######## infix_tokenizer_flat ########
==> src/rtl/infix_tokenizer_if.sv <==
// Character-in / token-out handshake bundle for the infix tokenizer.
// The slave modport is the tokenizer's view; the master modport is the view of
// whoever feeds characters and consumes tokens.
interface infix_tokenizer_if #(
  parameter int N     = 13,
  parameter int WIDTH = 16
);
  localparam int CW = $clog2(N + 1);

  // character stream
  logic             ch_valid;
  logic             ch_ready;
  logic [7:0]       ch_data;
  logic             ch_last;

  // token stream
  logic             tok_valid;
  logic             tok_ready;
  logic [WIDTH-1:0] tok_value;
  logic             tok_is_op;
  logic             tok_last;
  logic [CW-1:0]    tok_count;
  logic             err;

  modport slave (
    input  ch_valid, ch_data, ch_last, tok_ready,
    output ch_ready, tok_valid, tok_value, tok_is_op, tok_last, tok_count, err
  );

  modport master (
    output ch_valid, ch_data, ch_last, tok_ready,
    input  ch_ready, tok_valid, tok_value, tok_is_op, tok_last, tok_count, err
  );
endinterface

==> src/rtl/infix_tokenizer.sv <==
// Infix expression lexer: folds decimal digits (with an optional unary minus)
// into one two's-complement operand and passes operators/parens through as
// zero-extended ASCII codes, one token per handshake.
module infix_tokenizer #(
  parameter int N     = 13,
  parameter int WIDTH = 16
) (
  input logic              CLK,
  input logic              RST,
  infix_tokenizer_if.slave bus
);
  localparam int CW = $clog2(N + 1);
  localparam logic [CW-1:0] MAX_TOK = CW'(N);

  typedef enum logic [2:0] {
    S_EXPECT,
    S_NUM,
    S_FLUSH,
    S_AFTER,
    S_ERR
  } state_t;

  state_t           state_reg;
  logic [WIDTH-1:0] acc_reg;
  logic             neg_reg;
  logic [7:0]       held_op_reg;
  logic             held_last_reg;
  logic             err_exit_reg;   // error hit on the final character: leave S_ERR next cycle
  logic [CW-1:0]    emit_cnt_reg;   // tokens loaded into the output register this expression
  logic             count_clr_reg;  // zero tok_count the cycle after the final handshake
  logic             tok_valid_reg;
  logic [WIDTH-1:0] tok_value_reg;
  logic             tok_is_op_reg;
  logic             tok_last_reg;
  logic [CW-1:0]    tok_count_reg;
  logic             err_reg;

  logic             ch_ready_w, ch_fire, tok_fire, out_free;
  logic             is_digit, is_op, is_space, is_minus, is_rparen, held_rparen;
  logic [WIDTH-1:0] digit_word, acc_step, ch_op_word, held_op_word;

  // per-cycle decision produced by the decoder below
  logic             emit_req, emit_is_op, emit_last, emit_block;
  logic             lex_err, hold_op, neg_set, acc_load;
  logic [WIDTH-1:0] emit_word, acc_word;
  state_t           step_state;

  function automatic logic [WIDTH-1:0] apply_sign(input logic [WIDTH-1:0] mag,
                                                  input logic             neg);
    return neg ? (~mag + WIDTH'(1)) : mag;
  endfunction

  assign is_digit     = (bus.ch_data >= 8'd48) && (bus.ch_data <= 8'd57);
  assign is_op        = bus.ch_data inside {8'd40, 8'd41, 8'd42, 8'd43, 8'd45, 8'd47};
  assign is_space     = bus.ch_data == 8'd32;
  assign is_minus     = bus.ch_data == 8'd45;
  assign is_rparen    = bus.ch_data == 8'd41;
  assign held_rparen  = held_op_reg == 8'd41;
  assign digit_word   = WIDTH'(bus.ch_data[3:0]);
  assign acc_step     = (acc_reg << 3) + (acc_reg << 1) + digit_word;
  assign ch_op_word   = WIDTH'(bus.ch_data);
  assign held_op_word = WIDTH'(held_op_reg);

  // A character is only taken when the output register is empty, so every
  // accepted character can produce a token without back-pressure.
  assign ch_ready_w = !tok_valid_reg && (state_reg != S_FLUSH) &&
                      !(state_reg == S_ERR && err_exit_reg);
  assign ch_fire    = bus.ch_valid && ch_ready_w;
  assign tok_fire   = tok_valid_reg && bus.tok_ready;
  assign out_free   = !tok_valid_reg || bus.tok_ready;
  assign emit_block = emit_req && (emit_cnt_reg == MAX_TOK);

  // Decode the current state and character into the action for this cycle.
  always_comb begin
    emit_req   = 1'b0;
    emit_word  = '0;
    emit_is_op = 1'b0;
    emit_last  = 1'b0;
    lex_err    = 1'b0;
    hold_op    = 1'b0;
    neg_set    = 1'b0;
    acc_load   = 1'b0;
    acc_word   = acc_reg;
    step_state = state_reg;
    unique case (state_reg)
      S_EXPECT: begin
        if (ch_fire) begin
          if (is_digit) begin
            acc_load = 1'b1;
            acc_word = digit_word;
            if (bus.ch_last) begin
              emit_req  = 1'b1;
              emit_word = apply_sign(digit_word, neg_reg);
              emit_last = 1'b1;
            end else begin
              step_state = S_NUM;
            end
          end else if (!is_op && !is_space) begin
            lex_err = 1'b1;
          end else if (neg_reg) begin
            lex_err = 1'b1;               // unary minus must be followed by a digit
          end else if (is_minus) begin
            if (bus.ch_last) lex_err = 1'b1;
            else             neg_set = 1'b1;
          end else if (is_space) begin
            if (bus.ch_last) lex_err = 1'b1;
          end else begin
            emit_req   = 1'b1;
            emit_word  = ch_op_word;
            emit_is_op = 1'b1;
            emit_last  = bus.ch_last;
            step_state = is_rparen ? S_AFTER : S_EXPECT;
          end
        end
      end
      S_NUM: begin
        if (ch_fire) begin
          if (is_digit) begin
            acc_load = 1'b1;
            acc_word = acc_step;
            if (bus.ch_last) begin
              emit_req  = 1'b1;
              emit_word = apply_sign(acc_step, neg_reg);
              emit_last = 1'b1;
            end
          end else if (is_op) begin
            // operand goes now, the operator waits one token slot in S_FLUSH
            emit_req   = 1'b1;
            emit_word  = apply_sign(acc_reg, neg_reg);
            hold_op    = 1'b1;
            step_state = S_FLUSH;
          end else if (is_space) begin
            emit_req   = 1'b1;
            emit_word  = apply_sign(acc_reg, neg_reg);
            emit_last  = bus.ch_last;
            step_state = S_AFTER;
          end else begin
            lex_err = 1'b1;
          end
        end
      end
      S_FLUSH: begin
        if (out_free) begin
          emit_req   = 1'b1;
          emit_word  = held_op_word;
          emit_is_op = 1'b1;
          emit_last  = held_last_reg;
          step_state = held_rparen ? S_AFTER : S_EXPECT;
        end
      end
      S_AFTER: begin
        if (ch_fire) begin
          if (is_op) begin
            emit_req   = 1'b1;
            emit_word  = ch_op_word;
            emit_is_op = 1'b1;
            emit_last  = bus.ch_last;
            step_state = is_rparen ? S_AFTER : S_EXPECT;
          end else if (is_space) begin
            if (bus.ch_last) lex_err = 1'b1;
          end else begin
            lex_err = 1'b1;               // digit right after an operand, or illegal
          end
        end
      end
      default: begin
      end
    endcase
  end

  // Tokenizer state machine and token output register.
  always_ff @(posedge CLK) begin
    if (RST) begin
      state_reg     <= S_EXPECT;
      acc_reg       <= '0;
      neg_reg       <= 1'b0;
      held_op_reg   <= '0;
      held_last_reg <= 1'b0;
      err_exit_reg  <= 1'b0;
      emit_cnt_reg  <= '0;
      count_clr_reg <= 1'b0;
      tok_valid_reg <= 1'b0;
      tok_value_reg <= '0;
      tok_is_op_reg <= 1'b0;
      tok_last_reg  <= 1'b0;
      tok_count_reg <= '0;
      err_reg       <= 1'b0;
    end else begin
      if (count_clr_reg) begin
        tok_count_reg <= '0;
        count_clr_reg <= 1'b0;
      end
      if (tok_fire) begin
        tok_valid_reg <= 1'b0;
        tok_count_reg <= tok_count_reg + CW'(1);
      end

      if (state_reg == S_ERR) begin
        if (err_exit_reg || (ch_fire && bus.ch_last)) begin
          state_reg     <= S_EXPECT;
          err_reg       <= 1'b0;
          err_exit_reg  <= 1'b0;
          emit_cnt_reg  <= '0;
          tok_count_reg <= '0;
          neg_reg       <= 1'b0;
          acc_reg       <= '0;
        end
      end else if (lex_err || emit_block) begin
        // a token already in the output register is still delivered
        state_reg    <= S_ERR;
        err_reg      <= 1'b1;
        err_exit_reg <= (state_reg == S_FLUSH) ? held_last_reg : bus.ch_last;
        neg_reg      <= 1'b0;
        acc_reg      <= '0;
      end else begin
        state_reg <= step_state;
        if (acc_load) acc_reg <= acc_word;
        if (neg_set)  neg_reg <= 1'b1;
        if (hold_op) begin
          held_op_reg   <= bus.ch_data;
          held_last_reg <= bus.ch_last;
        end
        if (emit_req) begin
          tok_valid_reg <= 1'b1;
          tok_value_reg <= emit_word;
          tok_is_op_reg <= emit_is_op;
          tok_last_reg  <= emit_last;
          emit_cnt_reg  <= emit_cnt_reg + CW'(1);
          if (!emit_is_op) neg_reg <= 1'b0;
        end
      end

      // final token taken: start the next expression from a clean slate
      if (tok_fire && tok_last_reg) begin
        state_reg     <= S_EXPECT;
        neg_reg       <= 1'b0;
        acc_reg       <= '0;
        emit_cnt_reg  <= '0;
        count_clr_reg <= 1'b1;
      end
    end
  end

  assign bus.ch_ready  = ch_ready_w;
  assign bus.tok_valid = tok_valid_reg;
  assign bus.tok_value = tok_value_reg;
  assign bus.tok_is_op = tok_is_op_reg;
  assign bus.tok_last  = tok_last_reg;
  assign bus.tok_count = tok_count_reg;
  assign bus.err       = err_reg;
endmodule

==> src/flat_wrapper.sv <==
// flat-port wrapper written by rule: the top's interface ports become plain ports
module infix_tokenizer_flat 
#(
  parameter int N     = 13,
  parameter int WIDTH = 16
)
  (CLK, RST, bus_ch_valid, bus_ch_data, bus_ch_last, bus_tok_ready, bus_ch_ready, bus_tok_valid, bus_tok_value, bus_tok_is_op, bus_tok_last, bus_tok_count, bus_err);
  infix_tokenizer_if #(.N(N), .WIDTH(WIDTH)) bus_i ();
  input logic CLK;
  input logic RST;
  input wire logic [$bits(bus_i.ch_valid)-1:0] bus_ch_valid;
  input wire logic [$bits(bus_i.ch_data)-1:0] bus_ch_data;
  input wire logic [$bits(bus_i.ch_last)-1:0] bus_ch_last;
  input wire logic [$bits(bus_i.tok_ready)-1:0] bus_tok_ready;
  output wire logic [$bits(bus_i.ch_ready)-1:0] bus_ch_ready;
  output wire logic [$bits(bus_i.tok_valid)-1:0] bus_tok_valid;
  output wire logic [$bits(bus_i.tok_value)-1:0] bus_tok_value;
  output wire logic [$bits(bus_i.tok_is_op)-1:0] bus_tok_is_op;
  output wire logic [$bits(bus_i.tok_last)-1:0] bus_tok_last;
  output wire logic [$bits(bus_i.tok_count)-1:0] bus_tok_count;
  output wire logic [$bits(bus_i.err)-1:0] bus_err;
  assign bus_i.ch_valid = bus_ch_valid;
  assign bus_i.ch_data = bus_ch_data;
  assign bus_i.ch_last = bus_ch_last;
  assign bus_i.tok_ready = bus_tok_ready;
  assign bus_ch_ready = bus_i.ch_ready;
  assign bus_tok_valid = bus_i.tok_valid;
  assign bus_tok_value = bus_i.tok_value;
  assign bus_tok_is_op = bus_i.tok_is_op;
  assign bus_tok_last = bus_i.tok_last;
  assign bus_tok_count = bus_i.tok_count;
  assign bus_err = bus_i.err;
  infix_tokenizer #(.N(N), .WIDTH(WIDTH)) u_core (.CLK(CLK), .RST(RST), .bus(bus_i));
endmodule
==> config.mk <==
export PLATFORM = sky130hd
export DESIGN_NAME = infix_tokenizer_flat
export DESIGN_NICKNAME = d
export VERILOG_FILES = /design/src/rtl/infix_tokenizer_if.sv /design/src/rtl/infix_tokenizer.sv /design/src/flat_wrapper.sv
export SDC_FILE = /design/constraint.sdc
export NUM_CORES = 1
export LEC_CHECK = 0
export CAP_MARGIN = 20
export CELL_PAD_IN_SITES_DETAIL_PLACEMENT = 1
export CELL_PAD_IN_SITES_GLOBAL_PLACEMENT = 1
export CORE_MARGIN = 10
export CORE_UTILIZATION = 40
export DETAILED_ROUTE_END_ITERATION = 8
export GPL_ROUTABILITY_DRIVEN = 1
export PLACE_DENSITY = 0.76
export SLEW_MARGIN = 5
export SYNTH_ARGS = -nofsm -noshare
export SYNTH_HDL_FRONTEND = slang
export SYNTH_SLANG_ARGS = --single-unit
==> constraint.sdc <==
create_clock -name CLK -period 9.2 [get_ports CLK]
set_input_delay 1.84 -clock CLK [delete_from_list [all_inputs] [get_ports CLK]]
set_output_delay 1.84 -clock CLK [all_outputs]
set_load 0.02 [all_outputs]
######## hc595_chain_ctrl ########
[config.mk]
export PLATFORM = sky130hd
export DESIGN_NAME = hc595_chain_ctrl
export DESIGN_NICKNAME = d
export VERILOG_FILES = /design/src/rtl/hc595_pkg.sv /design/src/rtl/hc595_phase_gen.sv /design/src/rtl/hc595_chain_ctrl.sv
export SDC_FILE = /design/constraint.sdc
export NUM_CORES = 1
export LEC_CHECK = 0
export ABC_AREA = 1
export CAP_MARGIN = 20
export CORE_UTILIZATION = 25
export CTS_BUF_LIST = sky130_fd_sc_hd__clkbuf_16
export DETAILED_ROUTE_END_ITERATION = 12
export DONT_BUFFER_PORTS = 1
export MAX_ROUTING_LAYER = met4
export SLEW_MARGIN = 20
export SYNTH_ARGS = -nofsm -noshare
export SYNTH_HDL_FRONTEND = slang
export SYNTH_SLANG_ARGS = --single-unit
[constraint.sdc]
create_clock -name sys_clk -period 1.8 [get_ports sys_clk]
set_input_delay 0.18 -clock sys_clk [delete_from_list [all_inputs] [get_ports sys_clk]]
set_output_delay 0.18 -clock sys_clk [all_outputs]
set_load 0.005 [all_outputs]
[src/rtl/hc595_pkg.sv]
// rtl/hc595_pkg.sv - shared types, sizing helpers and parameter checks for the 595 chain driver
package hc595_pkg;

  // Frame sequencing states
  typedef enum logic [1:0] {
    IDLE  = 2'd0,
    SHIFT = 2'd1,
    LATCH = 2'd2
  } state_e;

  // Bits per frame for a cascade of chain_bytes devices
  function automatic int frame_bits(input int chain_bytes);
    return 8 * chain_bytes;
  endfunction

  // Counter width able to hold 0..n-1; never narrower than one bit
  function automatic int cnt_width(input int n);
    return (n <= 2) ? 1 : $clog2(n);
  endfunction

  // Legal configurations: at least one device, even bit period of two or more cycles
  function automatic bit params_legal(input int chain_bytes, input int div);
    return (chain_bytes >= 1) && (div >= 2) && ((div % 2) == 0);
  endfunction

endpackage

[src/rtl/hc595_phase_gen.sv]
// rtl/hc595_phase_gen.sv - DIV-cycle phase counter for one shifted bit or latch period
module hc595_phase_gen
  import hc595_pkg::*;
#(
  parameter int DIV = 4
) (
  input  logic                        clk_i,
  input  logic                        rst_i,
  input  logic                        start_i,
  input  logic                        en_i,
  output logic [cnt_width(DIV)-1:0]   phase_o,
  output logic [cnt_width(DIV)-1:0]   phase_nxt_o,
  output logic                        half_hi_o,
  output logic                        half_hi_nxt_o,
  output logic                        period_end_o
);

  localparam int PW = cnt_width(DIV);
  localparam logic [PW-1:0] LAST = PW'(DIV - 1);
  localparam logic [PW-1:0] HALF = PW'(DIV / 2);

  logic [PW-1:0] phase_q;
  logic [PW-1:0] phase_d;

  // Next phase: restart on frame start, otherwise wrap 0..DIV-1 while enabled
  always_comb begin
    phase_d = phase_q;
    if (start_i) begin
      phase_d = '0;
    end else if (en_i) begin
      phase_d = (phase_q == LAST) ? '0 : phase_q + PW'(1);
    end
  end

  // Phase register
  always_ff @(posedge clk_i) begin
    if (rst_i) begin
      phase_q <= '0;
    end else begin
      phase_q <= phase_d;
    end
  end

  assign phase_o       = phase_q;
  assign phase_nxt_o   = phase_d;
  assign half_hi_o     = (phase_q >= HALF);
  assign half_hi_nxt_o = (phase_d >= HALF);
  assign period_end_o  = (phase_q == LAST);

endmodule

[src/rtl/hc595_chain_ctrl.sv]
// rtl/hc595_chain_ctrl.sv - serial shift/latch driver for a cascade of 74HC595 registers
module hc595_chain_ctrl
  import hc595_pkg::*;
#(
  parameter int CHAIN_BYTES = 2,
  parameter int DIV         = 4,
  parameter bit MSB_FIRST   = 1'b1
) (
  input  logic                              sys_clk,
  input  logic                              sys_rst,
  input  logic [frame_bits(CHAIN_BYTES)-1:0] data_in,
  input  logic                              load,
  input  logic                              auto_en,
  output logic                              ready,
  output logic                              done,
  output logic                              shcp,
  output logic                              stcp,
  output logic                              ds,
  output logic                              oe_n
);

  localparam int W  = frame_bits(CHAIN_BYTES);
  localparam int BW = cnt_width(W);
  localparam int PW = cnt_width(DIV);
  localparam logic [BW-1:0] LAST_BIT = BW'(W - 1);

  if (!params_legal(CHAIN_BYTES, DIV)) begin : g_bad_params
    $error("hc595_chain_ctrl: CHAIN_BYTES must be >= 1 and DIV even and >= 2");
  end

  state_e        state_q, state_d;
  logic [BW-1:0] bit_q, bit_d;
  logic [W-1:0]  shadow_q, shadow_d;
  logic          start;

  logic          ready_q, ready_d;
  logic          done_q, done_d;
  logic          shcp_q, shcp_d;
  logic          stcp_q, stcp_d;
  logic          ds_q, ds_d;
  logic          oe_n_q, oe_n_d;

  logic [PW-1:0] phase;
  logic [PW-1:0] phase_nxt;
  logic          half_hi;
  logic          half_hi_nxt;
  logic          period_end;

  hc595_phase_gen #(
    .DIV (DIV)
  ) u_phase (
    .clk_i         (sys_clk),
    .rst_i         (sys_rst),
    .start_i       (start),
    .en_i          (state_q != IDLE),
    .phase_o       (phase),
    .phase_nxt_o   (phase_nxt),
    .half_hi_o     (half_hi),
    .half_hi_nxt_o (half_hi_nxt),
    .period_end_o  (period_end)
  );

  // Frame sequencing: accept a start in IDLE, step bits on each period end, then latch
  always_comb begin
    state_d  = state_q;
    bit_d    = bit_q;
    shadow_d = shadow_q;
    start    = 1'b0;
    case (state_q)
      IDLE: begin
        if (load || auto_en) begin
          start    = 1'b1;
          state_d  = SHIFT;
          bit_d    = '0;
          shadow_d = data_in;
        end
      end
      SHIFT: begin
        if (period_end) begin
          if (bit_q == LAST_BIT) begin
            state_d = LATCH;
          end else begin
            bit_d = bit_q + BW'(1);
          end
        end
      end
      LATCH: begin
        if (period_end) begin
          state_d = IDLE;
        end
      end
      default: state_d = IDLE;
    endcase
  end

  // Pin values for the coming cycle, decoded from next state so every output is a flop
  always_comb begin
    ready_d = (state_d == IDLE);
    done_d  = (state_q == LATCH) && period_end;
    shcp_d  = (state_d == SHIFT) && half_hi_nxt;
    stcp_d  = (state_d == LATCH) && half_hi_nxt;
    oe_n_d  = done_d ? 1'b0 : oe_n_q;
    case (state_d)
      SHIFT:   ds_d = MSB_FIRST ? shadow_d[LAST_BIT - bit_d] : shadow_d[bit_d];
      LATCH:   ds_d = ds_q;
      default: ds_d = 1'b0;
    endcase
  end

  // State, counters, shadow frame and registered pins
  always_ff @(posedge sys_clk) begin
    if (sys_rst) begin
      state_q  <= IDLE;
      bit_q    <= '0;
      shadow_q <= '0;
      ready_q  <= 1'b1;
      done_q   <= 1'b0;
      shcp_q   <= 1'b0;
      stcp_q   <= 1'b0;
      ds_q     <= 1'b0;
      oe_n_q   <= 1'b1;
    end else begin
      state_q  <= state_d;
      bit_q    <= bit_d;
      shadow_q <= shadow_d;
      ready_q  <= ready_d;
      done_q   <= done_d;
      shcp_q   <= shcp_d;
      stcp_q   <= stcp_d;
      ds_q     <= ds_d;
      oe_n_q   <= oe_n_d;
    end
  end

  assign ready = ready_q;
  assign done  = done_q;
  assign shcp  = shcp_q;
  assign stcp  = stcp_q;
  assign ds    = ds_q;
  assign oe_n  = oe_n_q;

endmodule
infix_tokenizer_flat/cell_classes.png
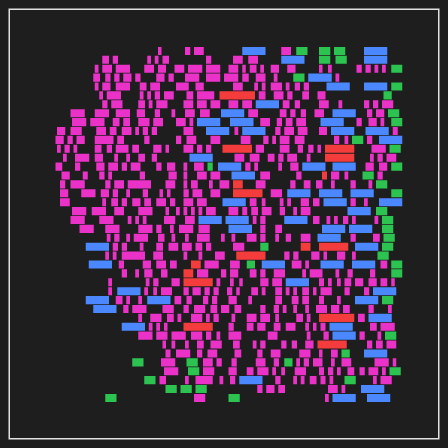
Magenta marks all other logic, cells 547, share of their area 65%. Red marks clock drivers and dummy loads, cells 16, share of their area 5.9%. Green marks other buffers and delay cells, cells 43, share of their area 7.5%. Blue marks flops, cells 59, share of their area 21%.
core area: 12000 sq um
row count: 40
post-route cell area: 5700 sq um

==> flow_summary_export.csv, infix_tokenizer_flat <==
group,metric,value,unit
final_timing,setup_violations,0,
final_timing,worstMarginPinSlew,1.07,ns
final_timing,hold_viol,0,
critical_path,critical_path_depth,12,
logic_synthesis,compound_area_frac,0.251,
status,status,"finished, final reports clean",
finish,flop-count,59,
power_and_ir_drop,p_seq_frac,0.376,
clock_tree,clkLatencyLatePin,0.33,ns
global_route,grt_pass1_wl,27700,um
logic_synthesis,synth_adder_area_share,0.102,
logic_synthesis,synthXorXnorAreaFrac,0.0642,
logic_synthesis,top_logic_kind,"simple AND/OR/NAND/NOR gates",
global_route,grt_max_degree,36,
placement,dp_cells,795,
logic_synthesis,top_cells_by_count,"nor2_1, dfxtp_1, nand2_1",
logic_synthesis,synth-async-reset-ratio,0,
final_timing,finalClockPeriodUsage,0.659,
critical_path,worst_path_dominant_cell_family,"AND-OR/OR-AND gates",
finish,final_nets,711,
clock_tree,cts_resized,0,
[infix_tokenizer_flat: routing by layer]
metal	up-vias	part of all wire	wire length, um	GRT usage
li1	2401	-	-	-
met1	2446	0.45	7790	0.258
met2	114	0.47	8090	0.333
met3	33	0.052	885	0.0387
met4	0	0.022	384	0.0759
met5	-	0	0	0
[infix_tokenizer_flat: worst min-delay path: stages, from the launching register on]
cell and delay (ns):
dfxtp_1 0.32, nand2_1 0.06, a211oi_1 0.05
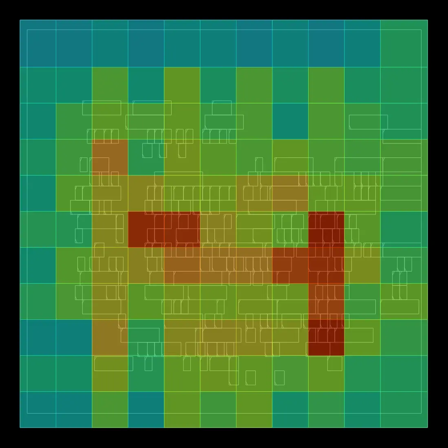
hc595_chain_ctrl/final_congestion.png
WL/cell: 11.8 um
post-route core utilization: 0.315
met3 Use GR: 0.0360
GR met1 Demand/Resource: 0.147

==> flow_summary_export.csv, hc595_chain_ctrl <==
group,metric,value,unit
status,status,"finished, final reports clean",
placement,hpwlAfterDp,2430,um
critical_path,critical_path.max_fanout,6,
hold_path,hold_path_depth,2,
final_timing,worstMarginPinSlew,0.776,ns
logic_synthesis,netlist_instances,205,
detailed_routing,drc_errors,0,
critical_path,cp.arrival,1.81,ns
logic_synthesis,ys_cells,205,
detailed_routing,wirelength,3440,um
finish,syn2layout_area_growth,21.0,%
final_timing,layout_setup_ws,0.112,ns
placement,dp_cells,275,
critical_path,critical_path_depth,11,
finish,final_common_cell,"nand2_1",
detailed_routing,drt-pass1-iter-count,5,
run,warning_count,26,
logic_synthesis,synth.most_common_cell,"nand2_1",
global_route,met2_usage,0.193,
power_and_ir_drop,p_seq_frac,0.425,
logic_synthesis,fp_nets,227,
detailed_routing,first_iter_violations,44,
placement,place_ws,0.0704,ns
detailed_routing,via_per_inst,4.56,
clock_tree,cts_tree,"done",
final_timing,max_freq,592,MHz
global_route,grt_pass1_wl,5650,um
logic_synthesis,mux_area_frac,0,
finish,top_register,"shadow_q",
critical_path,required,1.92,ns
finish,nNonClkBuffers,11,
logic_synthesis,largest_area_cell,"dfxtp_1",
power_and_ir_drop,power_leader,"clock",
floorplan,chipArea,6090,sq um
final_timing,drv_slew,0,
floorplan,coreArea,5540,sq um
finish,clk_share,0.0787,
placement,port_buffers,0,
logic_synthesis,ys_area,1450,sq um
power_and_ir_drop,combPwrFrac,0.108,
final_timing,period_minus_slack,1.69,ns
finish,layout_top_cells,"nand2_1, nand3_1, dfxtp_1",
logic_synthesis,synthXorXnorAreaFrac,0,
==> hc595_chain_ctrl: metrics by stage <==
step | area (sq um) | hold slack (ns)
after floorplan | 1450 | 0.345
after global placement | 1520 | 0.253
after detailed placement | 1520 | 0.255
after CTS | 1730 | 0.0382
after global routing | 1750 | 0.0388
final | 1750 | 0.0351
==> hc595_chain_ctrl: timing repair <==
item / CTS / global route
setup endpoints to repair: 0 / 6
hold buffers: 7 / 0
gates resized: 0 / 6
hold endpoints to repair: 25 / 0
==> hc595_chain_ctrl: cell families after synthesis <==
group           Yosys count
simple gates            125
flops                    30
buf+inv                  25
compound gates           23
fa+ha+maj                 2

==> notes/layouts.md <==
Pictures saved along the way, in no particular order.

Signal wires by layer.
image #1
Bar = 20 um.
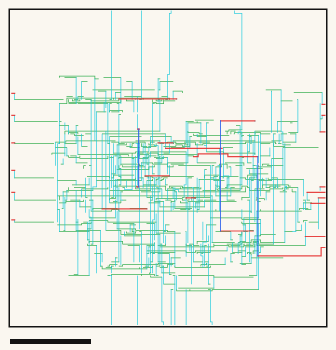
image #2
Bar = 50 um.
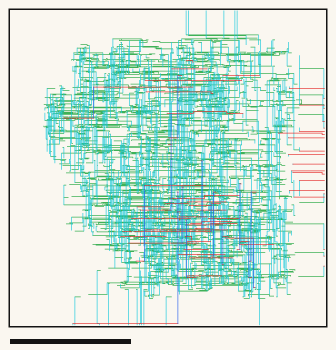
- largest die: image #2
- hc595_chain_ctrl = image #1
- infix_tokenizer_flat = image #2

Key to image #2:
Green marks met1, wire length 7790 um. Blue marks met4, wire length 385 um. Cyan marks met2, wire length 8090 um. Red marks met3, wire length 885 um.


######## decoder_leaf_n ########
decoder_leaf_n/final_congestion.png
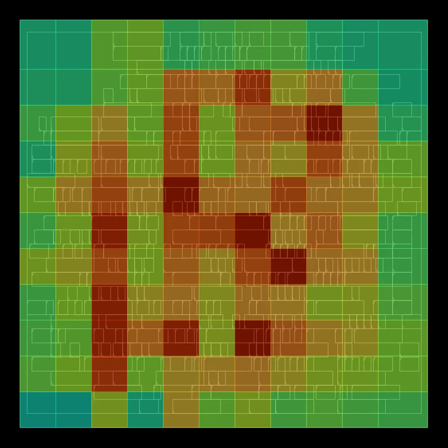

--- config.mk ---
export PLATFORM = sky130hd
export DESIGN_NAME = decoder_leaf_n
export DESIGN_NICKNAME = d
export VERILOG_FILES = /design/src/rtl/decoder_leaf_pkg.sv /design/src/rtl/decoder_leaf_fifo_sync.sv /design/src/rtl/decoder_leaf_n.sv
export SDC_FILE = /design/constraint.sdc
export NUM_CORES = 1
export LEC_CHECK = 0
export ABC_AREA = 1
export CORE_UTILIZATION = 55
export CTS_CLUSTER_DIAMETER = 60
export DETAILED_ROUTE_END_ITERATION = 6
export GPL_TIMING_DRIVEN = 0
export PLACE_DENSITY = 0.9
export SLEW_MARGIN = 20
export SYNTH_ARGS = -nofsm -noshare
export SYNTH_HDL_FRONTEND = slang
export SYNTH_SLANG_ARGS = --single-unit
--- constraint.sdc ---
create_clock -name CLK -period 2.8 [get_ports CLK]
set_input_delay 0.56 -clock CLK [delete_from_list [all_inputs] [get_ports CLK]]
set_output_delay 0.56 -clock CLK [all_outputs]
set_load 0.05 [all_outputs]
--- src/rtl/decoder_leaf_pkg.sv ---
// Shared types and flit helpers for the parametrised NoC leaf decoder.
package decoder_leaf_pkg;

  typedef enum logic [1:0] {
    HEAD = 2'd0,
    BODY = 2'd1,
    DROP = 2'd2
  } state_t;

  // Helpers work on a widest-case payload; callers cast the result back down.
  localparam int unsigned MAX_W     = 64;
  localparam int unsigned MAX_SEL_W = 4;

  function automatic int unsigned tail_bit(input int unsigned w);
    return w - 32'd1;
  endfunction

  function automatic logic [MAX_SEL_W-1:0] extract_sel(input logic [MAX_W-1:0] payload,
                                                       input int unsigned sel_w);
    logic [MAX_SEL_W-1:0] mask_s;
    mask_s = ~({MAX_SEL_W{1'b1}} << sel_w);
    return MAX_SEL_W'(payload) & mask_s;
  endfunction

  function automatic logic [MAX_W-1:0] shift_payload(input logic [MAX_W-1:0] payload,
                                                     input int unsigned sel_w);
    return payload >> sel_w;
  endfunction

endpackage

--- src/rtl/decoder_leaf_fifo_sync.sv ---
// Synchronous input FIFO; pointers wrap by natural overflow, no bypass path.
module fifo_sync #(
  parameter int W     = 9,
  parameter int DEPTH = 4
) (
  input  logic         CLK,
  input  logic         RESET,
  input  logic         push,
  input  logic [W-1:0] push_data,
  input  logic         pop,
  output logic         full,
  output logic         empty,
  output logic [W-1:0] head_data
);

  localparam int AW = $clog2(DEPTH);

  logic [W-1:0]  mem_r [DEPTH];
  logic [AW-1:0] wr_ptr_r;
  logic [AW-1:0] rd_ptr_r;
  logic [AW:0]   count_r;
  logic [AW:0]   count_next_s;
  logic          full_r;
  logic          empty_r;
  logic          do_push_s;
  logic          do_pop_s;

  // Next occupancy from this cycle's accepted push/pop.
  always_comb begin
    do_push_s    = push && !full_r;
    do_pop_s     = pop && !empty_r;
    count_next_s = count_r;
    if (do_push_s && !do_pop_s) begin
      count_next_s = count_r + (AW+1)'(1'b1);
    end else if (!do_push_s && do_pop_s) begin
      count_next_s = count_r - (AW+1)'(1'b1);
    end else begin
      count_next_s = count_r;
    end
  end

  // Storage, pointers and registered flags; full reads high during reset so the input stays closed.
  always_ff @(posedge CLK or posedge RESET) begin
    if (RESET) begin
      for (int i = 0; i < DEPTH; i++) begin
        mem_r[i] <= {W{1'b0}};
      end
      wr_ptr_r <= {AW{1'b0}};
      rd_ptr_r <= {AW{1'b0}};
      count_r  <= {(AW+1){1'b0}};
      full_r   <= 1'b1;
      empty_r  <= 1'b1;
    end else begin
      if (do_push_s) begin
        mem_r[wr_ptr_r] <= push_data;
        wr_ptr_r        <= wr_ptr_r + AW'(1'b1);
      end
      if (do_pop_s) begin
        rd_ptr_r <= rd_ptr_r + AW'(1'b1);
      end
      count_r <= count_next_s;
      full_r  <= (count_next_s == (AW+1)'(DEPTH));
      empty_r <= (count_next_s == {(AW+1){1'b0}});
    end
  end

  assign full      = full_r;
  assign empty     = empty_r;
  assign head_data = mem_r[rd_ptr_r];

endmodule

--- src/rtl/decoder_leaf_n.sv ---
// N-way NoC leaf decoder with input FIFO, per-port holding registers and invalid-destination drop.
// Optional per-port packet counters are enabled with DECODER_LEAF_PKT_COUNT_EN.
module decoder_leaf_n
  import decoder_leaf_pkg::*;
#(
  parameter int W       = 9,
  parameter int NUM_OUT = 2,
  parameter int DEPTH   = 4,
  parameter int SEL_W   = $clog2(NUM_OUT),
  parameter int CNT_W   = 16
) (
  input  logic                 CLK,
  input  logic                 RESET,
  input  logic [W-1:0]         in_data,
  input  logic                 in_valid,
  output logic                 in_ready,
  output logic [NUM_OUT*W-1:0] out_data,
  output logic [NUM_OUT-1:0]   out_valid,
  input  logic [NUM_OUT-1:0]   out_ready,
  output logic [SEL_W-1:0]     sel_data,
  output logic                 sel_valid,
  input  logic                 sel_ready,
  output logic                 drop_pulse
`ifdef DECODER_LEAF_PKT_COUNT_EN
  ,
  output logic [NUM_OUT*CNT_W-1:0] pkt_count
`endif
);

  localparam int unsigned       TAIL      = tail_bit(W);
  localparam int unsigned       PAD_W     = MAX_W - (W - 1);
  localparam logic [MAX_SEL_W:0] NUM_OUT_L = (MAX_SEL_W+1)'(NUM_OUT);

  logic [W-1:0]         fifo_head_s;
  logic                 fifo_full_s;
  logic                 fifo_empty_s;
  logic                 pop_s;
  logic                 head_tail_s;
  logic [MAX_W-1:0]     payload_ext_s;
  logic [MAX_SEL_W-1:0] sel_ext_s;
  logic [SEL_W-1:0]     sel_s;
  logic                 sel_ok_s;
  logic [W-2:0]         shifted_s;
  logic [NUM_OUT-1:0]   can_load_s;
  logic                 sel_free_s;
  logic                 load_en_s;
  logic [SEL_W-1:0]     tgt_s;
  logic [W-1:0]         load_data_s;
  logic                 sel_load_s;
  logic                 drop_s;
  state_t               state_next_s;

  state_t               state_r;
  logic [SEL_W-1:0]     cur_sel_r;
  logic [W-1:0]         out_data_r [NUM_OUT];
  logic [NUM_OUT-1:0]   out_valid_r;
  logic [SEL_W-1:0]     sel_data_r;
  logic                 sel_valid_r;
  logic                 drop_pulse_r;

  fifo_sync #(.W(W), .DEPTH(DEPTH)) u_fifo (
    .CLK       (CLK),
    .RESET     (RESET),
    .push      (in_valid),
    .push_data (in_data),
    .pop       (pop_s),
    .full      (fifo_full_s),
    .empty     (fifo_empty_s),
    .head_data (fifo_head_s)
  );

  assign in_ready    = !fifo_full_s;
  assign head_tail_s = fifo_head_s[TAIL];
  assign can_load_s  = ~out_valid_r | out_ready;
  assign sel_free_s  = !sel_valid_r || sel_ready;

  // Destination and stripped payload of the flit currently at the FIFO head.
  always_comb begin
    payload_ext_s = {{PAD_W{1'b0}}, fifo_head_s[W-2:0]};
    sel_ext_s     = extract_sel(payload_ext_s, SEL_W);
    shifted_s     = (W-1)'(shift_payload(payload_ext_s, SEL_W));
    sel_s         = sel_ext_s[SEL_W-1:0];
    sel_ok_s      = ({1'b0, sel_ext_s} < NUM_OUT_L);
  end

  // Per-cycle routing decision: at most one pop, one register load and one select token.
  always_comb begin
    pop_s        = 1'b0;
    load_en_s    = 1'b0;
    tgt_s        = cur_sel_r;
    load_data_s  = fifo_head_s;
    sel_load_s   = 1'b0;
    drop_s       = 1'b0;
    state_next_s = state_r;
    case (state_r)
      HEAD: begin
        if (fifo_empty_s) begin
          pop_s = 1'b0;
        end else if (!sel_ok_s) begin
          pop_s        = 1'b1;
          drop_s       = 1'b1;
          state_next_s = head_tail_s ? HEAD : DROP;
        end else if (can_load_s[sel_s] && sel_free_s) begin
          pop_s        = 1'b1;
          load_en_s    = 1'b1;
          tgt_s        = sel_s;
          load_data_s  = {head_tail_s, shifted_s};
          sel_load_s   = 1'b1;
          state_next_s = head_tail_s ? HEAD : BODY;
        end else begin
          pop_s = 1'b0;
        end
      end
      BODY: begin
        if (!fifo_empty_s && can_load_s[cur_sel_r]) begin
          pop_s        = 1'b1;
          load_en_s    = 1'b1;
          state_next_s = head_tail_s ? HEAD : BODY;
        end else begin
          pop_s = 1'b0;
        end
      end
      DROP: begin
        if (!fifo_empty_s) begin
          pop_s        = 1'b1;
          state_next_s = head_tail_s ? HEAD : DROP;
        end else begin
          pop_s = 1'b0;
        end
      end
      default: begin
        state_next_s = HEAD;
      end
    endcase
  end

  // FSM state plus the registered output, select and drop channels.
  always_ff @(posedge CLK or posedge RESET) begin
    if (RESET) begin
      state_r      <= HEAD;
      cur_sel_r    <= {SEL_W{1'b0}};
      out_valid_r  <= {NUM_OUT{1'b0}};
      sel_data_r   <= {SEL_W{1'b0}};
      sel_valid_r  <= 1'b0;
      drop_pulse_r <= 1'b0;
      for (int p = 0; p < NUM_OUT; p++) begin
        out_data_r[p] <= {W{1'b0}};
      end
    end else begin
      state_r      <= state_next_s;
      drop_pulse_r <= drop_s;
      if (sel_load_s) begin
        cur_sel_r   <= sel_s;
        sel_data_r  <= sel_s;
        sel_valid_r <= 1'b1;
      end else if (sel_ready) begin
        sel_valid_r <= 1'b0;
      end
      for (int p = 0; p < NUM_OUT; p++) begin
        if (load_en_s && (tgt_s == SEL_W'(p))) begin
          out_data_r[p]  <= load_data_s;
          out_valid_r[p] <= 1'b1;
        end else if (out_ready[p]) begin
          out_valid_r[p] <= 1'b0;
        end
      end
    end
  end

  for (genvar g = 0; g < NUM_OUT; g++) begin : g_out
    assign out_data[g*W +: W] = out_data_r[g];
  end

  assign out_valid  = out_valid_r;
  assign sel_data   = sel_data_r;
  assign sel_valid  = sel_valid_r;
  assign drop_pulse = drop_pulse_r;

`ifdef DECODER_LEAF_PKT_COUNT_EN
  logic [CNT_W-1:0] pkt_cnt_r [NUM_OUT];

  // Saturating per-port count of tail flits loaded into the holding registers.
  always_ff @(posedge CLK or posedge RESET) begin
    if (RESET) begin
      for (int p = 0; p < NUM_OUT; p++) begin
        pkt_cnt_r[p] <= {CNT_W{1'b0}};
      end
    end else begin
      for (int p = 0; p < NUM_OUT; p++) begin
        if (load_en_s && (tgt_s == SEL_W'(p)) && load_data_s[TAIL] &&
            (pkt_cnt_r[p] != {CNT_W{1'b1}})) begin
          pkt_cnt_r[p] <= pkt_cnt_r[p] + CNT_W'(1'b1);
        end
      end
    end
  end

  for (genvar g = 0; g < NUM_OUT; g++) begin : g_cnt
    assign pkt_count[g*CNT_W +: CNT_W] = pkt_cnt_r[g];
  end
`endif

endmodule

######## tt_um_unload ########
===== config.mk =====
export PLATFORM = sky130hd
export DESIGN_NAME = tt_um_unload
export DESIGN_NICKNAME = d
export VERILOG_FILES = /design/src/rtl/tt_um_unload_pkg.sv /design/src/rtl/tt_um_unload_shadow.sv /design/src/rtl/tt_um_unload.sv
export SDC_FILE = /design/constraint.sdc
export NUM_CORES = 1
export LEC_CHECK = 0
export CAP_MARGIN = 20
export CORE_MARGIN = 4
export CORE_UTILIZATION = 45
export CTS_CLUSTER_DIAMETER = 150
export DETAILED_ROUTE_END_ITERATION = 12
export PLACE_DENSITY = 0.87
export SYNTH_ARGS = -nofsm -noshare
export SYNTH_HDL_FRONTEND = slang
export SYNTH_SLANG_ARGS = --single-unit

===== constraint.sdc =====
create_clock -name clk -period 1.5 [get_ports clk]
set_input_delay 0.15 -clock clk [delete_from_list [all_inputs] [get_ports clk]]
set_output_delay 0.15 -clock clk [all_outputs]
set_load 0.1 [all_outputs]

===== src/rtl/tt_um_unload_pkg.sv =====
// Shared definitions for the weight readback serializer.
//   state_t   : controller states (CKSUM exists only with TT_UM_UNLOAD_CKSUM_EN)
//   nchunk    : number of data beats for a given weight width and neuron count
//   cnt_width : bits needed to count 0..n inclusive
package tt_um_unload_pkg;

    typedef enum logic [1:0] {
        IDLE  = 2'd0,
        SEND  = 2'd1,
`ifdef TT_UM_UNLOAD_CKSUM_EN
        CKSUM = 2'd2,
`endif
        FIN   = 2'd3
    } state_t;

    // One MAX_IN_LEN-bit chunk per (weight bit, neuron) pair.
    function automatic int nchunk(input int width, input int max_out_len);
        return width * max_out_len;
    endfunction

    function automatic int cnt_width(input int n);
        return $clog2(n + 1);
    endfunction

endpackage


===== src/rtl/tt_um_unload_shadow.sv =====
// Snapshot-and-shift register for the readback serializer.
//   clk, rst  : clock, synchronous active-high reset (clears contents)
//   load      : capture din into the register
//   shift     : move every chunk one slot towards the top, zero fill at the bottom
//   din       : packed weight array, TOTAL_W bits
//   top_chunk : the most significant CHUNK_W bits currently held
// load has priority over shift.
module tt_um_unload_shadow #(
    parameter int TOTAL_W = 144,
    parameter int CHUNK_W = 12
) (
    input  logic               clk,
    input  logic               rst,
    input  logic               load,
    input  logic               shift,
    input  logic [TOTAL_W-1:0] din,
    output logic [CHUNK_W-1:0] top_chunk
);

    localparam int NCH = TOTAL_W / CHUNK_W;

    // Slot 0 holds the most significant chunk, slot NCH-1 the least.
    logic [CHUNK_W-1:0] chunk_reg   [NCH];
    logic [CHUNK_W-1:0] load_slice  [NCH];
    logic [CHUNK_W-1:0] shift_slice [NCH];

    genvar gi;
    generate
        for (gi = 0; gi < NCH; gi++) begin : g_slot
            assign load_slice[gi] = din[TOTAL_W - 1 - gi*CHUNK_W -: CHUNK_W];
            if (gi < NCH - 1) begin : g_mid
                assign shift_slice[gi] = chunk_reg[gi + 1];
            end else begin : g_last
                assign shift_slice[gi] = '0;
            end
        end
    endgenerate

    always_ff @(posedge clk) begin
        if (rst) begin
            for (int i = 0; i < NCH; i++) begin
                chunk_reg[i] <= '0;
            end
        end else if (load) begin
            chunk_reg <= load_slice;
        end else if (shift) begin
            chunk_reg <= shift_slice;
        end
    end

    assign top_chunk = chunk_reg[0];

endmodule


===== src/rtl/tt_um_unload.sv =====
// Weight readback serializer: snapshots the packed ternary weight array on
// start and streams it out MSB chunk first, one MAX_IN_LEN-bit beat per
// valid/ready transfer, so the beats can be fed straight back into the loader.
//   clk, rst   : clock, synchronous active-high reset (aborts any stream)
//   ena        : block enable; low freezes all state and drops out_valid
//   start      : readback request, only honoured in IDLE
//   weights_in : packed weight array (WIDTH*MAX_IN_LEN*MAX_OUT_LEN bits)
//   out_data   : current beat; out_valid/out_ready handshake
//   busy       : readback in progress (SEND/CKSUM/FIN)
//   done       : one-cycle pulse after the final beat is accepted
// Build option TT_UM_UNLOAD_CKSUM_EN appends one extra beat holding the XOR of
// all data chunks.
module tt_um_unload
    import tt_um_unload_pkg::*;
#(
    parameter int MAX_IN_LEN  = 12,
    parameter int MAX_OUT_LEN = 6,
    parameter int WIDTH       = 2
) (
    input  logic                                    clk,
    input  logic                                    rst,
    input  logic                                    ena,
    input  logic                                    start,
    input  logic [WIDTH*MAX_IN_LEN*MAX_OUT_LEN-1:0] weights_in,
    output logic [MAX_IN_LEN-1:0]                   out_data,
    output logic                                    out_valid,
    input  logic                                    out_ready,
    output logic                                    busy,
    output logic                                    done
);

    localparam int NCHUNK  = nchunk(WIDTH, MAX_OUT_LEN);
    localparam int CNT_W   = cnt_width(NCHUNK);
    localparam int TOTAL_W = WIDTH * MAX_IN_LEN * MAX_OUT_LEN;

    state_t                  state_reg, state_next;
    logic [CNT_W-1:0]        count_reg, count_next;
    logic                    load_en;
    logic                    shift_en;
    logic [MAX_IN_LEN-1:0]   top_chunk;
`ifdef TT_UM_UNLOAD_CKSUM_EN
    logic [MAX_IN_LEN-1:0]   cksum_reg, cksum_next;
`endif

    tt_um_unload_shadow #(
        .TOTAL_W (TOTAL_W),
        .CHUNK_W (MAX_IN_LEN)
    ) u_shadow (
        .clk       (clk),
        .rst       (rst),
        .load      (load_en),
        .shift     (shift_en),
        .din       (weights_in),
        .top_chunk (top_chunk)
    );

    always_ff @(posedge clk) begin
        if (rst) begin
            state_reg <= IDLE;
            count_reg <= '0;
`ifdef TT_UM_UNLOAD_CKSUM_EN
            cksum_reg <= '0;
`endif
        end else begin
            state_reg <= state_next;
            count_reg <= count_next;
`ifdef TT_UM_UNLOAD_CKSUM_EN
            cksum_reg <= cksum_next;
`endif
        end
    end

    // out_valid already folds in ena, so "out_valid && out_ready" is the
    // complete transfer condition in both beat-carrying states.
    always_comb begin
        state_next = state_reg;
        count_next = count_reg;
        load_en    = 1'b0;
        shift_en   = 1'b0;
        out_valid  = 1'b0;
        busy       = 1'b0;
        done       = 1'b0;
        out_data   = top_chunk;
`ifdef TT_UM_UNLOAD_CKSUM_EN
        cksum_next = cksum_reg;
`endif
        case (state_reg)
            IDLE: begin
                if (start && ena) begin
                    load_en    = 1'b1;
                    count_next = '0;
`ifdef TT_UM_UNLOAD_CKSUM_EN
                    cksum_next = '0;
`endif
                    state_next = SEND;
                end
            end
            SEND: begin
                busy      = 1'b1;
                out_valid = ena;
                if (ena && out_ready) begin
                    shift_en   = 1'b1;
                    count_next = count_reg + CNT_W'(1);
`ifdef TT_UM_UNLOAD_CKSUM_EN
                    cksum_next = cksum_reg ^ top_chunk;
`endif
                    if (count_reg == CNT_W'(NCHUNK - 1)) begin
`ifdef TT_UM_UNLOAD_CKSUM_EN
                        state_next = CKSUM;
`else
                        state_next = FIN;
`endif
                    end
                end
            end
`ifdef TT_UM_UNLOAD_CKSUM_EN
            CKSUM: begin
                busy      = 1'b1;
                out_valid = ena;
                out_data  = cksum_reg;
                if (ena && out_ready) begin
                    state_next = FIN;
                end
            end
`endif
            FIN: begin
                // Held (with done low) while stalled so the pulse is still
                // exactly one enabled cycle long.
                busy = 1'b1;
                done = ena;
                if (ena) begin
                    state_next = IDLE;
                end
            end
            default: begin
                state_next = IDLE;
            end
        endcase
    end

endmodule


######## hazard_scoreboard_flat ########
File: src/rtl/hazard_pkg.sv
// Shared types, default latencies and counter helpers for the ID-stage hazard scoreboard.
package hazard_pkg;

  typedef enum logic [1:0] {
    CauseNone   = 2'd0,
    CauseRaw    = 2'd1,
    CauseStruct = 2'd2,
    CauseBoth   = 2'd3
  } stall_cause_e;

  localparam int unsigned DefLoadLat = 1;
  localparam int unsigned DefMdLat   = 4;
  localparam int unsigned DefCntW    = 3;

  function automatic int unsigned sat_dec(int unsigned v);
    return (v == 32'd0) ? 32'd0 : v - 32'd1;
  endfunction

  function automatic int unsigned max_u(int unsigned a, int unsigned b);
    return (a > b) ? a : b;
  endfunction

endpackage

File: src/rtl/hazard_scoreboard_if.sv
// ID-stage request and hazard-response bundle between the decoder and the scoreboard.
interface hazard_scoreboard_if #(
  parameter int unsigned NREG   = 32,
  parameter int unsigned PERF_W = 32
);
  localparam int unsigned RW = $clog2(NREG);

  logic          id_valid;
  logic [RW-1:0] id_rs1;
  logic [RW-1:0] id_rs2;
  logic          id_rs1_used;
  logic          id_rs2_used;
  logic [RW-1:0] id_rd;
  logic          id_reg_write;
  logic          id_mem_read;
  logic          id_muldiv;
  logic          br_ctrl;

  logic                     load_stall;
  logic                     flush;
  hazard_pkg::stall_cause_e stall_cause;
  logic [PERF_W-1:0]        stall_cycles;

  modport master (
    output id_valid, id_rs1, id_rs2, id_rs1_used, id_rs2_used, id_rd,
           id_reg_write, id_mem_read, id_muldiv, br_ctrl,
    input  load_stall, flush, stall_cause, stall_cycles
  );

  modport slave (
    input  id_valid, id_rs1, id_rs2, id_rs1_used, id_rs2_used, id_rd,
           id_reg_write, id_mem_read, id_muldiv, br_ctrl,
    output load_stall, flush, stall_cause, stall_cycles
  );
endinterface

File: src/rtl/hazard_sb_cnt.sv
// One scoreboard entry: saturating down-counter that loads max(lat, decremented value).
module hazard_sb_cnt
  import hazard_pkg::*;
#(
  parameter int unsigned CNT_W = DefCntW
) (
  input  logic             clk_i,
  input  logic             rst_i,
  input  logic             load_i,
  input  logic [CNT_W-1:0] lat_i,
  output logic             pending_o
);
  logic [CNT_W-1:0] cnt_q, cnt_d, dec;

  // Taking the max keeps a slower older writer (WAW) visible to later readers.
  always_comb begin
    dec   = CNT_W'(sat_dec(32'(cnt_q)));
    cnt_d = load_i ? CNT_W'(max_u(32'(lat_i), 32'(dec))) : dec;
  end

  always_ff @(posedge clk_i) begin
    if (rst_i) begin
      cnt_q <= '0;
    end else begin
      cnt_q <= cnt_d;
    end
  end

  assign pending_o = (cnt_q != '0);
endmodule

File: src/rtl/hazard_scoreboard.sv
// ID-stage hazard unit: per-register result countdown, mul/div busy guard, flush and stall counter.
module hazard_scoreboard
  import hazard_pkg::*;
#(
  parameter int unsigned NREG     = 32,
  parameter int unsigned LOAD_LAT = DefLoadLat,
  parameter int unsigned MD_LAT   = DefMdLat,
  parameter int unsigned CNT_W    = DefCntW,
  parameter int unsigned PERF_W   = 32
) (
  input logic               clk,
  input logic               rst,
  hazard_scoreboard_if.slave hz
);
  localparam int unsigned RW = $clog2(NREG);

  logic [NREG-1:0]   pending;
  logic              raw, structural, stall, issue, track;
  logic [CNT_W-1:0]  lat;
  logic [CNT_W-1:0]  md_cnt_q, md_cnt_d;
  logic [PERF_W-1:0] perf_q, perf_d;

  // x0 is hardwired, so it never holds a pending result.
  assign pending[0] = 1'b0;

  for (genvar r = 1; r < NREG; r++) begin : g_sb
    hazard_sb_cnt #(
      .CNT_W(CNT_W)
    ) u_cnt (
      .clk_i    (clk),
      .rst_i    (rst),
      .load_i   (track && (hz.id_rd == RW'(r))),
      .lat_i    (lat),
      .pending_o(pending[r])
    );
  end

  always_comb begin
    raw        = hz.id_valid & ((hz.id_rs1_used & pending[hz.id_rs1]) |
                                (hz.id_rs2_used & pending[hz.id_rs2]));
    structural = hz.id_valid & hz.id_muldiv & (md_cnt_q != '0);
    stall      = (raw | structural) & ~hz.br_ctrl;
    issue      = hz.id_valid & ~stall & ~hz.br_ctrl;
    // ALU results are forwarded, so only loads and mul/div occupy an entry.
    track      = issue & hz.id_reg_write & (hz.id_rd != '0) &
                 (hz.id_mem_read | hz.id_muldiv);
    lat        = hz.id_mem_read ? CNT_W'(LOAD_LAT) : CNT_W'(MD_LAT);
    md_cnt_d   = (issue & hz.id_muldiv) ? CNT_W'(MD_LAT) : CNT_W'(sat_dec(32'(md_cnt_q)));
    perf_d     = perf_q;
    if (stall && (perf_q != '1)) begin
      perf_d = perf_q + PERF_W'(1);
    end
  end

  always_ff @(posedge clk) begin
    if (rst) begin
      md_cnt_q <= '0;
      perf_q   <= '0;
    end else begin
      md_cnt_q <= md_cnt_d;
      perf_q   <= perf_d;
    end
  end

  assign hz.load_stall   = stall;
  assign hz.flush        = hz.br_ctrl;
  assign hz.stall_cause  = stall_cause_e'({structural & stall, raw & stall});
  assign hz.stall_cycles = perf_q;
endmodule

File: src/flat_wrapper.sv
// flat-port wrapper written by rule: the top's interface ports become plain ports
module hazard_scoreboard_flat import hazard_pkg::*;
#(
  parameter int unsigned NREG     = 32,
  parameter int unsigned LOAD_LAT = DefLoadLat,
  parameter int unsigned MD_LAT   = DefMdLat,
  parameter int unsigned CNT_W    = DefCntW,
  parameter int unsigned PERF_W   = 32
)
  (clk, rst, hz_id_valid, hz_id_rs1, hz_id_rs2, hz_id_rs1_used, hz_id_rs2_used, hz_id_rd, hz_id_reg_write, hz_id_mem_read, hz_id_muldiv, hz_br_ctrl, hz_load_stall, hz_flush, hz_stall_cause, hz_stall_cycles);
  hazard_scoreboard_if #(.NREG(NREG), .PERF_W(PERF_W)) hz_i ();
  input logic clk;
  input logic rst;
  input wire logic [$bits(hz_i.id_valid)-1:0] hz_id_valid;
  input wire logic [$bits(hz_i.id_rs1)-1:0] hz_id_rs1;
  input wire logic [$bits(hz_i.id_rs2)-1:0] hz_id_rs2;
  input wire logic [$bits(hz_i.id_rs1_used)-1:0] hz_id_rs1_used;
  input wire logic [$bits(hz_i.id_rs2_used)-1:0] hz_id_rs2_used;
  input wire logic [$bits(hz_i.id_rd)-1:0] hz_id_rd;
  input wire logic [$bits(hz_i.id_reg_write)-1:0] hz_id_reg_write;
  input wire logic [$bits(hz_i.id_mem_read)-1:0] hz_id_mem_read;
  input wire logic [$bits(hz_i.id_muldiv)-1:0] hz_id_muldiv;
  input wire logic [$bits(hz_i.br_ctrl)-1:0] hz_br_ctrl;
  output wire logic [$bits(hz_i.load_stall)-1:0] hz_load_stall;
  output wire logic [$bits(hz_i.flush)-1:0] hz_flush;
  output wire logic [$bits(hz_i.stall_cause)-1:0] hz_stall_cause;
  output wire logic [$bits(hz_i.stall_cycles)-1:0] hz_stall_cycles;
  assign hz_i.id_valid = hz_id_valid;
  assign hz_i.id_rs1 = hz_id_rs1;
  assign hz_i.id_rs2 = hz_id_rs2;
  assign hz_i.id_rs1_used = hz_id_rs1_used;
  assign hz_i.id_rs2_used = hz_id_rs2_used;
  assign hz_i.id_rd = hz_id_rd;
  assign hz_i.id_reg_write = hz_id_reg_write;
  assign hz_i.id_mem_read = hz_id_mem_read;
  assign hz_i.id_muldiv = hz_id_muldiv;
  assign hz_i.br_ctrl = hz_br_ctrl;
  assign hz_load_stall = hz_i.load_stall;
  assign hz_flush = hz_i.flush;
  assign hz_stall_cause = hz_i.stall_cause;
  assign hz_stall_cycles = hz_i.stall_cycles;
  hazard_scoreboard #(.NREG(NREG), .LOAD_LAT(LOAD_LAT), .MD_LAT(MD_LAT), .CNT_W(CNT_W), .PERF_W(PERF_W)) u_core (.clk(clk), .rst(rst), .hz(hz_i));
endmodule
File: config.mk
export PLATFORM = sky130hd
export DESIGN_NAME = hazard_scoreboard_flat
export DESIGN_NICKNAME = d
export VERILOG_FILES = /design/src/rtl/hazard_pkg.sv /design/src/rtl/hazard_scoreboard_if.sv /design/src/rtl/hazard_sb_cnt.sv /design/src/rtl/hazard_scoreboard.sv /design/src/flat_wrapper.sv
export SDC_FILE = /design/constraint.sdc
export NUM_CORES = 1
export LEC_CHECK = 0
export CAP_MARGIN = 5
export CELL_PAD_IN_SITES_DETAIL_PLACEMENT = 0
export CELL_PAD_IN_SITES_GLOBAL_PLACEMENT = 1
export CORE_ASPECT_RATIO = 0.6
export CORE_MARGIN = 2
export CORE_UTILIZATION = 35
export CTS_BUF_LIST = sky130_fd_sc_hd__clkbuf_8
export CTS_CLUSTER_SIZE = 30
export DETAILED_ROUTE_END_ITERATION = 10
export HOLD_SLACK_MARGIN = 0.1
export PLACE_DENSITY_LB_ADDON = 0.1
export SLEW_MARGIN = 20
export SYNTH_ARGS = -nofsm -noshare
export SYNTH_HDL_FRONTEND = slang
export SYNTH_SLANG_ARGS = --single-unit
File: constraint.sdc
create_clock -name clk -period 8.1 [get_ports clk]
set_clock_uncertainty 0.05 [all_clocks]
set_input_delay 1.62 -clock clk [delete_from_list [all_inputs] [get_ports clk]]
set_output_delay 1.62 -clock clk [all_outputs]
set_load 0.05 [all_outputs]
decoder_leaf_n/clock_map.png
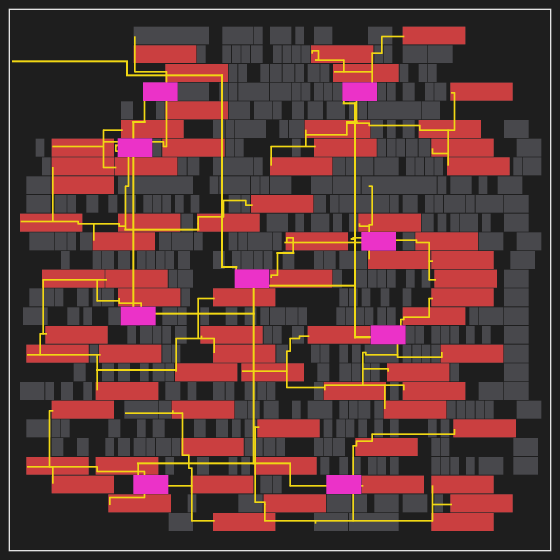
Red marks flip-flops, count 69. Magenta marks cells driving clock nets, count 9. Yellow marks clock wires, length 801 um.
There are 10 routed clock nets. Position of the flops: all over the die.
P_clk: 1.03 mW
Latency at later pin: 0.35 ns

## Picture notes: decoder_leaf_n/final_congestion.png
met2 GRT Util: 0.421
post-route core utilization: 0.711
WL/cell: 14.1 um
GR met1 Demand/Resource: 0.325
grt peak-use layer: met2

==> flow_summary_export.csv, decoder_leaf_n <==
group,metric,value,unit
status,status,"finished, final reports clean",
hold_path,whs_endpoint,"out_data[1]",
finish,logic_gates,265,
clock_tree,ctsHtreeMaxLevel,3,
global_route,overflow,0,
logic_synthesis,syn_area,3220,sq um
placement,hpwlAfterDp,5040,um
global_route,antenna_found_initial,0,
logic_synthesis,synth-async-reset-ratio,1.00,
logic_synthesis,synth.avg_cell_area,8.38,sq um
logic_synthesis,yosysWarningCount,0,
logic_synthesis,top_logic_kind,"simple AND/OR/NAND/NOR gates",
power_and_ir_drop,power_leader,"combinational cells",
logic_synthesis,largest_area_cell,"dfrtp_1",
clock_tree,cts_buffers,9,
critical_path,rr_endpoint,"out_data[12]",
critical_path,slowest_stage,"clkdlybuf4s50_1",
clock_tree,post_cts_buffers,0,
logic_synthesis,synth-main-ff-cell,"dfrtp_1",
floorplan,rows,27,
[decoder_leaf_n: placed cells by master (no fill, tap or decap), types with 4 or more instances in the layout]
cell	n
nand2_1	137
dfrtp_1	67
o21ai_0	54
clkdlybuf4s50_1	37
inv_1	31
nor2_1	21
nand3_1	12
clkbuf_8	12
clkbuf_1	8
inv_2	6
o22ai_1	6
ha_1	6
xor2_1	5
a21oi_1	4
[decoder_leaf_n: metal layers]
layer,routed length [um],GRT usage
met5,0,0
met4,157,0.135
met3,538,0.0558
met2,3540,0.421
met1,2960,0.325
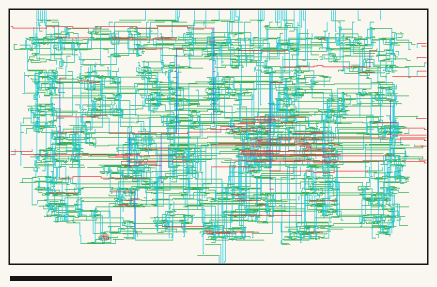
hazard_scoreboard_flat/metal_stack.png
Bar = 50 um.
Red marks met3, wire length 1740 um. Blue marks met4, wire length 259 um. Cyan marks met2, wire length 9210 um. Green marks met1, wire length 14000 um.
drt total wl: 25200 um
All-Layer GR Usage: 0.205

==> flow_summary_export.csv, hazard_scoreboard_flat <==
group,metric,value,unit
status,status,"finished, final reports clean",
logic_synthesis,synth-main-ff-cell,"dfxtp_1",
floorplan,coreArea,23300,sq um
detailed_routing,wl_met3,1740,um
critical_path,cp-start-kind,"input port",
global_route,grtUsageMet3,0.0529,
logic_synthesis,ys_seq_frac,0.304,
critical_path,worstPathCellList,"clkdlybuf4s50_1 > nand2b_1 > a211oi_1 > a211oi_1 > a211oi_1 > a41o_1 > nor2_1 > o21ai_0 > clkdlybuf4s50_1",
logic_synthesis,synthXorXnorAreaFrac,0.00520,
floorplan,fp-utilization,0.360,
final_timing,worstMarginPinSlew,1.02,ns
logic_synthesis,synth-async-reset-ratio,0,
critical_path,critPathBufInv,2,
logic_synthesis,synth.most_common_cell,"dfxtp_1",
logic_synthesis,synth.distinct_cells,62,
finish,n_clock_buffer,19,
finish,layout-drive-gt1-share,0.0572,
finish,n_fill_cell,2326,
power_and_ir_drop,cell_internal_pwr,0.997,mW
global_route,grt_max_degree,87,
finish,num-nonclk-inverters,18,
global_route,grt_util_met1,0.321,
power_and_ir_drop,p_sw_frac,0.277,
run,maxCapViolations,0,
logic_synthesis,synth.avg_cell_area,8.31,sq um
power_and_ir_drop,power_density,143,nW/um^2
logic_synthesis,edf_count,0,
logic_synthesis,largest_area_cell,"dfxtp_1",
logic_synthesis,fp_nets,1103,
-- hazard_scoreboard_flat: how the worst max path moves through the flow --
stage,start,endpoint,cells past startpoint
5_1_grt,hz_id_rs2[2],hz_load_stall,9
3_5_place_dp,hz_id_rs2[2],hz_load_stall,9
6_report,hz_id_rs2[2],hz_load_stall,9
3_3_place_gp,hz_id_rs2[2],hz_load_stall,9
2_1_floorplan,hz_id_rs1[1],hz_load_stall,8
4_1_cts,hz_id_rs2[2],hz_load_stall,9
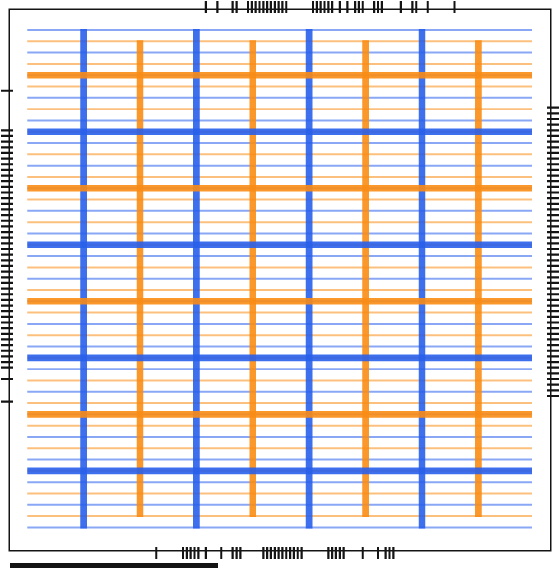
tt_um_unload/pdn.png
Bar = 50 um. Pins as bars on the die edge.
Blue marks VSS. Orange marks VDD.
8 straps on met5. 45 met1 rails follow the rows. 8 straps on met4. 164 signal pins sit on the boundary.
Die Width: 130 um
core area: 14500 sq um

==> flow_summary_export.csv, tt_um_unload <==
group,metric,value,unit
status,status,"finished, final reports clean",
finish,layout_top_cells,"dfxtp_1, clkdlybuf4s50_1, a21oi_1",
detailed_routing,ant_nets,0,
logic_synthesis,synth.avg_cell_area,9.46,sq um
placement,placed_area,8940,sq um
detailed_routing,wire_per_inst,17.9,um
logic_synthesis,top_cells_by_count,"dfxtp_1, a21oi_1, nand3_1",
critical_path,worstSetupPathType,"flip-flop to output pin",
logic_synthesis,area_leaders,"dfxtp_1, a22oi_2, a21oi_1",
logic_synthesis,fp_nets,857,
final_timing,layout_setup_ws,0.0690,ns
critical_path,setup.worst_path.start,"state_reg[0]",
floorplan,rows,44,
hold_path,hold_path_class,"input port to flip-flop",
detailed_routing,drc_errors,0,
logic_synthesis,largest_area_cell,"dfxtp_1",
final_timing,drv_slew,0,
power_and_ir_drop,power.leakage,3.13,nW
final_timing,setup_violations,0,
run,warning_count,26,
finish,layout-drive-gt1-share,0.229,
critical_path,slowest_stage,"dfxtp_2",
finish,final_cells,1047,
critical_path,critPathBufInv,2,
placement,place_congestion,0.852,
power_and_ir_drop,power_leader,"clock",
power_and_ir_drop,vdd_ir_drop_max,0.842,mV
floorplan,io_pins,164,
logic_synthesis,compound_area_frac,0.327,
detailed_routing,via_per_inst,5.88,
logic_synthesis,yosysWarningCount,0,
global_route,antenna_found_initial,0,
run,maxCapViolations,0,
power_and_ir_drop,pg_comb,1.53,mW
logic_synthesis,syn_area,6690,sq um
logic_synthesis,ys_area,6690,sq um
global_route,grt_pass1_vias,5997,
power_and_ir_drop,clock_power,4.36,mW
clock_tree,cts_resized,2,
-- tt_um_unload: area by class of cell --
| class | instances | area, sq um |
|---|---|---|
| Clock buffer | 20 | 457 |
| Clock inverter | 12 | 151 |
| Fill cell | 1121 | 4960 |
| Inverter | 1 | 3.75 |
| Multi-Input combinational cell | 463 | 3150 |
| Sequential cell | 150 | 3010 |
| Tap cell | 184 | 230 |
| Timing Repair Buffer | 217 | 2580 |
-- tt_um_unload: layer usage --
metal,routed length (um),GRT usage,vias up
met5,0,0,-
met4,337,0.0752,0
li1,-,-,2924
met2,9590,0.376,237
met3,1250,0.0446,27
met1,7580,0.272,2965

######## seq_chunk_adder ########
seq_chunk_adder/pdn.png
Bar = 20 um. Pins as bars on the die edge.
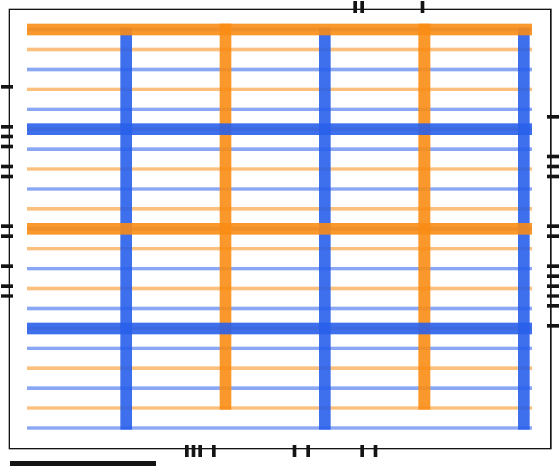

**src/rtl/seq_chunk_adder.sv**
```systemverilog
// Multi-cycle adder/subtractor that processes CHUNK bits per clock, LSB chunk first.
// Define SEQ_ADDER_OVF_EN to add the signed-overflow output ovf.
module seq_chunk_adder #(
  parameter int WIDTH = 8,
  parameter int CHUNK = 4
) (
  input  logic             clk,
  input  logic             rst,
  input  logic             in_valid,
  output logic             in_ready,
  input  logic [WIDTH-1:0] a,
  input  logic [WIDTH-1:0] b,
  input  logic             cin,
  input  logic             sub,
  output logic             out_valid,
  input  logic             out_ready,
  output logic [WIDTH-1:0] sum,
  output logic             cout,
  output logic             busy
`ifdef SEQ_ADDER_OVF_EN
  ,
  output logic             ovf
`endif
);

  localparam int NCHUNK = WIDTH / CHUNK;
  localparam int IDX_W  = (NCHUNK > 1) ? $clog2(NCHUNK) : 1;
  localparam logic [IDX_W-1:0] LAST_IDX = IDX_W'(NCHUNK - 1);

  localparam logic [1:0] S_IDLE = 2'd0;
  localparam logic [1:0] S_RUN  = 2'd1;
  localparam logic [1:0] S_DONE = 2'd2;

  logic [1:0]       r_state;
  logic [WIDTH-1:0] r_a;
  logic [WIDTH-1:0] r_b;
  logic [WIDTH-1:0] r_sum;
  logic             r_carry;
  logic             r_cout;
  logic [IDX_W-1:0] r_idx;

  logic [CHUNK-1:0] w_a_chunk;
  logic [CHUNK-1:0] w_b_chunk;
  logic [CHUNK:0]   w_chunk_total;
  logic             w_chunk_cout;
  logic             w_last;

  // Chunk select uses constant part-selects so the mux stays lint-clean for any NCHUNK.
  always_comb begin
    w_a_chunk = '0;
    w_b_chunk = '0;
    for (int k = 0; k < NCHUNK; k++) begin
      if (r_idx == IDX_W'(k)) begin
        w_a_chunk = r_a[k*CHUNK +: CHUNK];
        w_b_chunk = r_b[k*CHUNK +: CHUNK];
      end
    end
  end

  assign w_chunk_total = {1'b0, w_a_chunk} + {1'b0, w_b_chunk} + {{CHUNK{1'b0}}, r_carry};
  assign w_chunk_cout  = w_chunk_total[CHUNK];
  assign w_last        = (r_idx == LAST_IDX);

  always_ff @(posedge clk or posedge rst) begin
    if (rst) begin
      r_state <= S_IDLE;
      r_a     <= '0;
      r_b     <= '0;
      r_sum   <= '0;
      r_carry <= 1'b0;
      r_cout  <= 1'b0;
      r_idx   <= '0;
    end else begin
      case (r_state)
        S_IDLE: begin
          if (in_valid) begin
            // Subtract is a + ~b + 1, with borrow-in folded into the inverted carry.
            r_a     <= a;
            r_b     <= sub ? ~b : b;
            r_carry <= cin ^ sub;
            r_idx   <= '0;
            r_state <= S_RUN;
          end
        end
        S_RUN: begin
          for (int k = 0; k < NCHUNK; k++) begin
            if (r_idx == IDX_W'(k)) begin
              r_sum[k*CHUNK +: CHUNK] <= w_chunk_total[CHUNK-1:0];
            end
          end
          r_carry <= w_chunk_cout;
          if (w_last) begin
            r_cout  <= w_chunk_cout;
            r_state <= S_DONE;
          end else begin
            r_idx <= r_idx + 1'b1;
          end
        end
        S_DONE: begin
          if (out_ready) begin
            r_state <= S_IDLE;
          end
        end
        default: r_state <= S_IDLE;
      endcase
    end
  end

`ifdef SEQ_ADDER_OVF_EN
  logic r_ovf;
  logic w_msb_carry_in;

  // Carry into the MSB recovered from the sum bit: s = a ^ b ^ c.
  assign w_msb_carry_in = w_a_chunk[CHUNK-1] ^ w_b_chunk[CHUNK-1] ^ w_chunk_total[CHUNK-1];

  always_ff @(posedge clk or posedge rst) begin
    if (rst) begin
      r_ovf <= 1'b0;
    end else if (r_state == S_RUN && w_last) begin
      r_ovf <= w_msb_carry_in ^ w_chunk_cout;
    end
  end

  assign ovf = r_ovf;
`endif

  assign in_ready  = (r_state == S_IDLE);
  assign out_valid = (r_state == S_DONE);
  assign busy      = (r_state != S_IDLE);
  assign sum       = r_sum;
  assign cout      = r_cout;

endmodule

```
**config.mk**
```make
export PLATFORM = sky130hd
export DESIGN_NAME = seq_chunk_adder
export DESIGN_NICKNAME = d
export VERILOG_FILES = /design/src/rtl/seq_chunk_adder.sv
export SDC_FILE = /design/constraint.sdc
export NUM_CORES = 1
export LEC_CHECK = 0
export ABC_AREA = 1
export CORE_ASPECT_RATIO = 0.8
export CORE_MARGIN = 2
export CORE_UTILIZATION = 40
export DETAILED_ROUTE_END_ITERATION = 7
export PLACE_DENSITY_LB_ADDON = 0.3
export SYNTH_ARGS = -nofsm -noshare
export SYNTH_HDL_FRONTEND = slang
export SYNTH_SLANG_ARGS = --single-unit
```
**constraint.sdc**
```tcl
create_clock -name clk -period 1.65 [get_ports clk]
set_input_delay 0.33 -clock clk [delete_from_list [all_inputs] [get_ports clk]]
set_output_delay 0.33 -clock clk [all_outputs]
set_load 0.005 [all_outputs]
```
######## depthwise_conv_3_3 ########
`src/rtl/depthwise_conv_3_3.sv`:
```
// depthwise_conv_3_3: 3x3 depthwise convolution of one input tile, one
// channel at a time, with Q4.(PX_W-4) fixed-point arithmetic, zero padding
// at the tile border, optional stride 2 and a ReLU6 clip on every output.
module depthwise_conv_3_3 #(
    parameter int PX_W = 16,
    parameter int TIX  = 8,
    parameter int TIY  = 8,
    parameter int NCH  = 4,
    parameter int AW   = 10,
    parameter int KW   = 6
) (
    input  logic                   clk,
    input  logic                   rst,
    input  logic                   start,
    input  logic                   stride2,
    output logic [AW-1:0]          fmint_addr,
    input  logic signed [PX_W-1:0] fmint_data,
    output logic [KW-1:0]          kdw_addr,
    input  logic signed [PX_W-1:0] kdw_data,
    output logic [AW-1:0]          fmdw_addr,
    output logic signed [PX_W-1:0] fmdw_data,
    output logic                   fmdw_we,
    output logic                   busy,
    output logic                   finish
);

    localparam int ACC_W  = PX_W + 4;
    localparam int PROD_W = 2 * PX_W;
    localparam int CNT_W  = 16;

    // 6.0 in the accumulator's fixed-point format
    localparam logic signed [ACC_W-1:0] SIX = ACC_W'(32'sd6 <<< (PX_W - 4));

    localparam logic [CNT_W-1:0] C_LAST      = CNT_W'(NCH - 1);
    localparam logic [CNT_W-1:0] OX_LAST_S1  = CNT_W'(TIX - 1);
    localparam logic [CNT_W-1:0] OY_LAST_S1  = CNT_W'(TIY - 1);
    localparam logic [CNT_W-1:0] OX_LAST_S2  = CNT_W'((TIX + 1) / 2 - 1);
    localparam logic [CNT_W-1:0] OY_LAST_S2  = CNT_W'((TIY + 1) / 2 - 1);

    typedef enum logic [2:0] {
        ST_IDLE  = 3'd0,
        ST_LOAD  = 3'd1,
        ST_COMP  = 3'd2,
        ST_WRITE = 3'd3,
        ST_FIN   = 3'd4
    } state_t;

    // One tap's contribution: middle PX_W bits of the full product plus round bit.
    function automatic logic signed [ACC_W-1:0] tap_term(
        input logic signed [PX_W-1:0] px,
        input logic signed [PX_W-1:0] wt
    );
        logic signed [PROD_W-1:0] prod;
        logic signed [PX_W-1:0]   mid;
        prod     = px * wt;
        mid      = prod[PROD_W-5:PX_W-4];
        tap_term = ACC_W'(mid) + {{(ACC_W-1){1'b0}}, prod[PX_W-5]};
    endfunction

    // Clip accumulator to [0, 6.0] and narrow to pixel width.
    function automatic logic [PX_W-1:0] relu6(input logic signed [ACC_W-1:0] a);
        if (a[ACC_W-1]) begin
            relu6 = {PX_W{1'b0}};
        end else if (a > SIX) begin
            relu6 = SIX[PX_W-1:0];
        end else begin
            relu6 = a[PX_W-1:0];
        end
    endfunction

    // True when tap t of output (ox,oy) lands inside the tile.
    function automatic logic tap_in_tile(input int t, input int ox, input int oy, input logic s2);
        int s;
        int ix;
        int iy;
        s  = s2 ? 32'sd2 : 32'sd1;
        iy = s * oy + t / 32'sd3 - 32'sd1;
        ix = s * ox + t % 32'sd3 - 32'sd1;
        tap_in_tile = (ix >= 32'sd0) && (ix < TIX) && (iy >= 32'sd0) && (iy < TIY);
    endfunction

    // FMINT address of tap t; padded taps read address 0 (data is discarded).
    function automatic logic [AW-1:0] tap_addr(input int t, input int ox, input int oy,
                                               input int c, input logic s2);
        int s;
        int a;
        s = s2 ? 32'sd2 : 32'sd1;
        if (tap_in_tile(t, ox, oy, s2)) begin
            a = c * TIX * TIY + (s * oy + t / 32'sd3 - 32'sd1) * TIX
                + (s * ox + t % 32'sd3 - 32'sd1);
        end else begin
            a = 32'sd0;
        end
        tap_addr = a[AW-1:0];
    endfunction

    // Weight buffer address for weight k of channel c.
    function automatic logic [KW-1:0] wt_addr(input int c, input int k);
        int a;
        a       = 32'sd9 * c + k;
        wt_addr = a[KW-1:0];
    endfunction

    // FMDW address of output (ox,oy) of channel c for the given stride.
    function automatic logic [AW-1:0] out_addr(input int ox, input int oy, input int c,
                                               input logic s2);
        int oxn;
        int oyn;
        int a;
        oxn      = s2 ? (TIX + 1) / 2 : TIX;
        oyn      = s2 ? (TIY + 1) / 2 : TIY;
        a        = c * oxn * oyn + oy * oxn + ox;
        out_addr = a[AW-1:0];
    endfunction

    state_t                   state_q, state_d;
    logic [3:0]               cnt_q, cnt_d;
    logic [CNT_W-1:0]         ox_q, ox_d, oy_q, oy_d, c_q, c_d;
    logic                     s2_q, s2_d;
    logic signed [ACC_W-1:0]  acc_q, acc_d;
    logic signed [PX_W-1:0]   wt_q [0:8];
    logic signed [PX_W-1:0]   wt_d [0:8];
    logic [CNT_W-1:0]         ox_last_s, oy_last_s;

    logic [AW-1:0]            fmint_addr_q, fmint_addr_d;
    logic [KW-1:0]            kdw_addr_q, kdw_addr_d;
    logic [AW-1:0]            fmdw_addr_q, fmdw_addr_d;
    logic [PX_W-1:0]          fmdw_data_q, fmdw_data_d;
    logic                     fmdw_we_q, fmdw_we_d;
    logic                     busy_q, busy_d;
    logic                     finish_q, finish_d;

    // Last output column/row index for the stride latched at start.
    always_comb begin
        if (s2_q) begin
            ox_last_s = OX_LAST_S2;
            oy_last_s = OY_LAST_S2;
        end else begin
            ox_last_s = OX_LAST_S1;
            oy_last_s = OY_LAST_S1;
        end
    end

    // Next-state, datapath and next-output computation.
    always_comb begin
        state_d = state_q;
        cnt_d   = cnt_q;
        ox_d    = ox_q;
        oy_d    = oy_q;
        c_d     = c_q;
        s2_d    = s2_q;
        acc_d   = acc_q;
        for (int i = 0; i < 9; i++) begin
            wt_d[i] = wt_q[i];
        end

        case (state_q)
            ST_IDLE: begin
                if (start) begin
                    state_d = ST_LOAD;
                    cnt_d   = 4'd0;
                    ox_d    = {CNT_W{1'b0}};
                    oy_d    = {CNT_W{1'b0}};
                    c_d     = {CNT_W{1'b0}};
                    s2_d    = stride2;
                end else begin
                    state_d = ST_IDLE;
                end
            end
            ST_LOAD: begin
                // weight k arrives one cycle after its address
                if (cnt_q != 4'd0) begin
                    wt_d[cnt_q - 4'd1] = kdw_data;
                end else begin
                    wt_d[0] = wt_q[0];
                end
                if (cnt_q == 4'd9) begin
                    state_d = ST_COMP;
                    cnt_d   = 4'd0;
                end else begin
                    cnt_d = cnt_q + 4'd1;
                end
            end
            ST_COMP: begin
                // cycle 0 clears, cycles 1..9 add the tap whose data just arrived
                if (cnt_q == 4'd0) begin
                    acc_d = {ACC_W{1'b0}};
                end else if (tap_in_tile(int'(cnt_q) - 32'sd1, int'(ox_q), int'(oy_q), s2_q)) begin
                    acc_d = acc_q + tap_term(fmint_data, wt_q[cnt_q - 4'd1]);
                end else begin
                    acc_d = acc_q;
                end
                if (cnt_q == 4'd9) begin
                    state_d = ST_WRITE;
                end else begin
                    cnt_d = cnt_q + 4'd1;
                end
            end
            ST_WRITE: begin
                cnt_d = 4'd0;
                if (ox_q == ox_last_s) begin
                    ox_d = {CNT_W{1'b0}};
                    if (oy_q == oy_last_s) begin
                        oy_d = {CNT_W{1'b0}};
                        if (c_q == C_LAST) begin
                            state_d = ST_FIN;
                        end else begin
                            c_d     = c_q + 16'd1;
                            state_d = ST_LOAD;
                        end
                    end else begin
                        oy_d    = oy_q + 16'd1;
                        state_d = ST_COMP;
                    end
                end else begin
                    ox_d    = ox_q + 16'd1;
                    state_d = ST_COMP;
                end
            end
            ST_FIN: begin
                state_d = ST_IDLE;
            end
            default: begin
                state_d = ST_IDLE;
            end
        endcase

        // addresses are registered so they line up with the cycle they belong to
        if (state_d == ST_COMP && cnt_d < 4'd9) begin
            fmint_addr_d = tap_addr(int'(cnt_d), int'(ox_d), int'(oy_d), int'(c_d), s2_d);
        end else begin
            fmint_addr_d = {AW{1'b0}};
        end
        if (state_d == ST_LOAD && cnt_d < 4'd9) begin
            kdw_addr_d = wt_addr(int'(c_d), int'(cnt_d));
        end else begin
            kdw_addr_d = {KW{1'b0}};
        end
        // output pixel is held until the next write
        if (state_d == ST_WRITE) begin
            fmdw_addr_d = out_addr(int'(ox_q), int'(oy_q), int'(c_q), s2_q);
            fmdw_data_d = relu6(acc_d);
        end else begin
            fmdw_addr_d = fmdw_addr_q;
            fmdw_data_d = fmdw_data_q;
        end
        fmdw_we_d = (state_d == ST_WRITE);
        busy_d    = (state_d != ST_IDLE);
        finish_d  = (state_d == ST_FIN);
    end

    // State, datapath and output registers; reset clears everything.
    always_ff @(posedge clk or negedge rst) begin
        if (!rst) begin
            state_q      <= ST_IDLE;
            cnt_q        <= 4'd0;
            ox_q         <= {CNT_W{1'b0}};
            oy_q         <= {CNT_W{1'b0}};
            c_q          <= {CNT_W{1'b0}};
            s2_q         <= 1'b0;
            acc_q        <= {ACC_W{1'b0}};
            for (int i = 0; i < 9; i++) begin
                wt_q[i] <= {PX_W{1'b0}};
            end
            fmint_addr_q <= {AW{1'b0}};
            kdw_addr_q   <= {KW{1'b0}};
            fmdw_addr_q  <= {AW{1'b0}};
            fmdw_data_q  <= {PX_W{1'b0}};
            fmdw_we_q    <= 1'b0;
            busy_q       <= 1'b0;
            finish_q     <= 1'b0;
        end else begin
            state_q      <= state_d;
            cnt_q        <= cnt_d;
            ox_q         <= ox_d;
            oy_q         <= oy_d;
            c_q          <= c_d;
            s2_q         <= s2_d;
            acc_q        <= acc_d;
            for (int i = 0; i < 9; i++) begin
                wt_q[i] <= wt_d[i];
            end
            fmint_addr_q <= fmint_addr_d;
            kdw_addr_q   <= kdw_addr_d;
            fmdw_addr_q  <= fmdw_addr_d;
            fmdw_data_q  <= fmdw_data_d;
            fmdw_we_q    <= fmdw_we_d;
            busy_q       <= busy_d;
            finish_q     <= finish_d;
        end
    end

    assign fmint_addr = fmint_addr_q;
    assign kdw_addr   = kdw_addr_q;
    assign fmdw_addr  = fmdw_addr_q;
    assign fmdw_data  = fmdw_data_q;
    assign fmdw_we    = fmdw_we_q;
    assign busy       = busy_q;
    assign finish     = finish_q;

endmodule
```
`config.mk`:
```
export PLATFORM = sky130hd
export DESIGN_NAME = depthwise_conv_3_3
export DESIGN_NICKNAME = d
export VERILOG_FILES = /design/src/rtl/depthwise_conv_3_3.sv
export SDC_FILE = /design/constraint.sdc
export NUM_CORES = 1
export LEC_CHECK = 0
export CAP_MARGIN = 20
export CORE_MARGIN = 5
export CORE_UTILIZATION = 62
export CTS_BUF_LIST = sky130_fd_sc_hd__clkbuf_8
export DETAILED_ROUTE_END_ITERATION = 10
export PLACE_DENSITY = 0.81
export SKIP_CTS_REPAIR_TIMING = 1
export SLEW_MARGIN = 40
export SYNTH_ARGS = -nofsm -noshare
export SYNTH_HDL_FRONTEND = slang
export SYNTH_SLANG_ARGS = --single-unit
```
`constraint.sdc`:
```
create_clock -name clk -period 16.4 [get_ports clk]
set_clock_uncertainty 0.15 [all_clocks]
set_input_delay 2.46 -clock clk [delete_from_list [all_inputs] [get_ports clk]]
set_output_delay 2.46 -clock clk [all_outputs]
set_load 0.005 [all_outputs]
```
######## stq_l_alloc_ctl_flat ########
**config.mk**
```make
export PLATFORM = sky130hd
export DESIGN_NAME = stq_l_alloc_ctl_flat
export DESIGN_NICKNAME = d
export VERILOG_FILES = /design/src/rtl/stq_pkg.sv /design/src/rtl/stq_l_alloc_ctl_if.sv /design/src/rtl/stq_range_mask.sv /design/src/rtl/stq_l_alloc_ctl.sv /design/src/flat_wrapper.sv
export SDC_FILE = /design/constraint.sdc
export NUM_CORES = 1
export LEC_CHECK = 0
export ABC_AREA = 1
export CAP_MARGIN = 20
export CORE_AREA = 2 2 104 131
export CTS_BUF_LIST = sky130_fd_sc_hd__clkbuf_4 sky130_fd_sc_hd__clkbuf_8
export DETAILED_ROUTE_END_ITERATION = 16
export DIE_AREA = 0 0 106 133
export HOLD_SLACK_MARGIN = 0.12
export PLACE_DENSITY = 0.73
export SYNTH_ARGS = -nofsm -noshare
export SYNTH_HDL_FRONTEND = slang
export SYNTH_SLANG_ARGS = --single-unit
```
**constraint.sdc**
```tcl
create_clock -name clk -period 6.35 [get_ports clk]
set_input_delay 0.9525 -clock clk [delete_from_list [all_inputs] [get_ports clk]]
set_output_delay 0.9525 -clock clk [all_outputs]
set_load 0.1 [all_outputs]
```
**src/rtl/stq_pkg.sv**
```systemverilog
// -----------------------------------------------------------------------------
// stq_pkg
// Shared definitions for the low store-queue entry array:
//   BUF_COUNT  - number of entries in the array (power of two)
//   IDX_W      - width of an entry index
//   stq_idx_t  - entry index
//   stq_ptr_t  - lifecycle pointer: index plus one wrap bit
//   stq_sum_t  - one bit wider than a pointer, for occupancy headroom sums
//   stq_mask_t - one bit per entry
//   onehot()   - entry index to single-bit mask
// -----------------------------------------------------------------------------
package stq_pkg;

  localparam int BUF_COUNT = 32;
  localparam int IDX_W     = $clog2(BUF_COUNT);

  typedef logic [IDX_W-1:0]     stq_idx_t;
  typedef logic [IDX_W:0]       stq_ptr_t;
  typedef logic [IDX_W+1:0]     stq_sum_t;
  typedef logic [BUF_COUNT-1:0] stq_mask_t;

  function automatic stq_mask_t onehot(input stq_idx_t idx);
    stq_mask_t m;
    m      = '0;
    m[idx] = 1'b1;
    return m;
  endfunction

endpackage

```
**src/rtl/stq_l_alloc_ctl_if.sv**
```systemverilog
// -----------------------------------------------------------------------------
// stq_l_alloc_ctl_if
// Bundles every non-clock/reset signal of the store-queue allocation
// controller.
//   allocate : stallA, excpt, alloc_req -> alloc_gnt, alloc_id0/1, wrt0/1_en
//   retire   : retire_cnt -> passe_en
//   drain    : drain_valid, drain_id, drain_ready -> free_en
//   status   : used_cnt, full, empty
// master = pipeline / cache side (drives requests), slave = controller.
// -----------------------------------------------------------------------------
interface stq_l_alloc_ctl_if;
  import stq_pkg::*;

  logic      stallA;
  logic      excpt;
  logic [1:0] alloc_req;
  logic      alloc_gnt;
  stq_idx_t  alloc_id0;
  stq_idx_t  alloc_id1;
  stq_mask_t wrt0_en;
  stq_mask_t wrt1_en;
  logic [1:0] retire_cnt;
  stq_mask_t passe_en;
  logic      drain_valid;
  stq_idx_t  drain_id;
  logic      drain_ready;
  stq_mask_t free_en;
  stq_ptr_t  used_cnt;
  logic      full;
  logic      empty;

  modport master (
    output stallA, excpt, alloc_req, retire_cnt, drain_ready,
    input  alloc_gnt, alloc_id0, alloc_id1, wrt0_en, wrt1_en,
           passe_en, drain_valid, drain_id, free_en,
           used_cnt, full, empty
  );

  modport slave (
    input  stallA, excpt, alloc_req, retire_cnt, drain_ready,
    output alloc_gnt, alloc_id0, alloc_id1, wrt0_en, wrt1_en,
           passe_en, drain_valid, drain_id, free_en,
           used_cnt, full, empty
  );

endinterface

```
**src/rtl/stq_range_mask.sv**
```systemverilog
// -----------------------------------------------------------------------------
// stq_range_mask
// Produces a BUF_COUNT-wide mask with the bits for entries
// i_start, i_start+1, ..., i_start+i_count-1 set, wrapping from the top
// entry back to entry 0. i_count may be 0 (empty mask) up to BUF_COUNT
// (all bits set).
//   i_start : first entry of the range
//   i_count : number of entries in the range (0..BUF_COUNT)
//   o_mask  : resulting wrapped mask
// -----------------------------------------------------------------------------
module stq_range_mask
  import stq_pkg::*;
(
  input  stq_idx_t  i_start,
  input  stq_ptr_t  i_count,
  output stq_mask_t o_mask
);

  // Bit g belongs to the range when its distance from i_start, taken
  // modulo BUF_COUNT, is below the count.
  for (genvar g = 0; g < BUF_COUNT; g++) begin : g_bit
    localparam stq_idx_t LP_IDX = stq_idx_t'(g);
    stq_idx_t w_ofs;
    assign w_ofs     = LP_IDX - i_start;
    assign o_mask[g] = ({1'b0, w_ofs} < i_count);
  end

endmodule

```
**src/rtl/stq_l_alloc_ctl.sv**
```systemverilog
// -----------------------------------------------------------------------------
// stq_l_alloc_ctl
// In-order lifecycle controller for the low store-queue entry array.
// Entries move free -> allocated -> retired (passe) -> drained (free) and are
// tracked by three wrap-bit pointers, alloc_ptr >= passe_ptr >= free_ptr.
//   clk, rst : clock, synchronous active-high reset
//   bus      : stq_l_alloc_ctl_if.slave
//     allocate up to 2 entries/cycle (alloc_gnt, alloc_id0/1, wrt0/1_en)
//     retire up to 2 entries/cycle   (retire_cnt -> passe_en)
//     drain 1 entry/cycle            (drain_valid/drain_ready -> free_en)
//     flush unretired entries        (excpt -> free_en, alloc_ptr rewinds)
//     occupancy                      (used_cnt, full, empty)
// -----------------------------------------------------------------------------
module stq_l_alloc_ctl
  import stq_pkg::*;
(
  input logic              clk,
  input logic              rst,
  stq_l_alloc_ctl_if.slave bus
);

  localparam stq_sum_t LP_CAP = stq_sum_t'(BUF_COUNT);

  stq_ptr_t  r_alloc_ptr;
  stq_ptr_t  r_passe_ptr;
  stq_ptr_t  r_free_ptr;

  stq_ptr_t  w_used;
  stq_sum_t  w_need;
  logic      w_req_ok;
  logic      w_gnt;
  stq_idx_t  w_id0;
  stq_idx_t  w_id1;

  stq_ptr_t  w_retire_cnt;
  stq_ptr_t  w_passe_cnt;
  stq_ptr_t  w_passe_nxt;
  stq_ptr_t  w_flush_cnt;
  stq_mask_t w_passe_mask;
  stq_mask_t w_flush_mask;

  logic      w_drain_vld;
  logic      w_drain_fire;
  stq_idx_t  w_drain_id;

  // ---------------------------------------------------------------------------
  // Allocation: combinational from the registered pointers. Headroom is
  // judged on the registered occupancy, so a same-cycle drain does not make
  // room until the following cycle.
  // ---------------------------------------------------------------------------
  assign w_used   = r_alloc_ptr - r_free_ptr;
  assign w_need   = {1'b0, w_used} + stq_sum_t'(bus.alloc_req);
  assign w_req_ok = (bus.alloc_req == 2'd1) || (bus.alloc_req == 2'd2);
  assign w_gnt    = ~rst & w_req_ok & ~bus.stallA & ~bus.excpt & (w_need <= LP_CAP);

  assign w_id0 = r_alloc_ptr[IDX_W-1:0];
  assign w_id1 = w_id0 + stq_idx_t'(1);

  assign bus.alloc_gnt = w_gnt;
  assign bus.alloc_id0 = w_id0;
  assign bus.alloc_id1 = w_id1;
  assign bus.wrt0_en   = w_gnt ? onehot(w_id0) : '0;
  assign bus.wrt1_en   = (w_gnt && (bus.alloc_req == 2'd2)) ? onehot(w_id1) : '0;

  // ---------------------------------------------------------------------------
  // Retire and flush. The retire is applied before the flush, so the flush
  // range starts at the post-retire passe pointer and retired entries are
  // never flushed.
  // ---------------------------------------------------------------------------
  assign w_retire_cnt = stq_ptr_t'(bus.retire_cnt);
  assign w_passe_cnt  = rst ? '0 : w_retire_cnt;
  assign w_passe_nxt  = r_passe_ptr + w_retire_cnt;
  assign w_flush_cnt  = (bus.excpt && !rst) ? (r_alloc_ptr - w_passe_nxt) : '0;

  stq_range_mask u_passe_mask (
    .i_start (r_passe_ptr[IDX_W-1:0]),
    .i_count (w_passe_cnt),
    .o_mask  (w_passe_mask)
  );

  stq_range_mask u_flush_mask (
    .i_start (w_passe_nxt[IDX_W-1:0]),
    .i_count (w_flush_cnt),
    .o_mask  (w_flush_mask)
  );

  assign bus.passe_en = w_passe_mask;

  // ---------------------------------------------------------------------------
  // Drain: the oldest retired entry is offered to the cache. drain_id comes
  // straight from free_ptr, which only moves on an accepted drain, so it is
  // stable while the cache back-pressures.
  // ---------------------------------------------------------------------------
  assign w_drain_vld  = ~rst & (r_passe_ptr != r_free_ptr);
  assign w_drain_fire = w_drain_vld & bus.drain_ready;
  assign w_drain_id   = r_free_ptr[IDX_W-1:0];

  assign bus.drain_valid = w_drain_vld;
  assign bus.drain_id    = w_drain_id;
  // Drained entries are retired and flushed ones are not, so the two
  // contributions never overlap.
  assign bus.free_en     = w_flush_mask | (w_drain_fire ? onehot(w_drain_id) : '0);

  assign bus.used_cnt = w_used;
  assign bus.full     = (w_used == stq_ptr_t'(BUF_COUNT));
  assign bus.empty    = (w_used == '0);

  // ---------------------------------------------------------------------------
  // Pointer registers
  // ---------------------------------------------------------------------------
  always_ff @(posedge clk) begin
    if (rst) begin
      r_alloc_ptr <= '0;
      r_passe_ptr <= '0;
      r_free_ptr  <= '0;
    end else begin
      r_passe_ptr <= w_passe_nxt;
      if (w_drain_fire) begin
        r_free_ptr <= r_free_ptr + stq_ptr_t'(1);
      end
      // A flush rewinds allocation to the first unretired entry; no grant
      // can coincide with it.
      if (bus.excpt) begin
        r_alloc_ptr <= w_passe_nxt;
      end else if (w_gnt) begin
        r_alloc_ptr <= r_alloc_ptr + stq_ptr_t'(bus.alloc_req);
      end
    end
  end

  // ---------------------------------------------------------------------------
  // Usage checks
  // ---------------------------------------------------------------------------
  a_retire_within_alloc: assert property (@(posedge clk) disable iff (rst)
    w_retire_cnt <= (r_alloc_ptr - r_passe_ptr));

  a_alloc_req_legal: assert property (@(posedge clk) disable iff (rst)
    bus.alloc_req != 2'd3);

  a_ptr_order: assert property (@(posedge clk) disable iff (rst)
    (r_passe_ptr - r_free_ptr) <= (r_alloc_ptr - r_free_ptr));

  a_used_bound: assert property (@(posedge clk) disable iff (rst)
    w_used <= stq_ptr_t'(BUF_COUNT));

endmodule
```
**src/flat_wrapper.sv**
```systemverilog
// flat-port wrapper written by rule: the top's interface ports become plain ports
module stq_l_alloc_ctl_flat import stq_pkg::*;
  (clk, rst, bus_stallA, bus_excpt, bus_alloc_req, bus_retire_cnt, bus_drain_ready, bus_alloc_gnt, bus_alloc_id0, bus_alloc_id1, bus_wrt0_en, bus_wrt1_en, bus_passe_en, bus_drain_valid, bus_drain_id, bus_free_en, bus_used_cnt, bus_full, bus_empty);
  stq_l_alloc_ctl_if bus_i ();
  input logic clk;
  input logic rst;
  input wire logic [$bits(bus_i.stallA)-1:0] bus_stallA;
  input wire logic [$bits(bus_i.excpt)-1:0] bus_excpt;
  input wire logic [$bits(bus_i.alloc_req)-1:0] bus_alloc_req;
  input wire logic [$bits(bus_i.retire_cnt)-1:0] bus_retire_cnt;
  input wire logic [$bits(bus_i.drain_ready)-1:0] bus_drain_ready;
  output wire logic [$bits(bus_i.alloc_gnt)-1:0] bus_alloc_gnt;
  output wire logic [$bits(bus_i.alloc_id0)-1:0] bus_alloc_id0;
  output wire logic [$bits(bus_i.alloc_id1)-1:0] bus_alloc_id1;
  output wire logic [$bits(bus_i.wrt0_en)-1:0] bus_wrt0_en;
  output wire logic [$bits(bus_i.wrt1_en)-1:0] bus_wrt1_en;
  output wire logic [$bits(bus_i.passe_en)-1:0] bus_passe_en;
  output wire logic [$bits(bus_i.drain_valid)-1:0] bus_drain_valid;
  output wire logic [$bits(bus_i.drain_id)-1:0] bus_drain_id;
  output wire logic [$bits(bus_i.free_en)-1:0] bus_free_en;
  output wire logic [$bits(bus_i.used_cnt)-1:0] bus_used_cnt;
  output wire logic [$bits(bus_i.full)-1:0] bus_full;
  output wire logic [$bits(bus_i.empty)-1:0] bus_empty;
  assign bus_i.stallA = bus_stallA;
  assign bus_i.excpt = bus_excpt;
  assign bus_i.alloc_req = bus_alloc_req;
  assign bus_i.retire_cnt = bus_retire_cnt;
  assign bus_i.drain_ready = bus_drain_ready;
  assign bus_alloc_gnt = bus_i.alloc_gnt;
  assign bus_alloc_id0 = bus_i.alloc_id0;
  assign bus_alloc_id1 = bus_i.alloc_id1;
  assign bus_wrt0_en = bus_i.wrt0_en;
  assign bus_wrt1_en = bus_i.wrt1_en;
  assign bus_passe_en = bus_i.passe_en;
  assign bus_drain_valid = bus_i.drain_valid;
  assign bus_drain_id = bus_i.drain_id;
  assign bus_free_en = bus_i.free_en;
  assign bus_used_cnt = bus_i.used_cnt;
  assign bus_full = bus_i.full;
  assign bus_empty = bus_i.empty;
  stq_l_alloc_ctl u_core (.clk(clk), .rst(rst), .bus(bus_i));
endmodule
```

==> gallery <==
Clock network drawn from the DEF.
Plate I
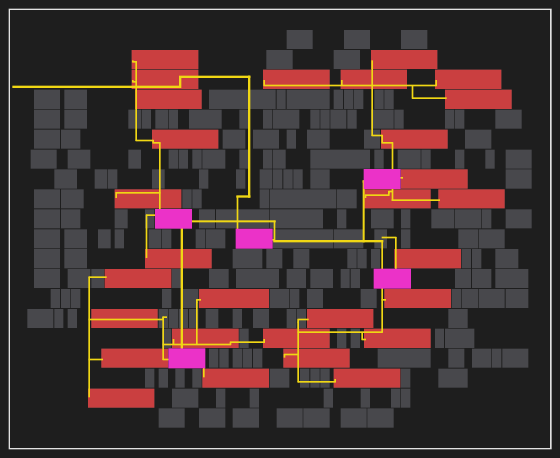
Plate II
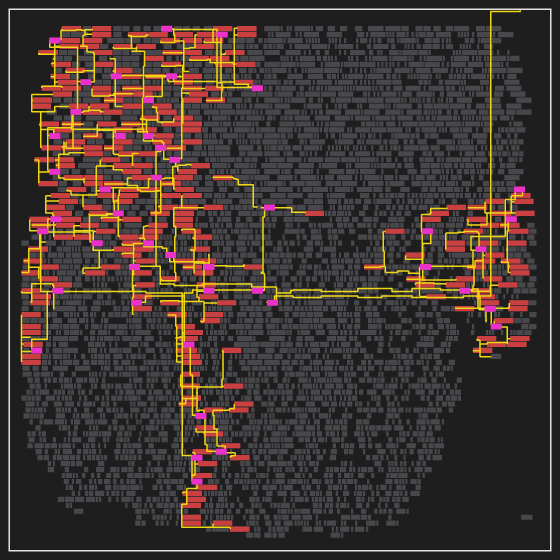
Plate III
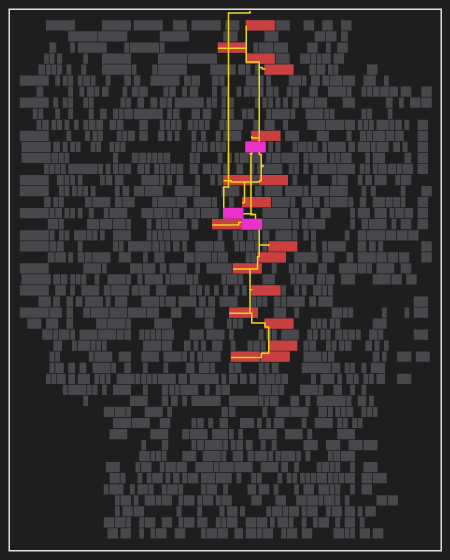
Plate III comes from stq_l_alloc_ctl_flat.
Plate II comes from depthwise_conv_3_3.
Plate I comes from seq_chunk_adder.
The one with the most sequential cells is Plate II.

Key to Plate II:
Yellow marks clock wires, length 3790 um. Magenta marks cells driving clock nets, count 45. Red marks flip-flops, count 265.
There are 46 routed clock nets.

seq_chunk_adder/metal_stack.png
Bar = 20 um.
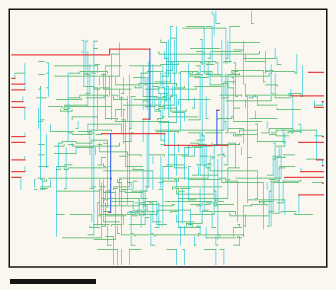
Cyan marks met2, wire length 1440 um. Red marks met3, wire length 133 um. Blue marks met4, wire length 42.8 um. Green marks met1, wire length 1360 um.
routed vias: 1243
drt total wl: 2980 um
WL/cell: 10.9 um
All-Layer GR Usage: 0.156

## Picture notes: seq_chunk_adder/pdn.png
Blue marks VSS. Orange marks VDD.
21 met1 rails follow the rows. 4 straps on met5.
Die H: 59.8 um
Die Width: 73.7 um
core area: 3750 sq um

==> flow_summary_export.csv, seq_chunk_adder <==
group,metric,value,unit
status,status,"finished, violations left",
status,violations,"negative setup slack",
global_route,grt_pass1_vias,1231,
global_route,grt_max_degree,30,
detailed_routing,via_per_inst,4.54,
final_timing,drv_slew,0,
detailed_routing,wl_met2,1440,um
critical_path,required,1.86,ns
logic_synthesis,ys_seq_frac,0.466,
critical_path,critical_path.max_fanout,6,
critical_path,rr_startpoint,"r_idx",
run,warning_count,29,
global_route,grt_util_met1,0.197,
final_timing,holdWs,0.427,ns
logic_synthesis,synth_adder_area_share,0.0498,
finish,n_clock_buffer,6,
critical_path,rr_endpoint,"sum[1]",
detailed_routing,met1Wirelength,1360,um
finish,final_cells,274,
logic_synthesis,fp_nets,207,
final_timing,layout_setup_ws,-0.0765,ns
critical_path,worst_path_dominant_cell_family,"adder cells",
finish,nNonClkBuffers,46,
floorplan,io_pins,34,
final_timing,rsz0062_at_grt,"true",
finish,syn2layout_area_growth,40.4,%
finish,sh_seq_area,0.333,
detailed_routing,drc_errors,0,
placement,placed_area,2010,sq um
global_route,met2_usage,0.254,
floorplan,rows,20,
finish,num-nonclk-inverters,17,
clock_tree,numClockSinks,29,
final_timing,max_freq,579,MHz
clock_tree,ctsHtreeMaxLevel,2,
final_timing,setup_violations,8,
logic_synthesis,synth.avg_cell_area,8.65,sq um
logic_synthesis,compound_area_frac,0.0772,
## seq_chunk_adder: synthesized netlist by cell type (all sizes together)
master / n / share of area
xnor2: 9 / 0.051
buf: 4 / 0.024
nand3: 5 / 0.016
ha: 3 / 0.024
or2: 2 / 0.0080
o21ai: 16 / 0.066
dfrtp: 29 / 0.47
a21oi: 2 / 0.0064
fa: 2 / 0.026
inv: 17 / 0.054
o31ai: 1 / 0.0048
nand2: 83 / 0.20
nor2: 7 / 0.049
## seq_chunk_adder: repair_timing
item,in CTS,in global routing
setup endpoints to repair,11,9
setup buffers,2,0
gates resized,9,9
pin swaps,10,12
gates cloned,0,0
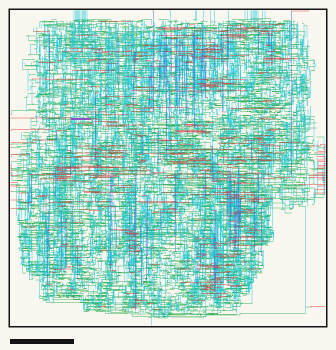
depthwise_conv_3_3/metal_stack.png
Bar = 50 um.
Cyan marks met2, wire length 40.3 mm. Red marks met3, wire length 5720 um. Green marks met1, wire length 39.3 mm. Purple marks met5, wire length 13.8 um. Blue marks met4, wire length 3020 um.
WL/cell: 18.3 um
routed vias: 29319
All-Layer GR Usage: 0.290
drt total wl: 88400 um

==> flow_summary_export.csv, depthwise_conv_3_3 <==
group,metric,value,unit
status,status,"finished, final reports clean",
finish,final_common_cell,"inv_1",
finish,flop-count,265,
hold_path,hp-start,"fmdw_addr[1]",
global_route,grt_pass1_vias,28514,
critical_path,rr_endpoint,"fmdw_data[3]",
placement,hpwlAfterDp,67800,um
clock_tree,cts.clk_slew.worst_paths,0.06,ns
critical_path,critical_path.max_fanout,46,
clock_tree,cts_buffers,45,
finish,layout-drive-gt1-share,0.0928,
logic_synthesis,edf_count,0,
finish,largest_class,"multi-input combinational cells",
finish,logic_gates,3037,
finish,final_util,0.672,
logic_synthesis,ys_seq_frac,0.191,
global_route,grt_pass1_wl,145000,um
critical_path,worstSetupPathType,"flip-flop to flip-flop",
finish,comb_area,25300,sq um
finish,largest_reg_flops,144,
run,maxCapViolations,0,
logic_synthesis,largest_area_cell,"dfrtp_1",
finish,clk_share,0.0264,
critical_path,slowest_stage,"or4_4",
detailed_routing,first_iter_violations,2859,
logic_synthesis,yosysWarningCount,0,
logic_synthesis,ys_area,34700,sq um
global_route,grt_max_degree,90,
floorplan,rows,86,
final_timing,holdWs,0.323,ns
detailed_routing,drt-pass1-iter-count,7,
hold_path,whs_endpoint,"fmdw_addr[1]",
final_timing,max_slew_margin,0.363,
final_timing,drv_slew,0,
clock_tree,numClockSinks,265,
final_timing,finalClockPeriodUsage,0.788,
-- depthwise_conv_3_3: cells by family after synthesis --
logic type | Yosys count
and+or+nand+nor | 1227
AOI/OAI and AO/OA | 790
buffers and inverters | 751
adders and majority gates | 580
DFF | 265
muxes | 233
xor gates and xnor gates | 198
other | 2
-- depthwise_conv_3_3: layer usage --
layer  share of wire  GRT usage  wire [um]  up-vias
met5         0.00015          0         13        -
met4           0.034     0.0960       3020        2
met3           0.065     0.0374       5720      205
met2            0.46      0.464      40300     1101
met1            0.45      0.413      39300    14184
li1                -          -          -    13827
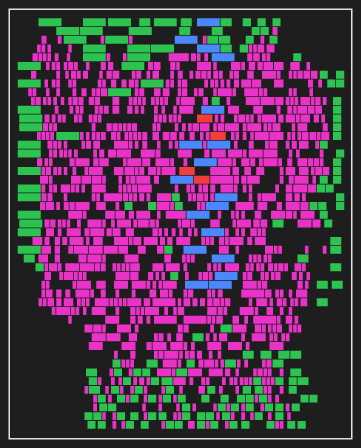
stq_l_alloc_ctl_flat/cell_classes.png
Blue marks flops, cells 18, share of their area 5.0%. Magenta marks all other logic, cells 896, share of their area 70%. Green marks other buffers and delay cells, cells 169, share of their area 24%. Red marks clock drivers and dummy loads, cells 4, share of their area 0.76%.
flop share of the area: 0.0485
post-route cell area: 7430 sq um
post-route core utilization: 0.572
core area: 13000 sq um

==> flow_summary_export.csv, stq_l_alloc_ctl_flat <==
group,metric,value,unit
logic_synthesis,synth.distinct_cells,42,
logic_synthesis,ys_cells,951,
final_timing,finalClockPeriodUsage,0.916,
clock_tree,holdBufCountCts,0,
final_timing,rsz0062_at_grt,"false",
finish,seqCellArea,360,sq um
status,status,"finished, final reports clean",
final_timing,hold_viol,0,
final_timing,worstMarginPinSlew,1.00,ns
finish,bufAreaShareNonClock,0.235,
global_route,grt_pass1_wl,28100,um
clock_tree,clkLatencyLatePin,0.25,ns
critical_path,rr_startpoint,"u_core.r_alloc_ptr[0]",
final_timing,period_minus_slack,5.81,ns
clock_tree,clock_path_buffers,2,
floorplan,fp-utilization,0.439,
global_route,grt_max_degree,33,
detailed_routing,wl_met3,634,um
finish,layout_top_cells,"nand2_1, nor2_1, inv_1",
hold_path,hp-start,"u_core.r_alloc_ptr[5]",
finish,nNonClkBuffers,169,
detailed_routing,vias,6362,
critical_path,worstSetupPathType,"input port to output pin",
detailed_routing,drc_errors,0,
logic_synthesis,synth.avg_cell_area,6.00,sq um
finish,n_fill_cell,1298,
floorplan,io_pins,162,
detailed_routing,ant_nets,0,
logic_synthesis,synthXorXnorAreaFrac,0.0687,
detailed_routing,wl_met2,8910,um
finish,clk_share,0.00741,
critical_path,critPathBufInv,5,
logic_synthesis,yosys.area_share.simple,0.413,
finish,n_clock_buffer,4,
detailed_routing,dr.max_layer_used,"met4",
-- stq_l_alloc_ctl_flat: cells in the mapped netlist (8+ instances only) --
library cell,instances,area (sq um)
a21oi_1,37,185
buf_2,8,40.0
buf_4,12,90.1
buf_6,13,146
dfxtp_1,18,360
ha_1,89,1110
inv_1,125,469
nand2_1,195,732
nand2_2,10,62.6
nand3_1,65,325
nand4_1,14,87.6
nor2_1,177,664
nor3_1,12,60.1
nor4_1,17,106
o21ai_0,28,140
o21bai_1,14,105
or2_2,8,50.1
xor2_1,37,324

######## sram_pixel_writer ########
sram_pixel_writer/metal_stack.png
Bar = 50 um.
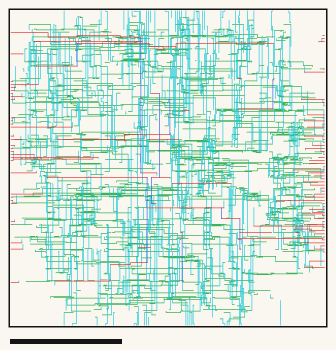

## config.mk

```make
export PLATFORM = sky130hd
export DESIGN_NAME = sram_pixel_writer
export DESIGN_NICKNAME = d
export VERILOG_FILES = /design/src/rtl/sram_pixel_writer.sv
export SDC_FILE = /design/constraint.sdc
export NUM_CORES = 1
export LEC_CHECK = 0
export CORE_UTILIZATION = 40
export CTS_CLUSTER_DIAMETER = 200
export DETAILED_ROUTE_END_ITERATION = 10
export HOLD_SLACK_MARGIN = 0.05
export PLACE_DENSITY_LB_ADDON = 0.1
export SYNTH_ARGS = -nofsm -noshare
export SYNTH_HDL_FRONTEND = slang
export SYNTH_SLANG_ARGS = --single-unit
export TNS_END_PERCENT = 5
```

## constraint.sdc

```tcl
create_clock -name avm_clk -period 3.6 [get_ports avm_clk]
set_input_delay 0.72 -clock avm_clk [delete_from_list [all_inputs] [get_ports avm_clk]]
set_output_delay 0.72 -clock avm_clk [all_outputs]
set_load 0.02 [all_outputs]
```

## src/rtl/sram_pixel_writer.sv

```systemverilog
// Buffers loader pixel writes in a small FIFO and commits them to the async
// frame-buffer SRAM, giving display reads fixed-latency priority over writes.
module sram_pixel_writer #(
  parameter int ADDR_W     = 20,
  parameter int DATA_W     = 16,
  parameter int FIFO_DEPTH = 4
) (
  input  logic              avm_clk,
  input  logic              avm_rst,
  input  logic              i_wr_valid,
  output logic              o_wr_ready,
  input  logic [ADDR_W-1:0] i_wr_addr,
  input  logic [DATA_W-1:0] i_wr_data,
  input  logic              i_load_fin,
  output logic              o_frame_done,
  input  logic              i_rd_req,
  input  logic [ADDR_W-1:0] i_rd_addr,
  output logic              o_rd_valid,
  output logic [DATA_W-1:0] o_rd_data,
  output logic [ADDR_W-1:0] o_sram_addr,
  output logic [DATA_W-1:0] o_sram_dq,
  output logic              o_sram_dq_oe,
  input  logic [DATA_W-1:0] i_sram_dq,
  output logic              o_sram_ce_n,
  output logic              o_sram_oe_n,
  output logic              o_sram_we_n,
  output logic              o_sram_lb_n,
  output logic              o_sram_ub_n,
  output logic [1:0]        dbg_state
);

  // Handshake: a pixel is taken on every rising edge where i_wr_valid and
  // o_wr_ready are both high; the producer holds its request until then.

  localparam int PTR_W = (FIFO_DEPTH > 1) ? $clog2(FIFO_DEPTH) : 1;
  localparam int CNT_W = PTR_W + 1;

  typedef enum logic [1:0] {
    S_IDLE  = 2'd0,
    S_READ  = 2'd1,
    S_WRITE = 2'd2
  } state_t;

  state_t state, state_d;

  logic [ADDR_W-1:0] fifo_addr [FIFO_DEPTH];
  logic [DATA_W-1:0] fifo_data [FIFO_DEPTH];
  logic [PTR_W-1:0]  wr_ptr, rd_ptr;
  logic [CNT_W-1:0]  count;
  logic              full, empty, push, pop;

  logic [ADDR_W-1:0] addr_d;
  logic [DATA_W-1:0] dq_d;
  logic              oe_n_d, we_n_d, dq_oe_d;

  assign full       = (count == CNT_W'(FIFO_DEPTH));
  assign empty      = (count == '0);
  // Ready comes from the registered count only, never from this cycle's pop.
  assign o_wr_ready = !avm_rst && !full;
  assign push       = i_wr_valid && o_wr_ready;
  assign pop        = (state_d == S_WRITE);

  always_ff @(posedge avm_clk) begin
    if (push) begin
      fifo_addr[wr_ptr] <= i_wr_addr;
      fifo_data[wr_ptr] <= i_wr_data;
    end
  end

  always_ff @(posedge avm_clk) begin
    if (avm_rst) begin
      wr_ptr <= '0;
      rd_ptr <= '0;
      count  <= '0;
    end else begin
      if (push) wr_ptr <= wr_ptr + 1'b1;
      if (pop)  rd_ptr <= rd_ptr + 1'b1;
      case ({push, pop})
        2'b10:   count <= count + 1'b1;
        2'b01:   count <= count - 1'b1;
        default: count <= count;
      endcase
    end
  end

  always_ff @(posedge avm_clk) begin
    if (avm_rst) state <= S_IDLE;
    else         state <= state_d;
  end

  always_comb begin
    state_d = S_IDLE;
    if (i_rd_req)    state_d = S_READ;
    else if (!empty) state_d = S_WRITE;
  end

  // Next values of the registered SRAM pins, keyed on the state being entered.
  always_comb begin
    addr_d  = o_sram_addr;
    dq_d    = o_sram_dq;
    oe_n_d  = 1'b1;
    we_n_d  = 1'b1;
    dq_oe_d = 1'b0;
    unique case (state_d)
      S_READ: begin
        addr_d = i_rd_addr;
        oe_n_d = 1'b0;
      end
      S_WRITE: begin
        addr_d  = fifo_addr[rd_ptr];
        dq_d    = fifo_data[rd_ptr];
        we_n_d  = 1'b0;
        dq_oe_d = 1'b1;
      end
      default: ;
    endcase
  end

  always_ff @(posedge avm_clk) begin
    if (avm_rst) begin
      o_sram_addr  <= '0;
      o_sram_dq    <= '0;
      o_sram_oe_n  <= 1'b1;
      o_sram_we_n  <= 1'b1;
      o_sram_dq_oe <= 1'b0;
    end else begin
      o_sram_addr  <= addr_d;
      o_sram_dq    <= dq_d;
      o_sram_oe_n  <= oe_n_d;
      o_sram_we_n  <= we_n_d;
      o_sram_dq_oe <= dq_oe_d;
    end
  end

  // Read data is sampled at the close of the S_READ cycle.
  always_ff @(posedge avm_clk) begin
    if (avm_rst) begin
      o_rd_valid <= 1'b0;
      o_rd_data  <= '0;
    end else begin
      o_rd_valid <= (state == S_READ);
      if (state == S_READ) o_rd_data <= i_sram_dq;
    end
  end

  always_ff @(posedge avm_clk) begin
    if (avm_rst || !i_load_fin)              o_frame_done <= 1'b0;
    else if (empty && (state != S_WRITE))    o_frame_done <= 1'b1;
  end

  assign o_sram_ce_n = 1'b0;
  assign o_sram_lb_n = 1'b0;
  assign o_sram_ub_n = 1'b0;
  assign dbg_state   = state;

endmodule

```

######## xy_scan_ctrl ########
`config.mk`:
```
export PLATFORM = sky130hd
export DESIGN_NAME = xy_scan_ctrl
export DESIGN_NICKNAME = d
export VERILOG_FILES = /design/src/rtl/xy_scan_ctrl.sv
export SDC_FILE = /design/constraint.sdc
export NUM_CORES = 1
export LEC_CHECK = 0
export CAP_MARGIN = 10
export CELL_PAD_IN_SITES_DETAIL_PLACEMENT = 0
export CELL_PAD_IN_SITES_GLOBAL_PLACEMENT = 1
export CORE_ASPECT_RATIO = 1.2
export CORE_UTILIZATION = 37
export CTS_CLUSTER_DIAMETER = 200
export DETAILED_ROUTE_END_ITERATION = 10
export GPL_TIMING_DRIVEN = 1
export PLACE_DENSITY = 0.86
export SETUP_SLACK_MARGIN = 0.1
export SLEW_MARGIN = 10
export SYNTH_ARGS = -nofsm -noshare
export SYNTH_HDL_FRONTEND = slang
export SYNTH_SLANG_ARGS = --single-unit
```
`constraint.sdc`:
```
create_clock -name clk -period 3.1 [get_ports clk]
set_clock_uncertainty 0.1 [all_clocks]
set_input_delay 0.62 -clock clk [delete_from_list [all_inputs] [get_ports clk]]
set_output_delay 0.62 -clock clk [all_outputs]
set_load 0.02 [all_outputs]
```
`src/rtl/xy_scan_ctrl.sv`:
```
// Raster-scan controller for the x/y index registers: walks y (outer) and x (inner),
// drives load/clear strobes for both registers and presents one valid pair per beat.
module xy_scan_ctrl #(
  parameter int IDX_W = 6
) (
  input  logic             clk,
  input  logic             rst,
  input  logic             start_i,
  input  logic [IDX_W-1:0] x_size_i,
  input  logic [IDX_W-1:0] y_size_i,
  input  logic             stall_i,
  output logic [IDX_W-1:0] x_ind_o,
  output logic             x_ind_en_o,
  output logic             x_ind_clr_o,
  output logic [IDX_W-1:0] y_ind_o,
  output logic             y_ind_en_o,
  output logic             y_ind_clr_o,
  output logic             valid_o,
  output logic             last_o,
  output logic             busy_o,
  output logic             done_o,
  output logic [1:0]       state_dbg_o
);

  localparam logic [1:0] IDLE  = 2'd0;
  localparam logic [1:0] CLEAR = 2'd1;
  localparam logic [1:0] SCAN  = 2'd2;
  localparam logic [1:0] DONE  = 2'd3;

  localparam logic [IDX_W-1:0] ONE = {{(IDX_W-1){1'b0}}, 1'b1};

  // Handshake: in a cycle with valid_o=1 the index registers hold the pair being
  // presented. The beat completes when stall_i was low at the edge that opened the
  // cycle; that cycle then carries the en/clr strobes that load the next pair.
  // A stalled beat repeats with valid_o=1, the same pair and no strobes.

  logic [1:0]       state;
  logic [1:0]       state_n;
  logic [IDX_W-1:0] x_size;
  logic [IDX_W-1:0] y_size;
  logic [IDX_W-1:0] x_cnt;
  logic [IDX_W-1:0] y_cnt;
  logic [IDX_W-1:0] bx;
  logic [IDX_W-1:0] by;
  logic             adv_q;
  logic             bx_end;
  logic             by_end;

  assign state_dbg_o = state;
  assign bx_end      = (bx == x_size - ONE);
  assign by_end      = (by == y_size - ONE);

  // Next state and the beat (bx,by) that will be presented in the next cycle.
  always_comb begin
    state_n = state;
    bx      = x_cnt;
    by      = y_cnt;
    case (state)
      IDLE: begin
        if (start_i) begin
          state_n = ((x_size_i == '0) || (y_size_i == '0)) ? DONE : CLEAR;
          bx      = '0;
          by      = '0;
        end
      end
      CLEAR: begin
        state_n = SCAN;
        bx      = '0;
        by      = '0;
      end
      SCAN: begin
        if (adv_q) begin
          if (last_o) begin
            state_n = DONE;
          end else if (x_cnt != x_size - ONE) begin
            bx = x_cnt + ONE;
          end else begin
            bx = '0;
            by = y_cnt + ONE;
          end
        end
      end
      default: state_n = IDLE;
    endcase
  end

  always_ff @(posedge clk) begin
    if (rst) begin
      state       <= IDLE;
      x_size      <= '0;
      y_size      <= '0;
      x_cnt       <= '0;
      y_cnt       <= '0;
      adv_q       <= 1'b0;
      x_ind_o     <= '0;
      x_ind_en_o  <= 1'b0;
      x_ind_clr_o <= 1'b0;
      y_ind_o     <= '0;
      y_ind_en_o  <= 1'b0;
      y_ind_clr_o <= 1'b0;
      valid_o     <= 1'b0;
      last_o      <= 1'b0;
      busy_o      <= 1'b0;
      done_o      <= 1'b0;
    end else begin
      state       <= state_n;
      x_cnt       <= bx;
      y_cnt       <= by;
      adv_q       <= 1'b0;
      x_ind_o     <= '0;
      x_ind_en_o  <= 1'b0;
      x_ind_clr_o <= 1'b0;
      y_ind_o     <= '0;
      y_ind_en_o  <= 1'b0;
      y_ind_clr_o <= 1'b0;
      valid_o     <= 1'b0;
      last_o      <= 1'b0;
      done_o      <= 1'b0;
      busy_o      <= (state_n != IDLE);

      if ((state == IDLE) && start_i) begin
        x_size <= x_size_i;
        y_size <= y_size_i;
      end

      case (state_n)
        CLEAR: begin
          x_ind_clr_o <= 1'b1;
          y_ind_clr_o <= 1'b1;
        end
        SCAN: begin
          valid_o <= 1'b1;
          last_o  <= bx_end && by_end;
          if (!stall_i) begin
            adv_q <= 1'b1;
            if (!bx_end) begin
              x_ind_o    <= bx + ONE;
              x_ind_en_o <= 1'b1;
            end else begin
              x_ind_clr_o <= 1'b1;
              if (!by_end) begin
                y_ind_o    <= by + ONE;
                y_ind_en_o <= 1'b1;
              end else begin
                y_ind_clr_o <= 1'b1;
              end
            end
          end
        end
        DONE: done_o <= 1'b1;
        default: ;
      endcase
    end
  end

endmodule
```
xy_scan_ctrl/metal_stack.png
Bar = 20 um.
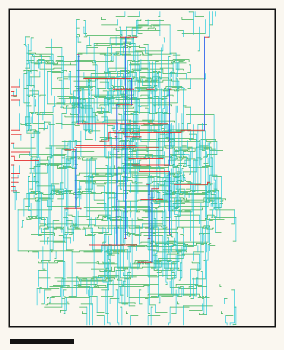
Green marks met1, wire length 3380 um. Red marks met3, wire length 270 um. Cyan marks met2, wire length 3970 um. Blue marks met4, wire length 269 um.
All-Layer GR Usage: 0.199
WL/cell: 14.1 um

==> flow_summary_export.csv, xy_scan_ctrl <==
group,metric,value,unit
status,status,"finished, violations left",
placement,place_ws,-0.247,ns
final_timing,fin_setup_tns,-0.655,ns
logic_synthesis,largest_area_cell,"dfxtp_1",
logic_synthesis,ys_area,2920,sq um
global_route,overflow,0,
final_timing,hold_viol,0,
detailed_routing,met1Wirelength,3380,um
clock_tree,clock_path_buffers,2,
floorplan,chipArea,8260,sq um
placement,dp_cells,540,
power_and_ir_drop,combPwrFrac,0.564,
logic_synthesis,numSynthFlops,47,
placement,port_buffers,37,
clock_tree,cts_resized,26,
logic_synthesis,top_logic_kind,"simple AND/OR/NAND/NOR gates",
detailed_routing,wl_met3,270,um
power_and_ir_drop,clock_power,0.385,mW
floorplan,die_h,99.4,um
floorplan,fp-utilization,0.382,
logic_synthesis,synth.most_common_cell,"nand2_1",
power_and_ir_drop,power_leader,"combinational cells",
floorplan,fp.dieW,83.2,um
power_and_ir_drop,vdd_ir_drop_max,0.356,mV
critical_path,cp-end-kind,"flip-flop",
global_route,grtUsageMet3,0.0357,
placement,hpwlAfterDp,6020,um
final_timing,layout_setup_ws,-0.128,ns
final_timing,setup_violations,8,
logic_synthesis,area_leaders,"dfxtp_1, nand2_1, xnor2_1",
global_route,grt.busiest_layer,"met2",
finish,syn2layout_area_growth,45.8,%
logic_synthesis,synth_adder_area_share,0.0556,
global_route,grt_max_degree,32,
power_and_ir_drop,pg_comb,1.42,mW
status,violations,"negative setup slack",
## xy_scan_ctrl: worst max-delay path, cell delays in order, from the launching register on
cell      delay, ns
dfxtp_4        0.37
or4_4          0.54
or3_4          0.44
nand4_1        0.14
buf_4          0.12
o211ai_1       0.15
o22ai_2        0.22
xor2_1         0.18
and4_4         0.26
inv_2          0.04
or4_1          0.48
a21oi_2        0.13
## xy_scan_ctrl: area by class of cell
cell class,count,area [sq um]
clock buffers,7,86.3
clock inverters,1,5.00
fillers,651,3400
inverters,22,82.6
multi-input cells,283,2100
flip-flops and latches,47,948
well taps,92,115
repair buffers,106,923
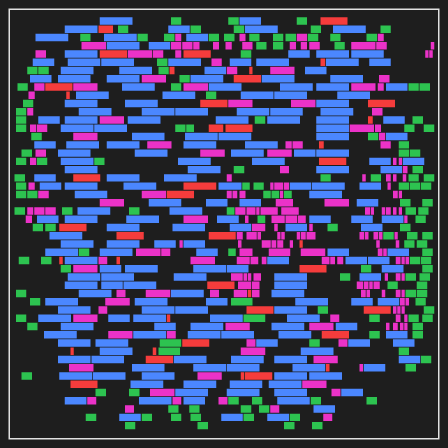
sram_pixel_writer/cell_classes.png
Blue marks flops, cells 212, share of their area 58%. Red marks clock drivers and dummy loads, cells 41, share of their area 7.1%. Magenta marks all other logic, cells 200, share of their area 19%. Green marks other buffers and delay cells, cells 148, share of their area 15%.
post-route core utilization: 0.537
post-route cell area: 10100 sq um
row count: 50
flop share of the area: 0.562

## Picture notes: sram_pixel_writer/metal_stack.png
Blue marks met4, wire length 226 um. Green marks met1, wire length 7010 um. Red marks met3, wire length 1040 um. Cyan marks met2, wire length 7750 um.
WL/cell: 18.6 um
routed vias: 4265
drt total wl: 16000 um
All-Layer GR Usage: 0.165

==> flow_summary_export.csv, sram_pixel_writer <==
group,metric,value,unit
status,status,"finished, final reports clean",
detailed_routing,drc_errors,0,
final_timing,holdWs,0.459,ns
logic_synthesis,ys_area,7730,sq um
power_and_ir_drop,cell_internal_pwr,4.84,mW
clock_tree,holdBufCountCts,0,
placement,place_congestion,0.699,
finish,seqCellArea,5690,sq um
floorplan,fp.dieW,141,um
finish,bufAreaShareNonClock,0.148,
run,maxCapViolations,0,
finish,syn2layout_area_growth,30.9,%
finish,n_clock_buffer,35,
finish,reg_top3,"fifo_addr x80, fifo_data x64, o_sram_addr x20",
hold_path,hold_path_depth,2,
power_and_ir_drop,power.leakage,3.37,nW
clock_tree,ctsHtreeMaxLevel,1,
global_route,overflow,0,
final_timing,rsz0062_at_grt,"false",
critical_path,cp-start-kind,"input port",
logic_synthesis,compound_area_frac,0.0633,
logic_synthesis,ys_cells,437,
critical_path,ff2ff_path_depth,10,
[sram_pixel_writer: per-stage QoR]
| stage | std cells | cell area (sq um) | total power, mW |
|---|---|---|---|
| 6_report | 861 | 10100 | 6.54 |
| 5_1_grt | 861 | 10100 | 6.84 |
| 4_1_cts | 861 | 10100 | 6.64 |
| 3_5_place_dp | 820 | 9420 | 4.44 |
| 3_3_place_gp | 820 | 9420 | 4.42 |
| 2_1_floorplan | 439 | 7730 | 3.88 |
[sram_pixel_writer: worst max-delay path, cell delays in order]
cell and delay (ns):
clkdlybuf4s50_1 0.54, buf_4 0.29, nor2_1 0.09, clkdlybuf4s50_1 0.56

==> screenshots <==
Power grid.
(a)
Bar = 50 um. Pins as bars on the die edge.
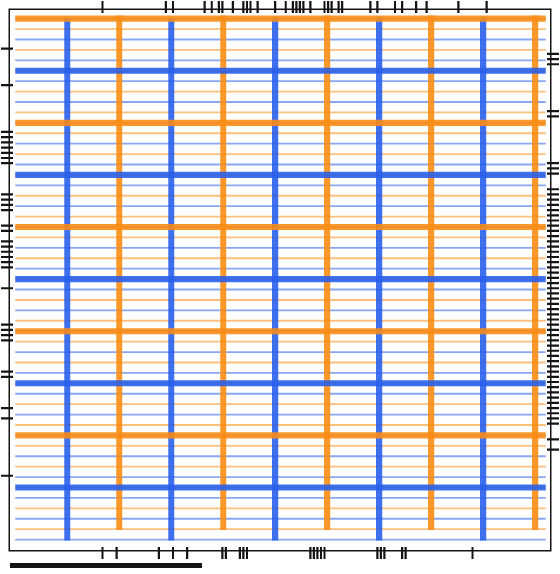
(b)
Bar = 20 um. Pins as bars on the die edge.
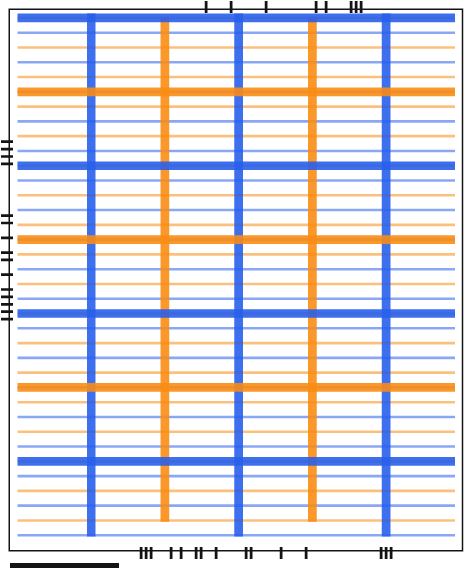
(a) is sram_pixel_writer.
(b) is xy_scan_ctrl.
- most pins: (a)
- largest die: (a)



## Gallery

Power grid.
picture 1
Bar = 50 um. Pins as bars on the die edge.
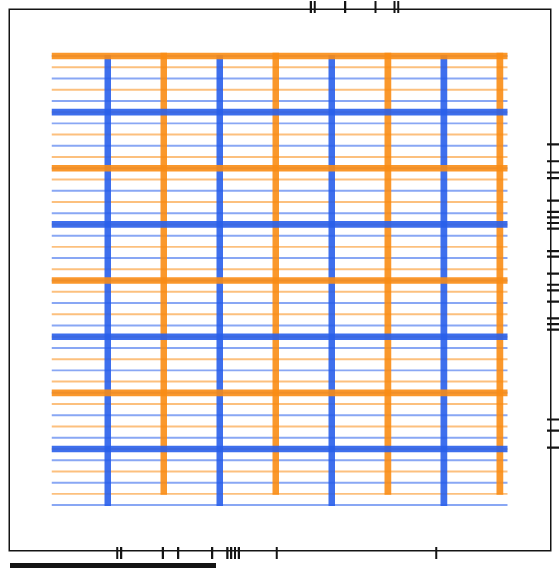
picture 2
Bar = 20 um. Pins as bars on the die edge.
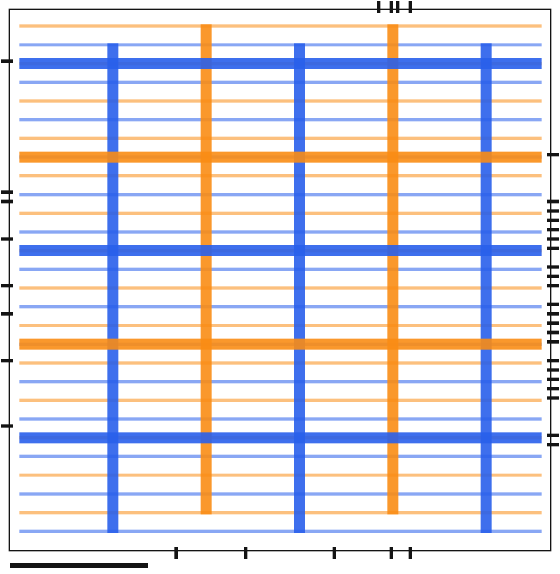
picture 3
Bar = 50 um. Pins as bars on the die edge.
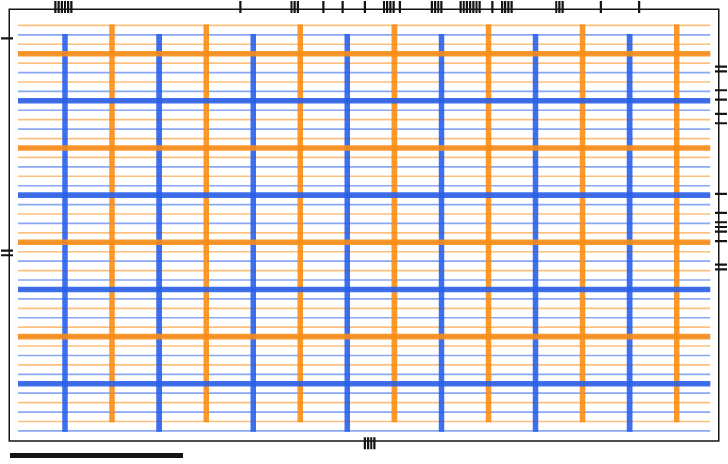
picture 4
Bar = 20 um. Pins as bars on the die edge.
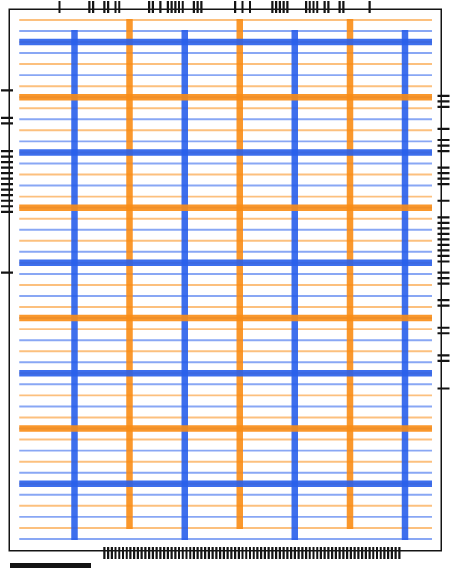
picture 5
Bar = 50 um. Pins as bars on the die edge.
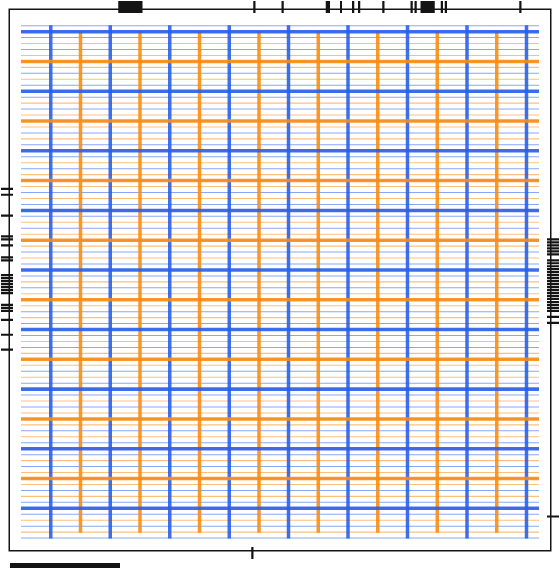
- largest die: picture 5
picture 2: decoder_leaf_n
picture 3: hazard_scoreboard_flat
picture 4: stq_l_alloc_ctl_flat
picture 5: depthwise_conv_3_3
picture 1: infix_tokenizer_flat

Key to picture 3:
Blue marks VSS. Orange marks VDD.
44 met1 rails follow the rows. 14 straps on met4. The core has 43 rows.


==> notes/layouts.md <==
Pictures saved along the way, in no particular order.

Cells coloured by class.
panel A
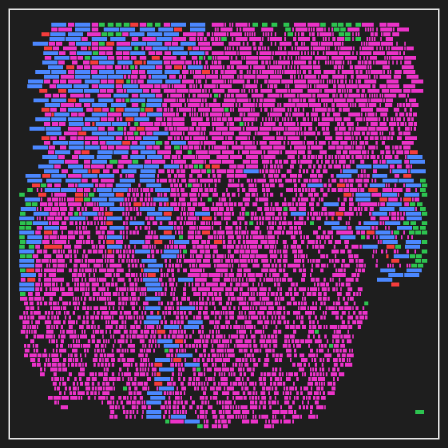
panel B
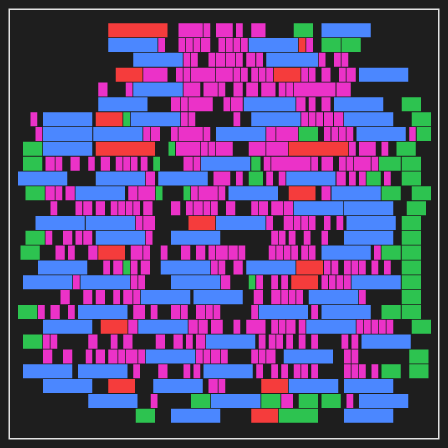
panel C
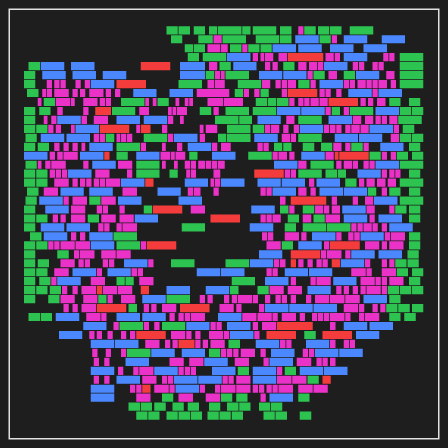
panel D
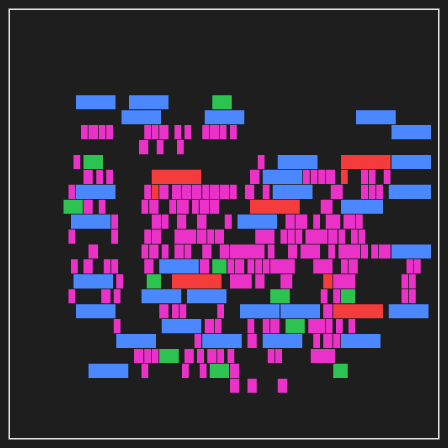
panel E
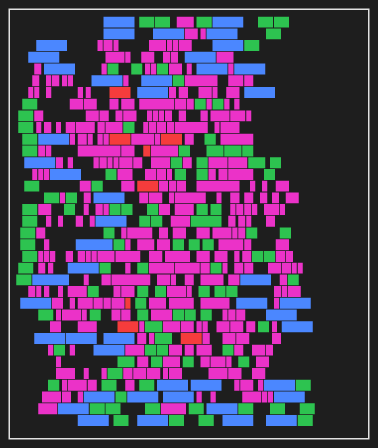
panel F
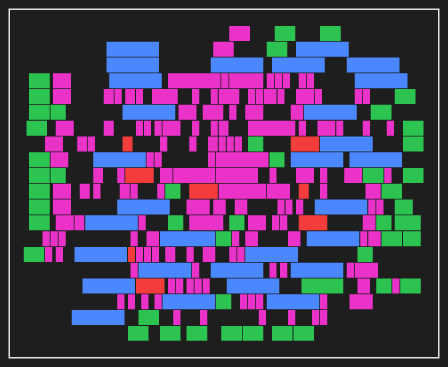
Of these, lowest utilization: panel D
tt_um_unload -> panel C
depthwise_conv_3_3 -> panel A
hc595_chain_ctrl -> panel D
decoder_leaf_n -> panel B
seq_chunk_adder -> panel F
xy_scan_ctrl -> panel E

Key to panel B:
Blue marks flops, cells 69, share of their area 45%. Green marks other buffers and delay cells, cells 50, share of their area 12%. Red marks clock drivers and dummy loads, cells 16, share of their area 6.7%. Magenta marks all other logic, cells 303, share of their area 37%.

Power is estimated from default activity; no workload was simulated.
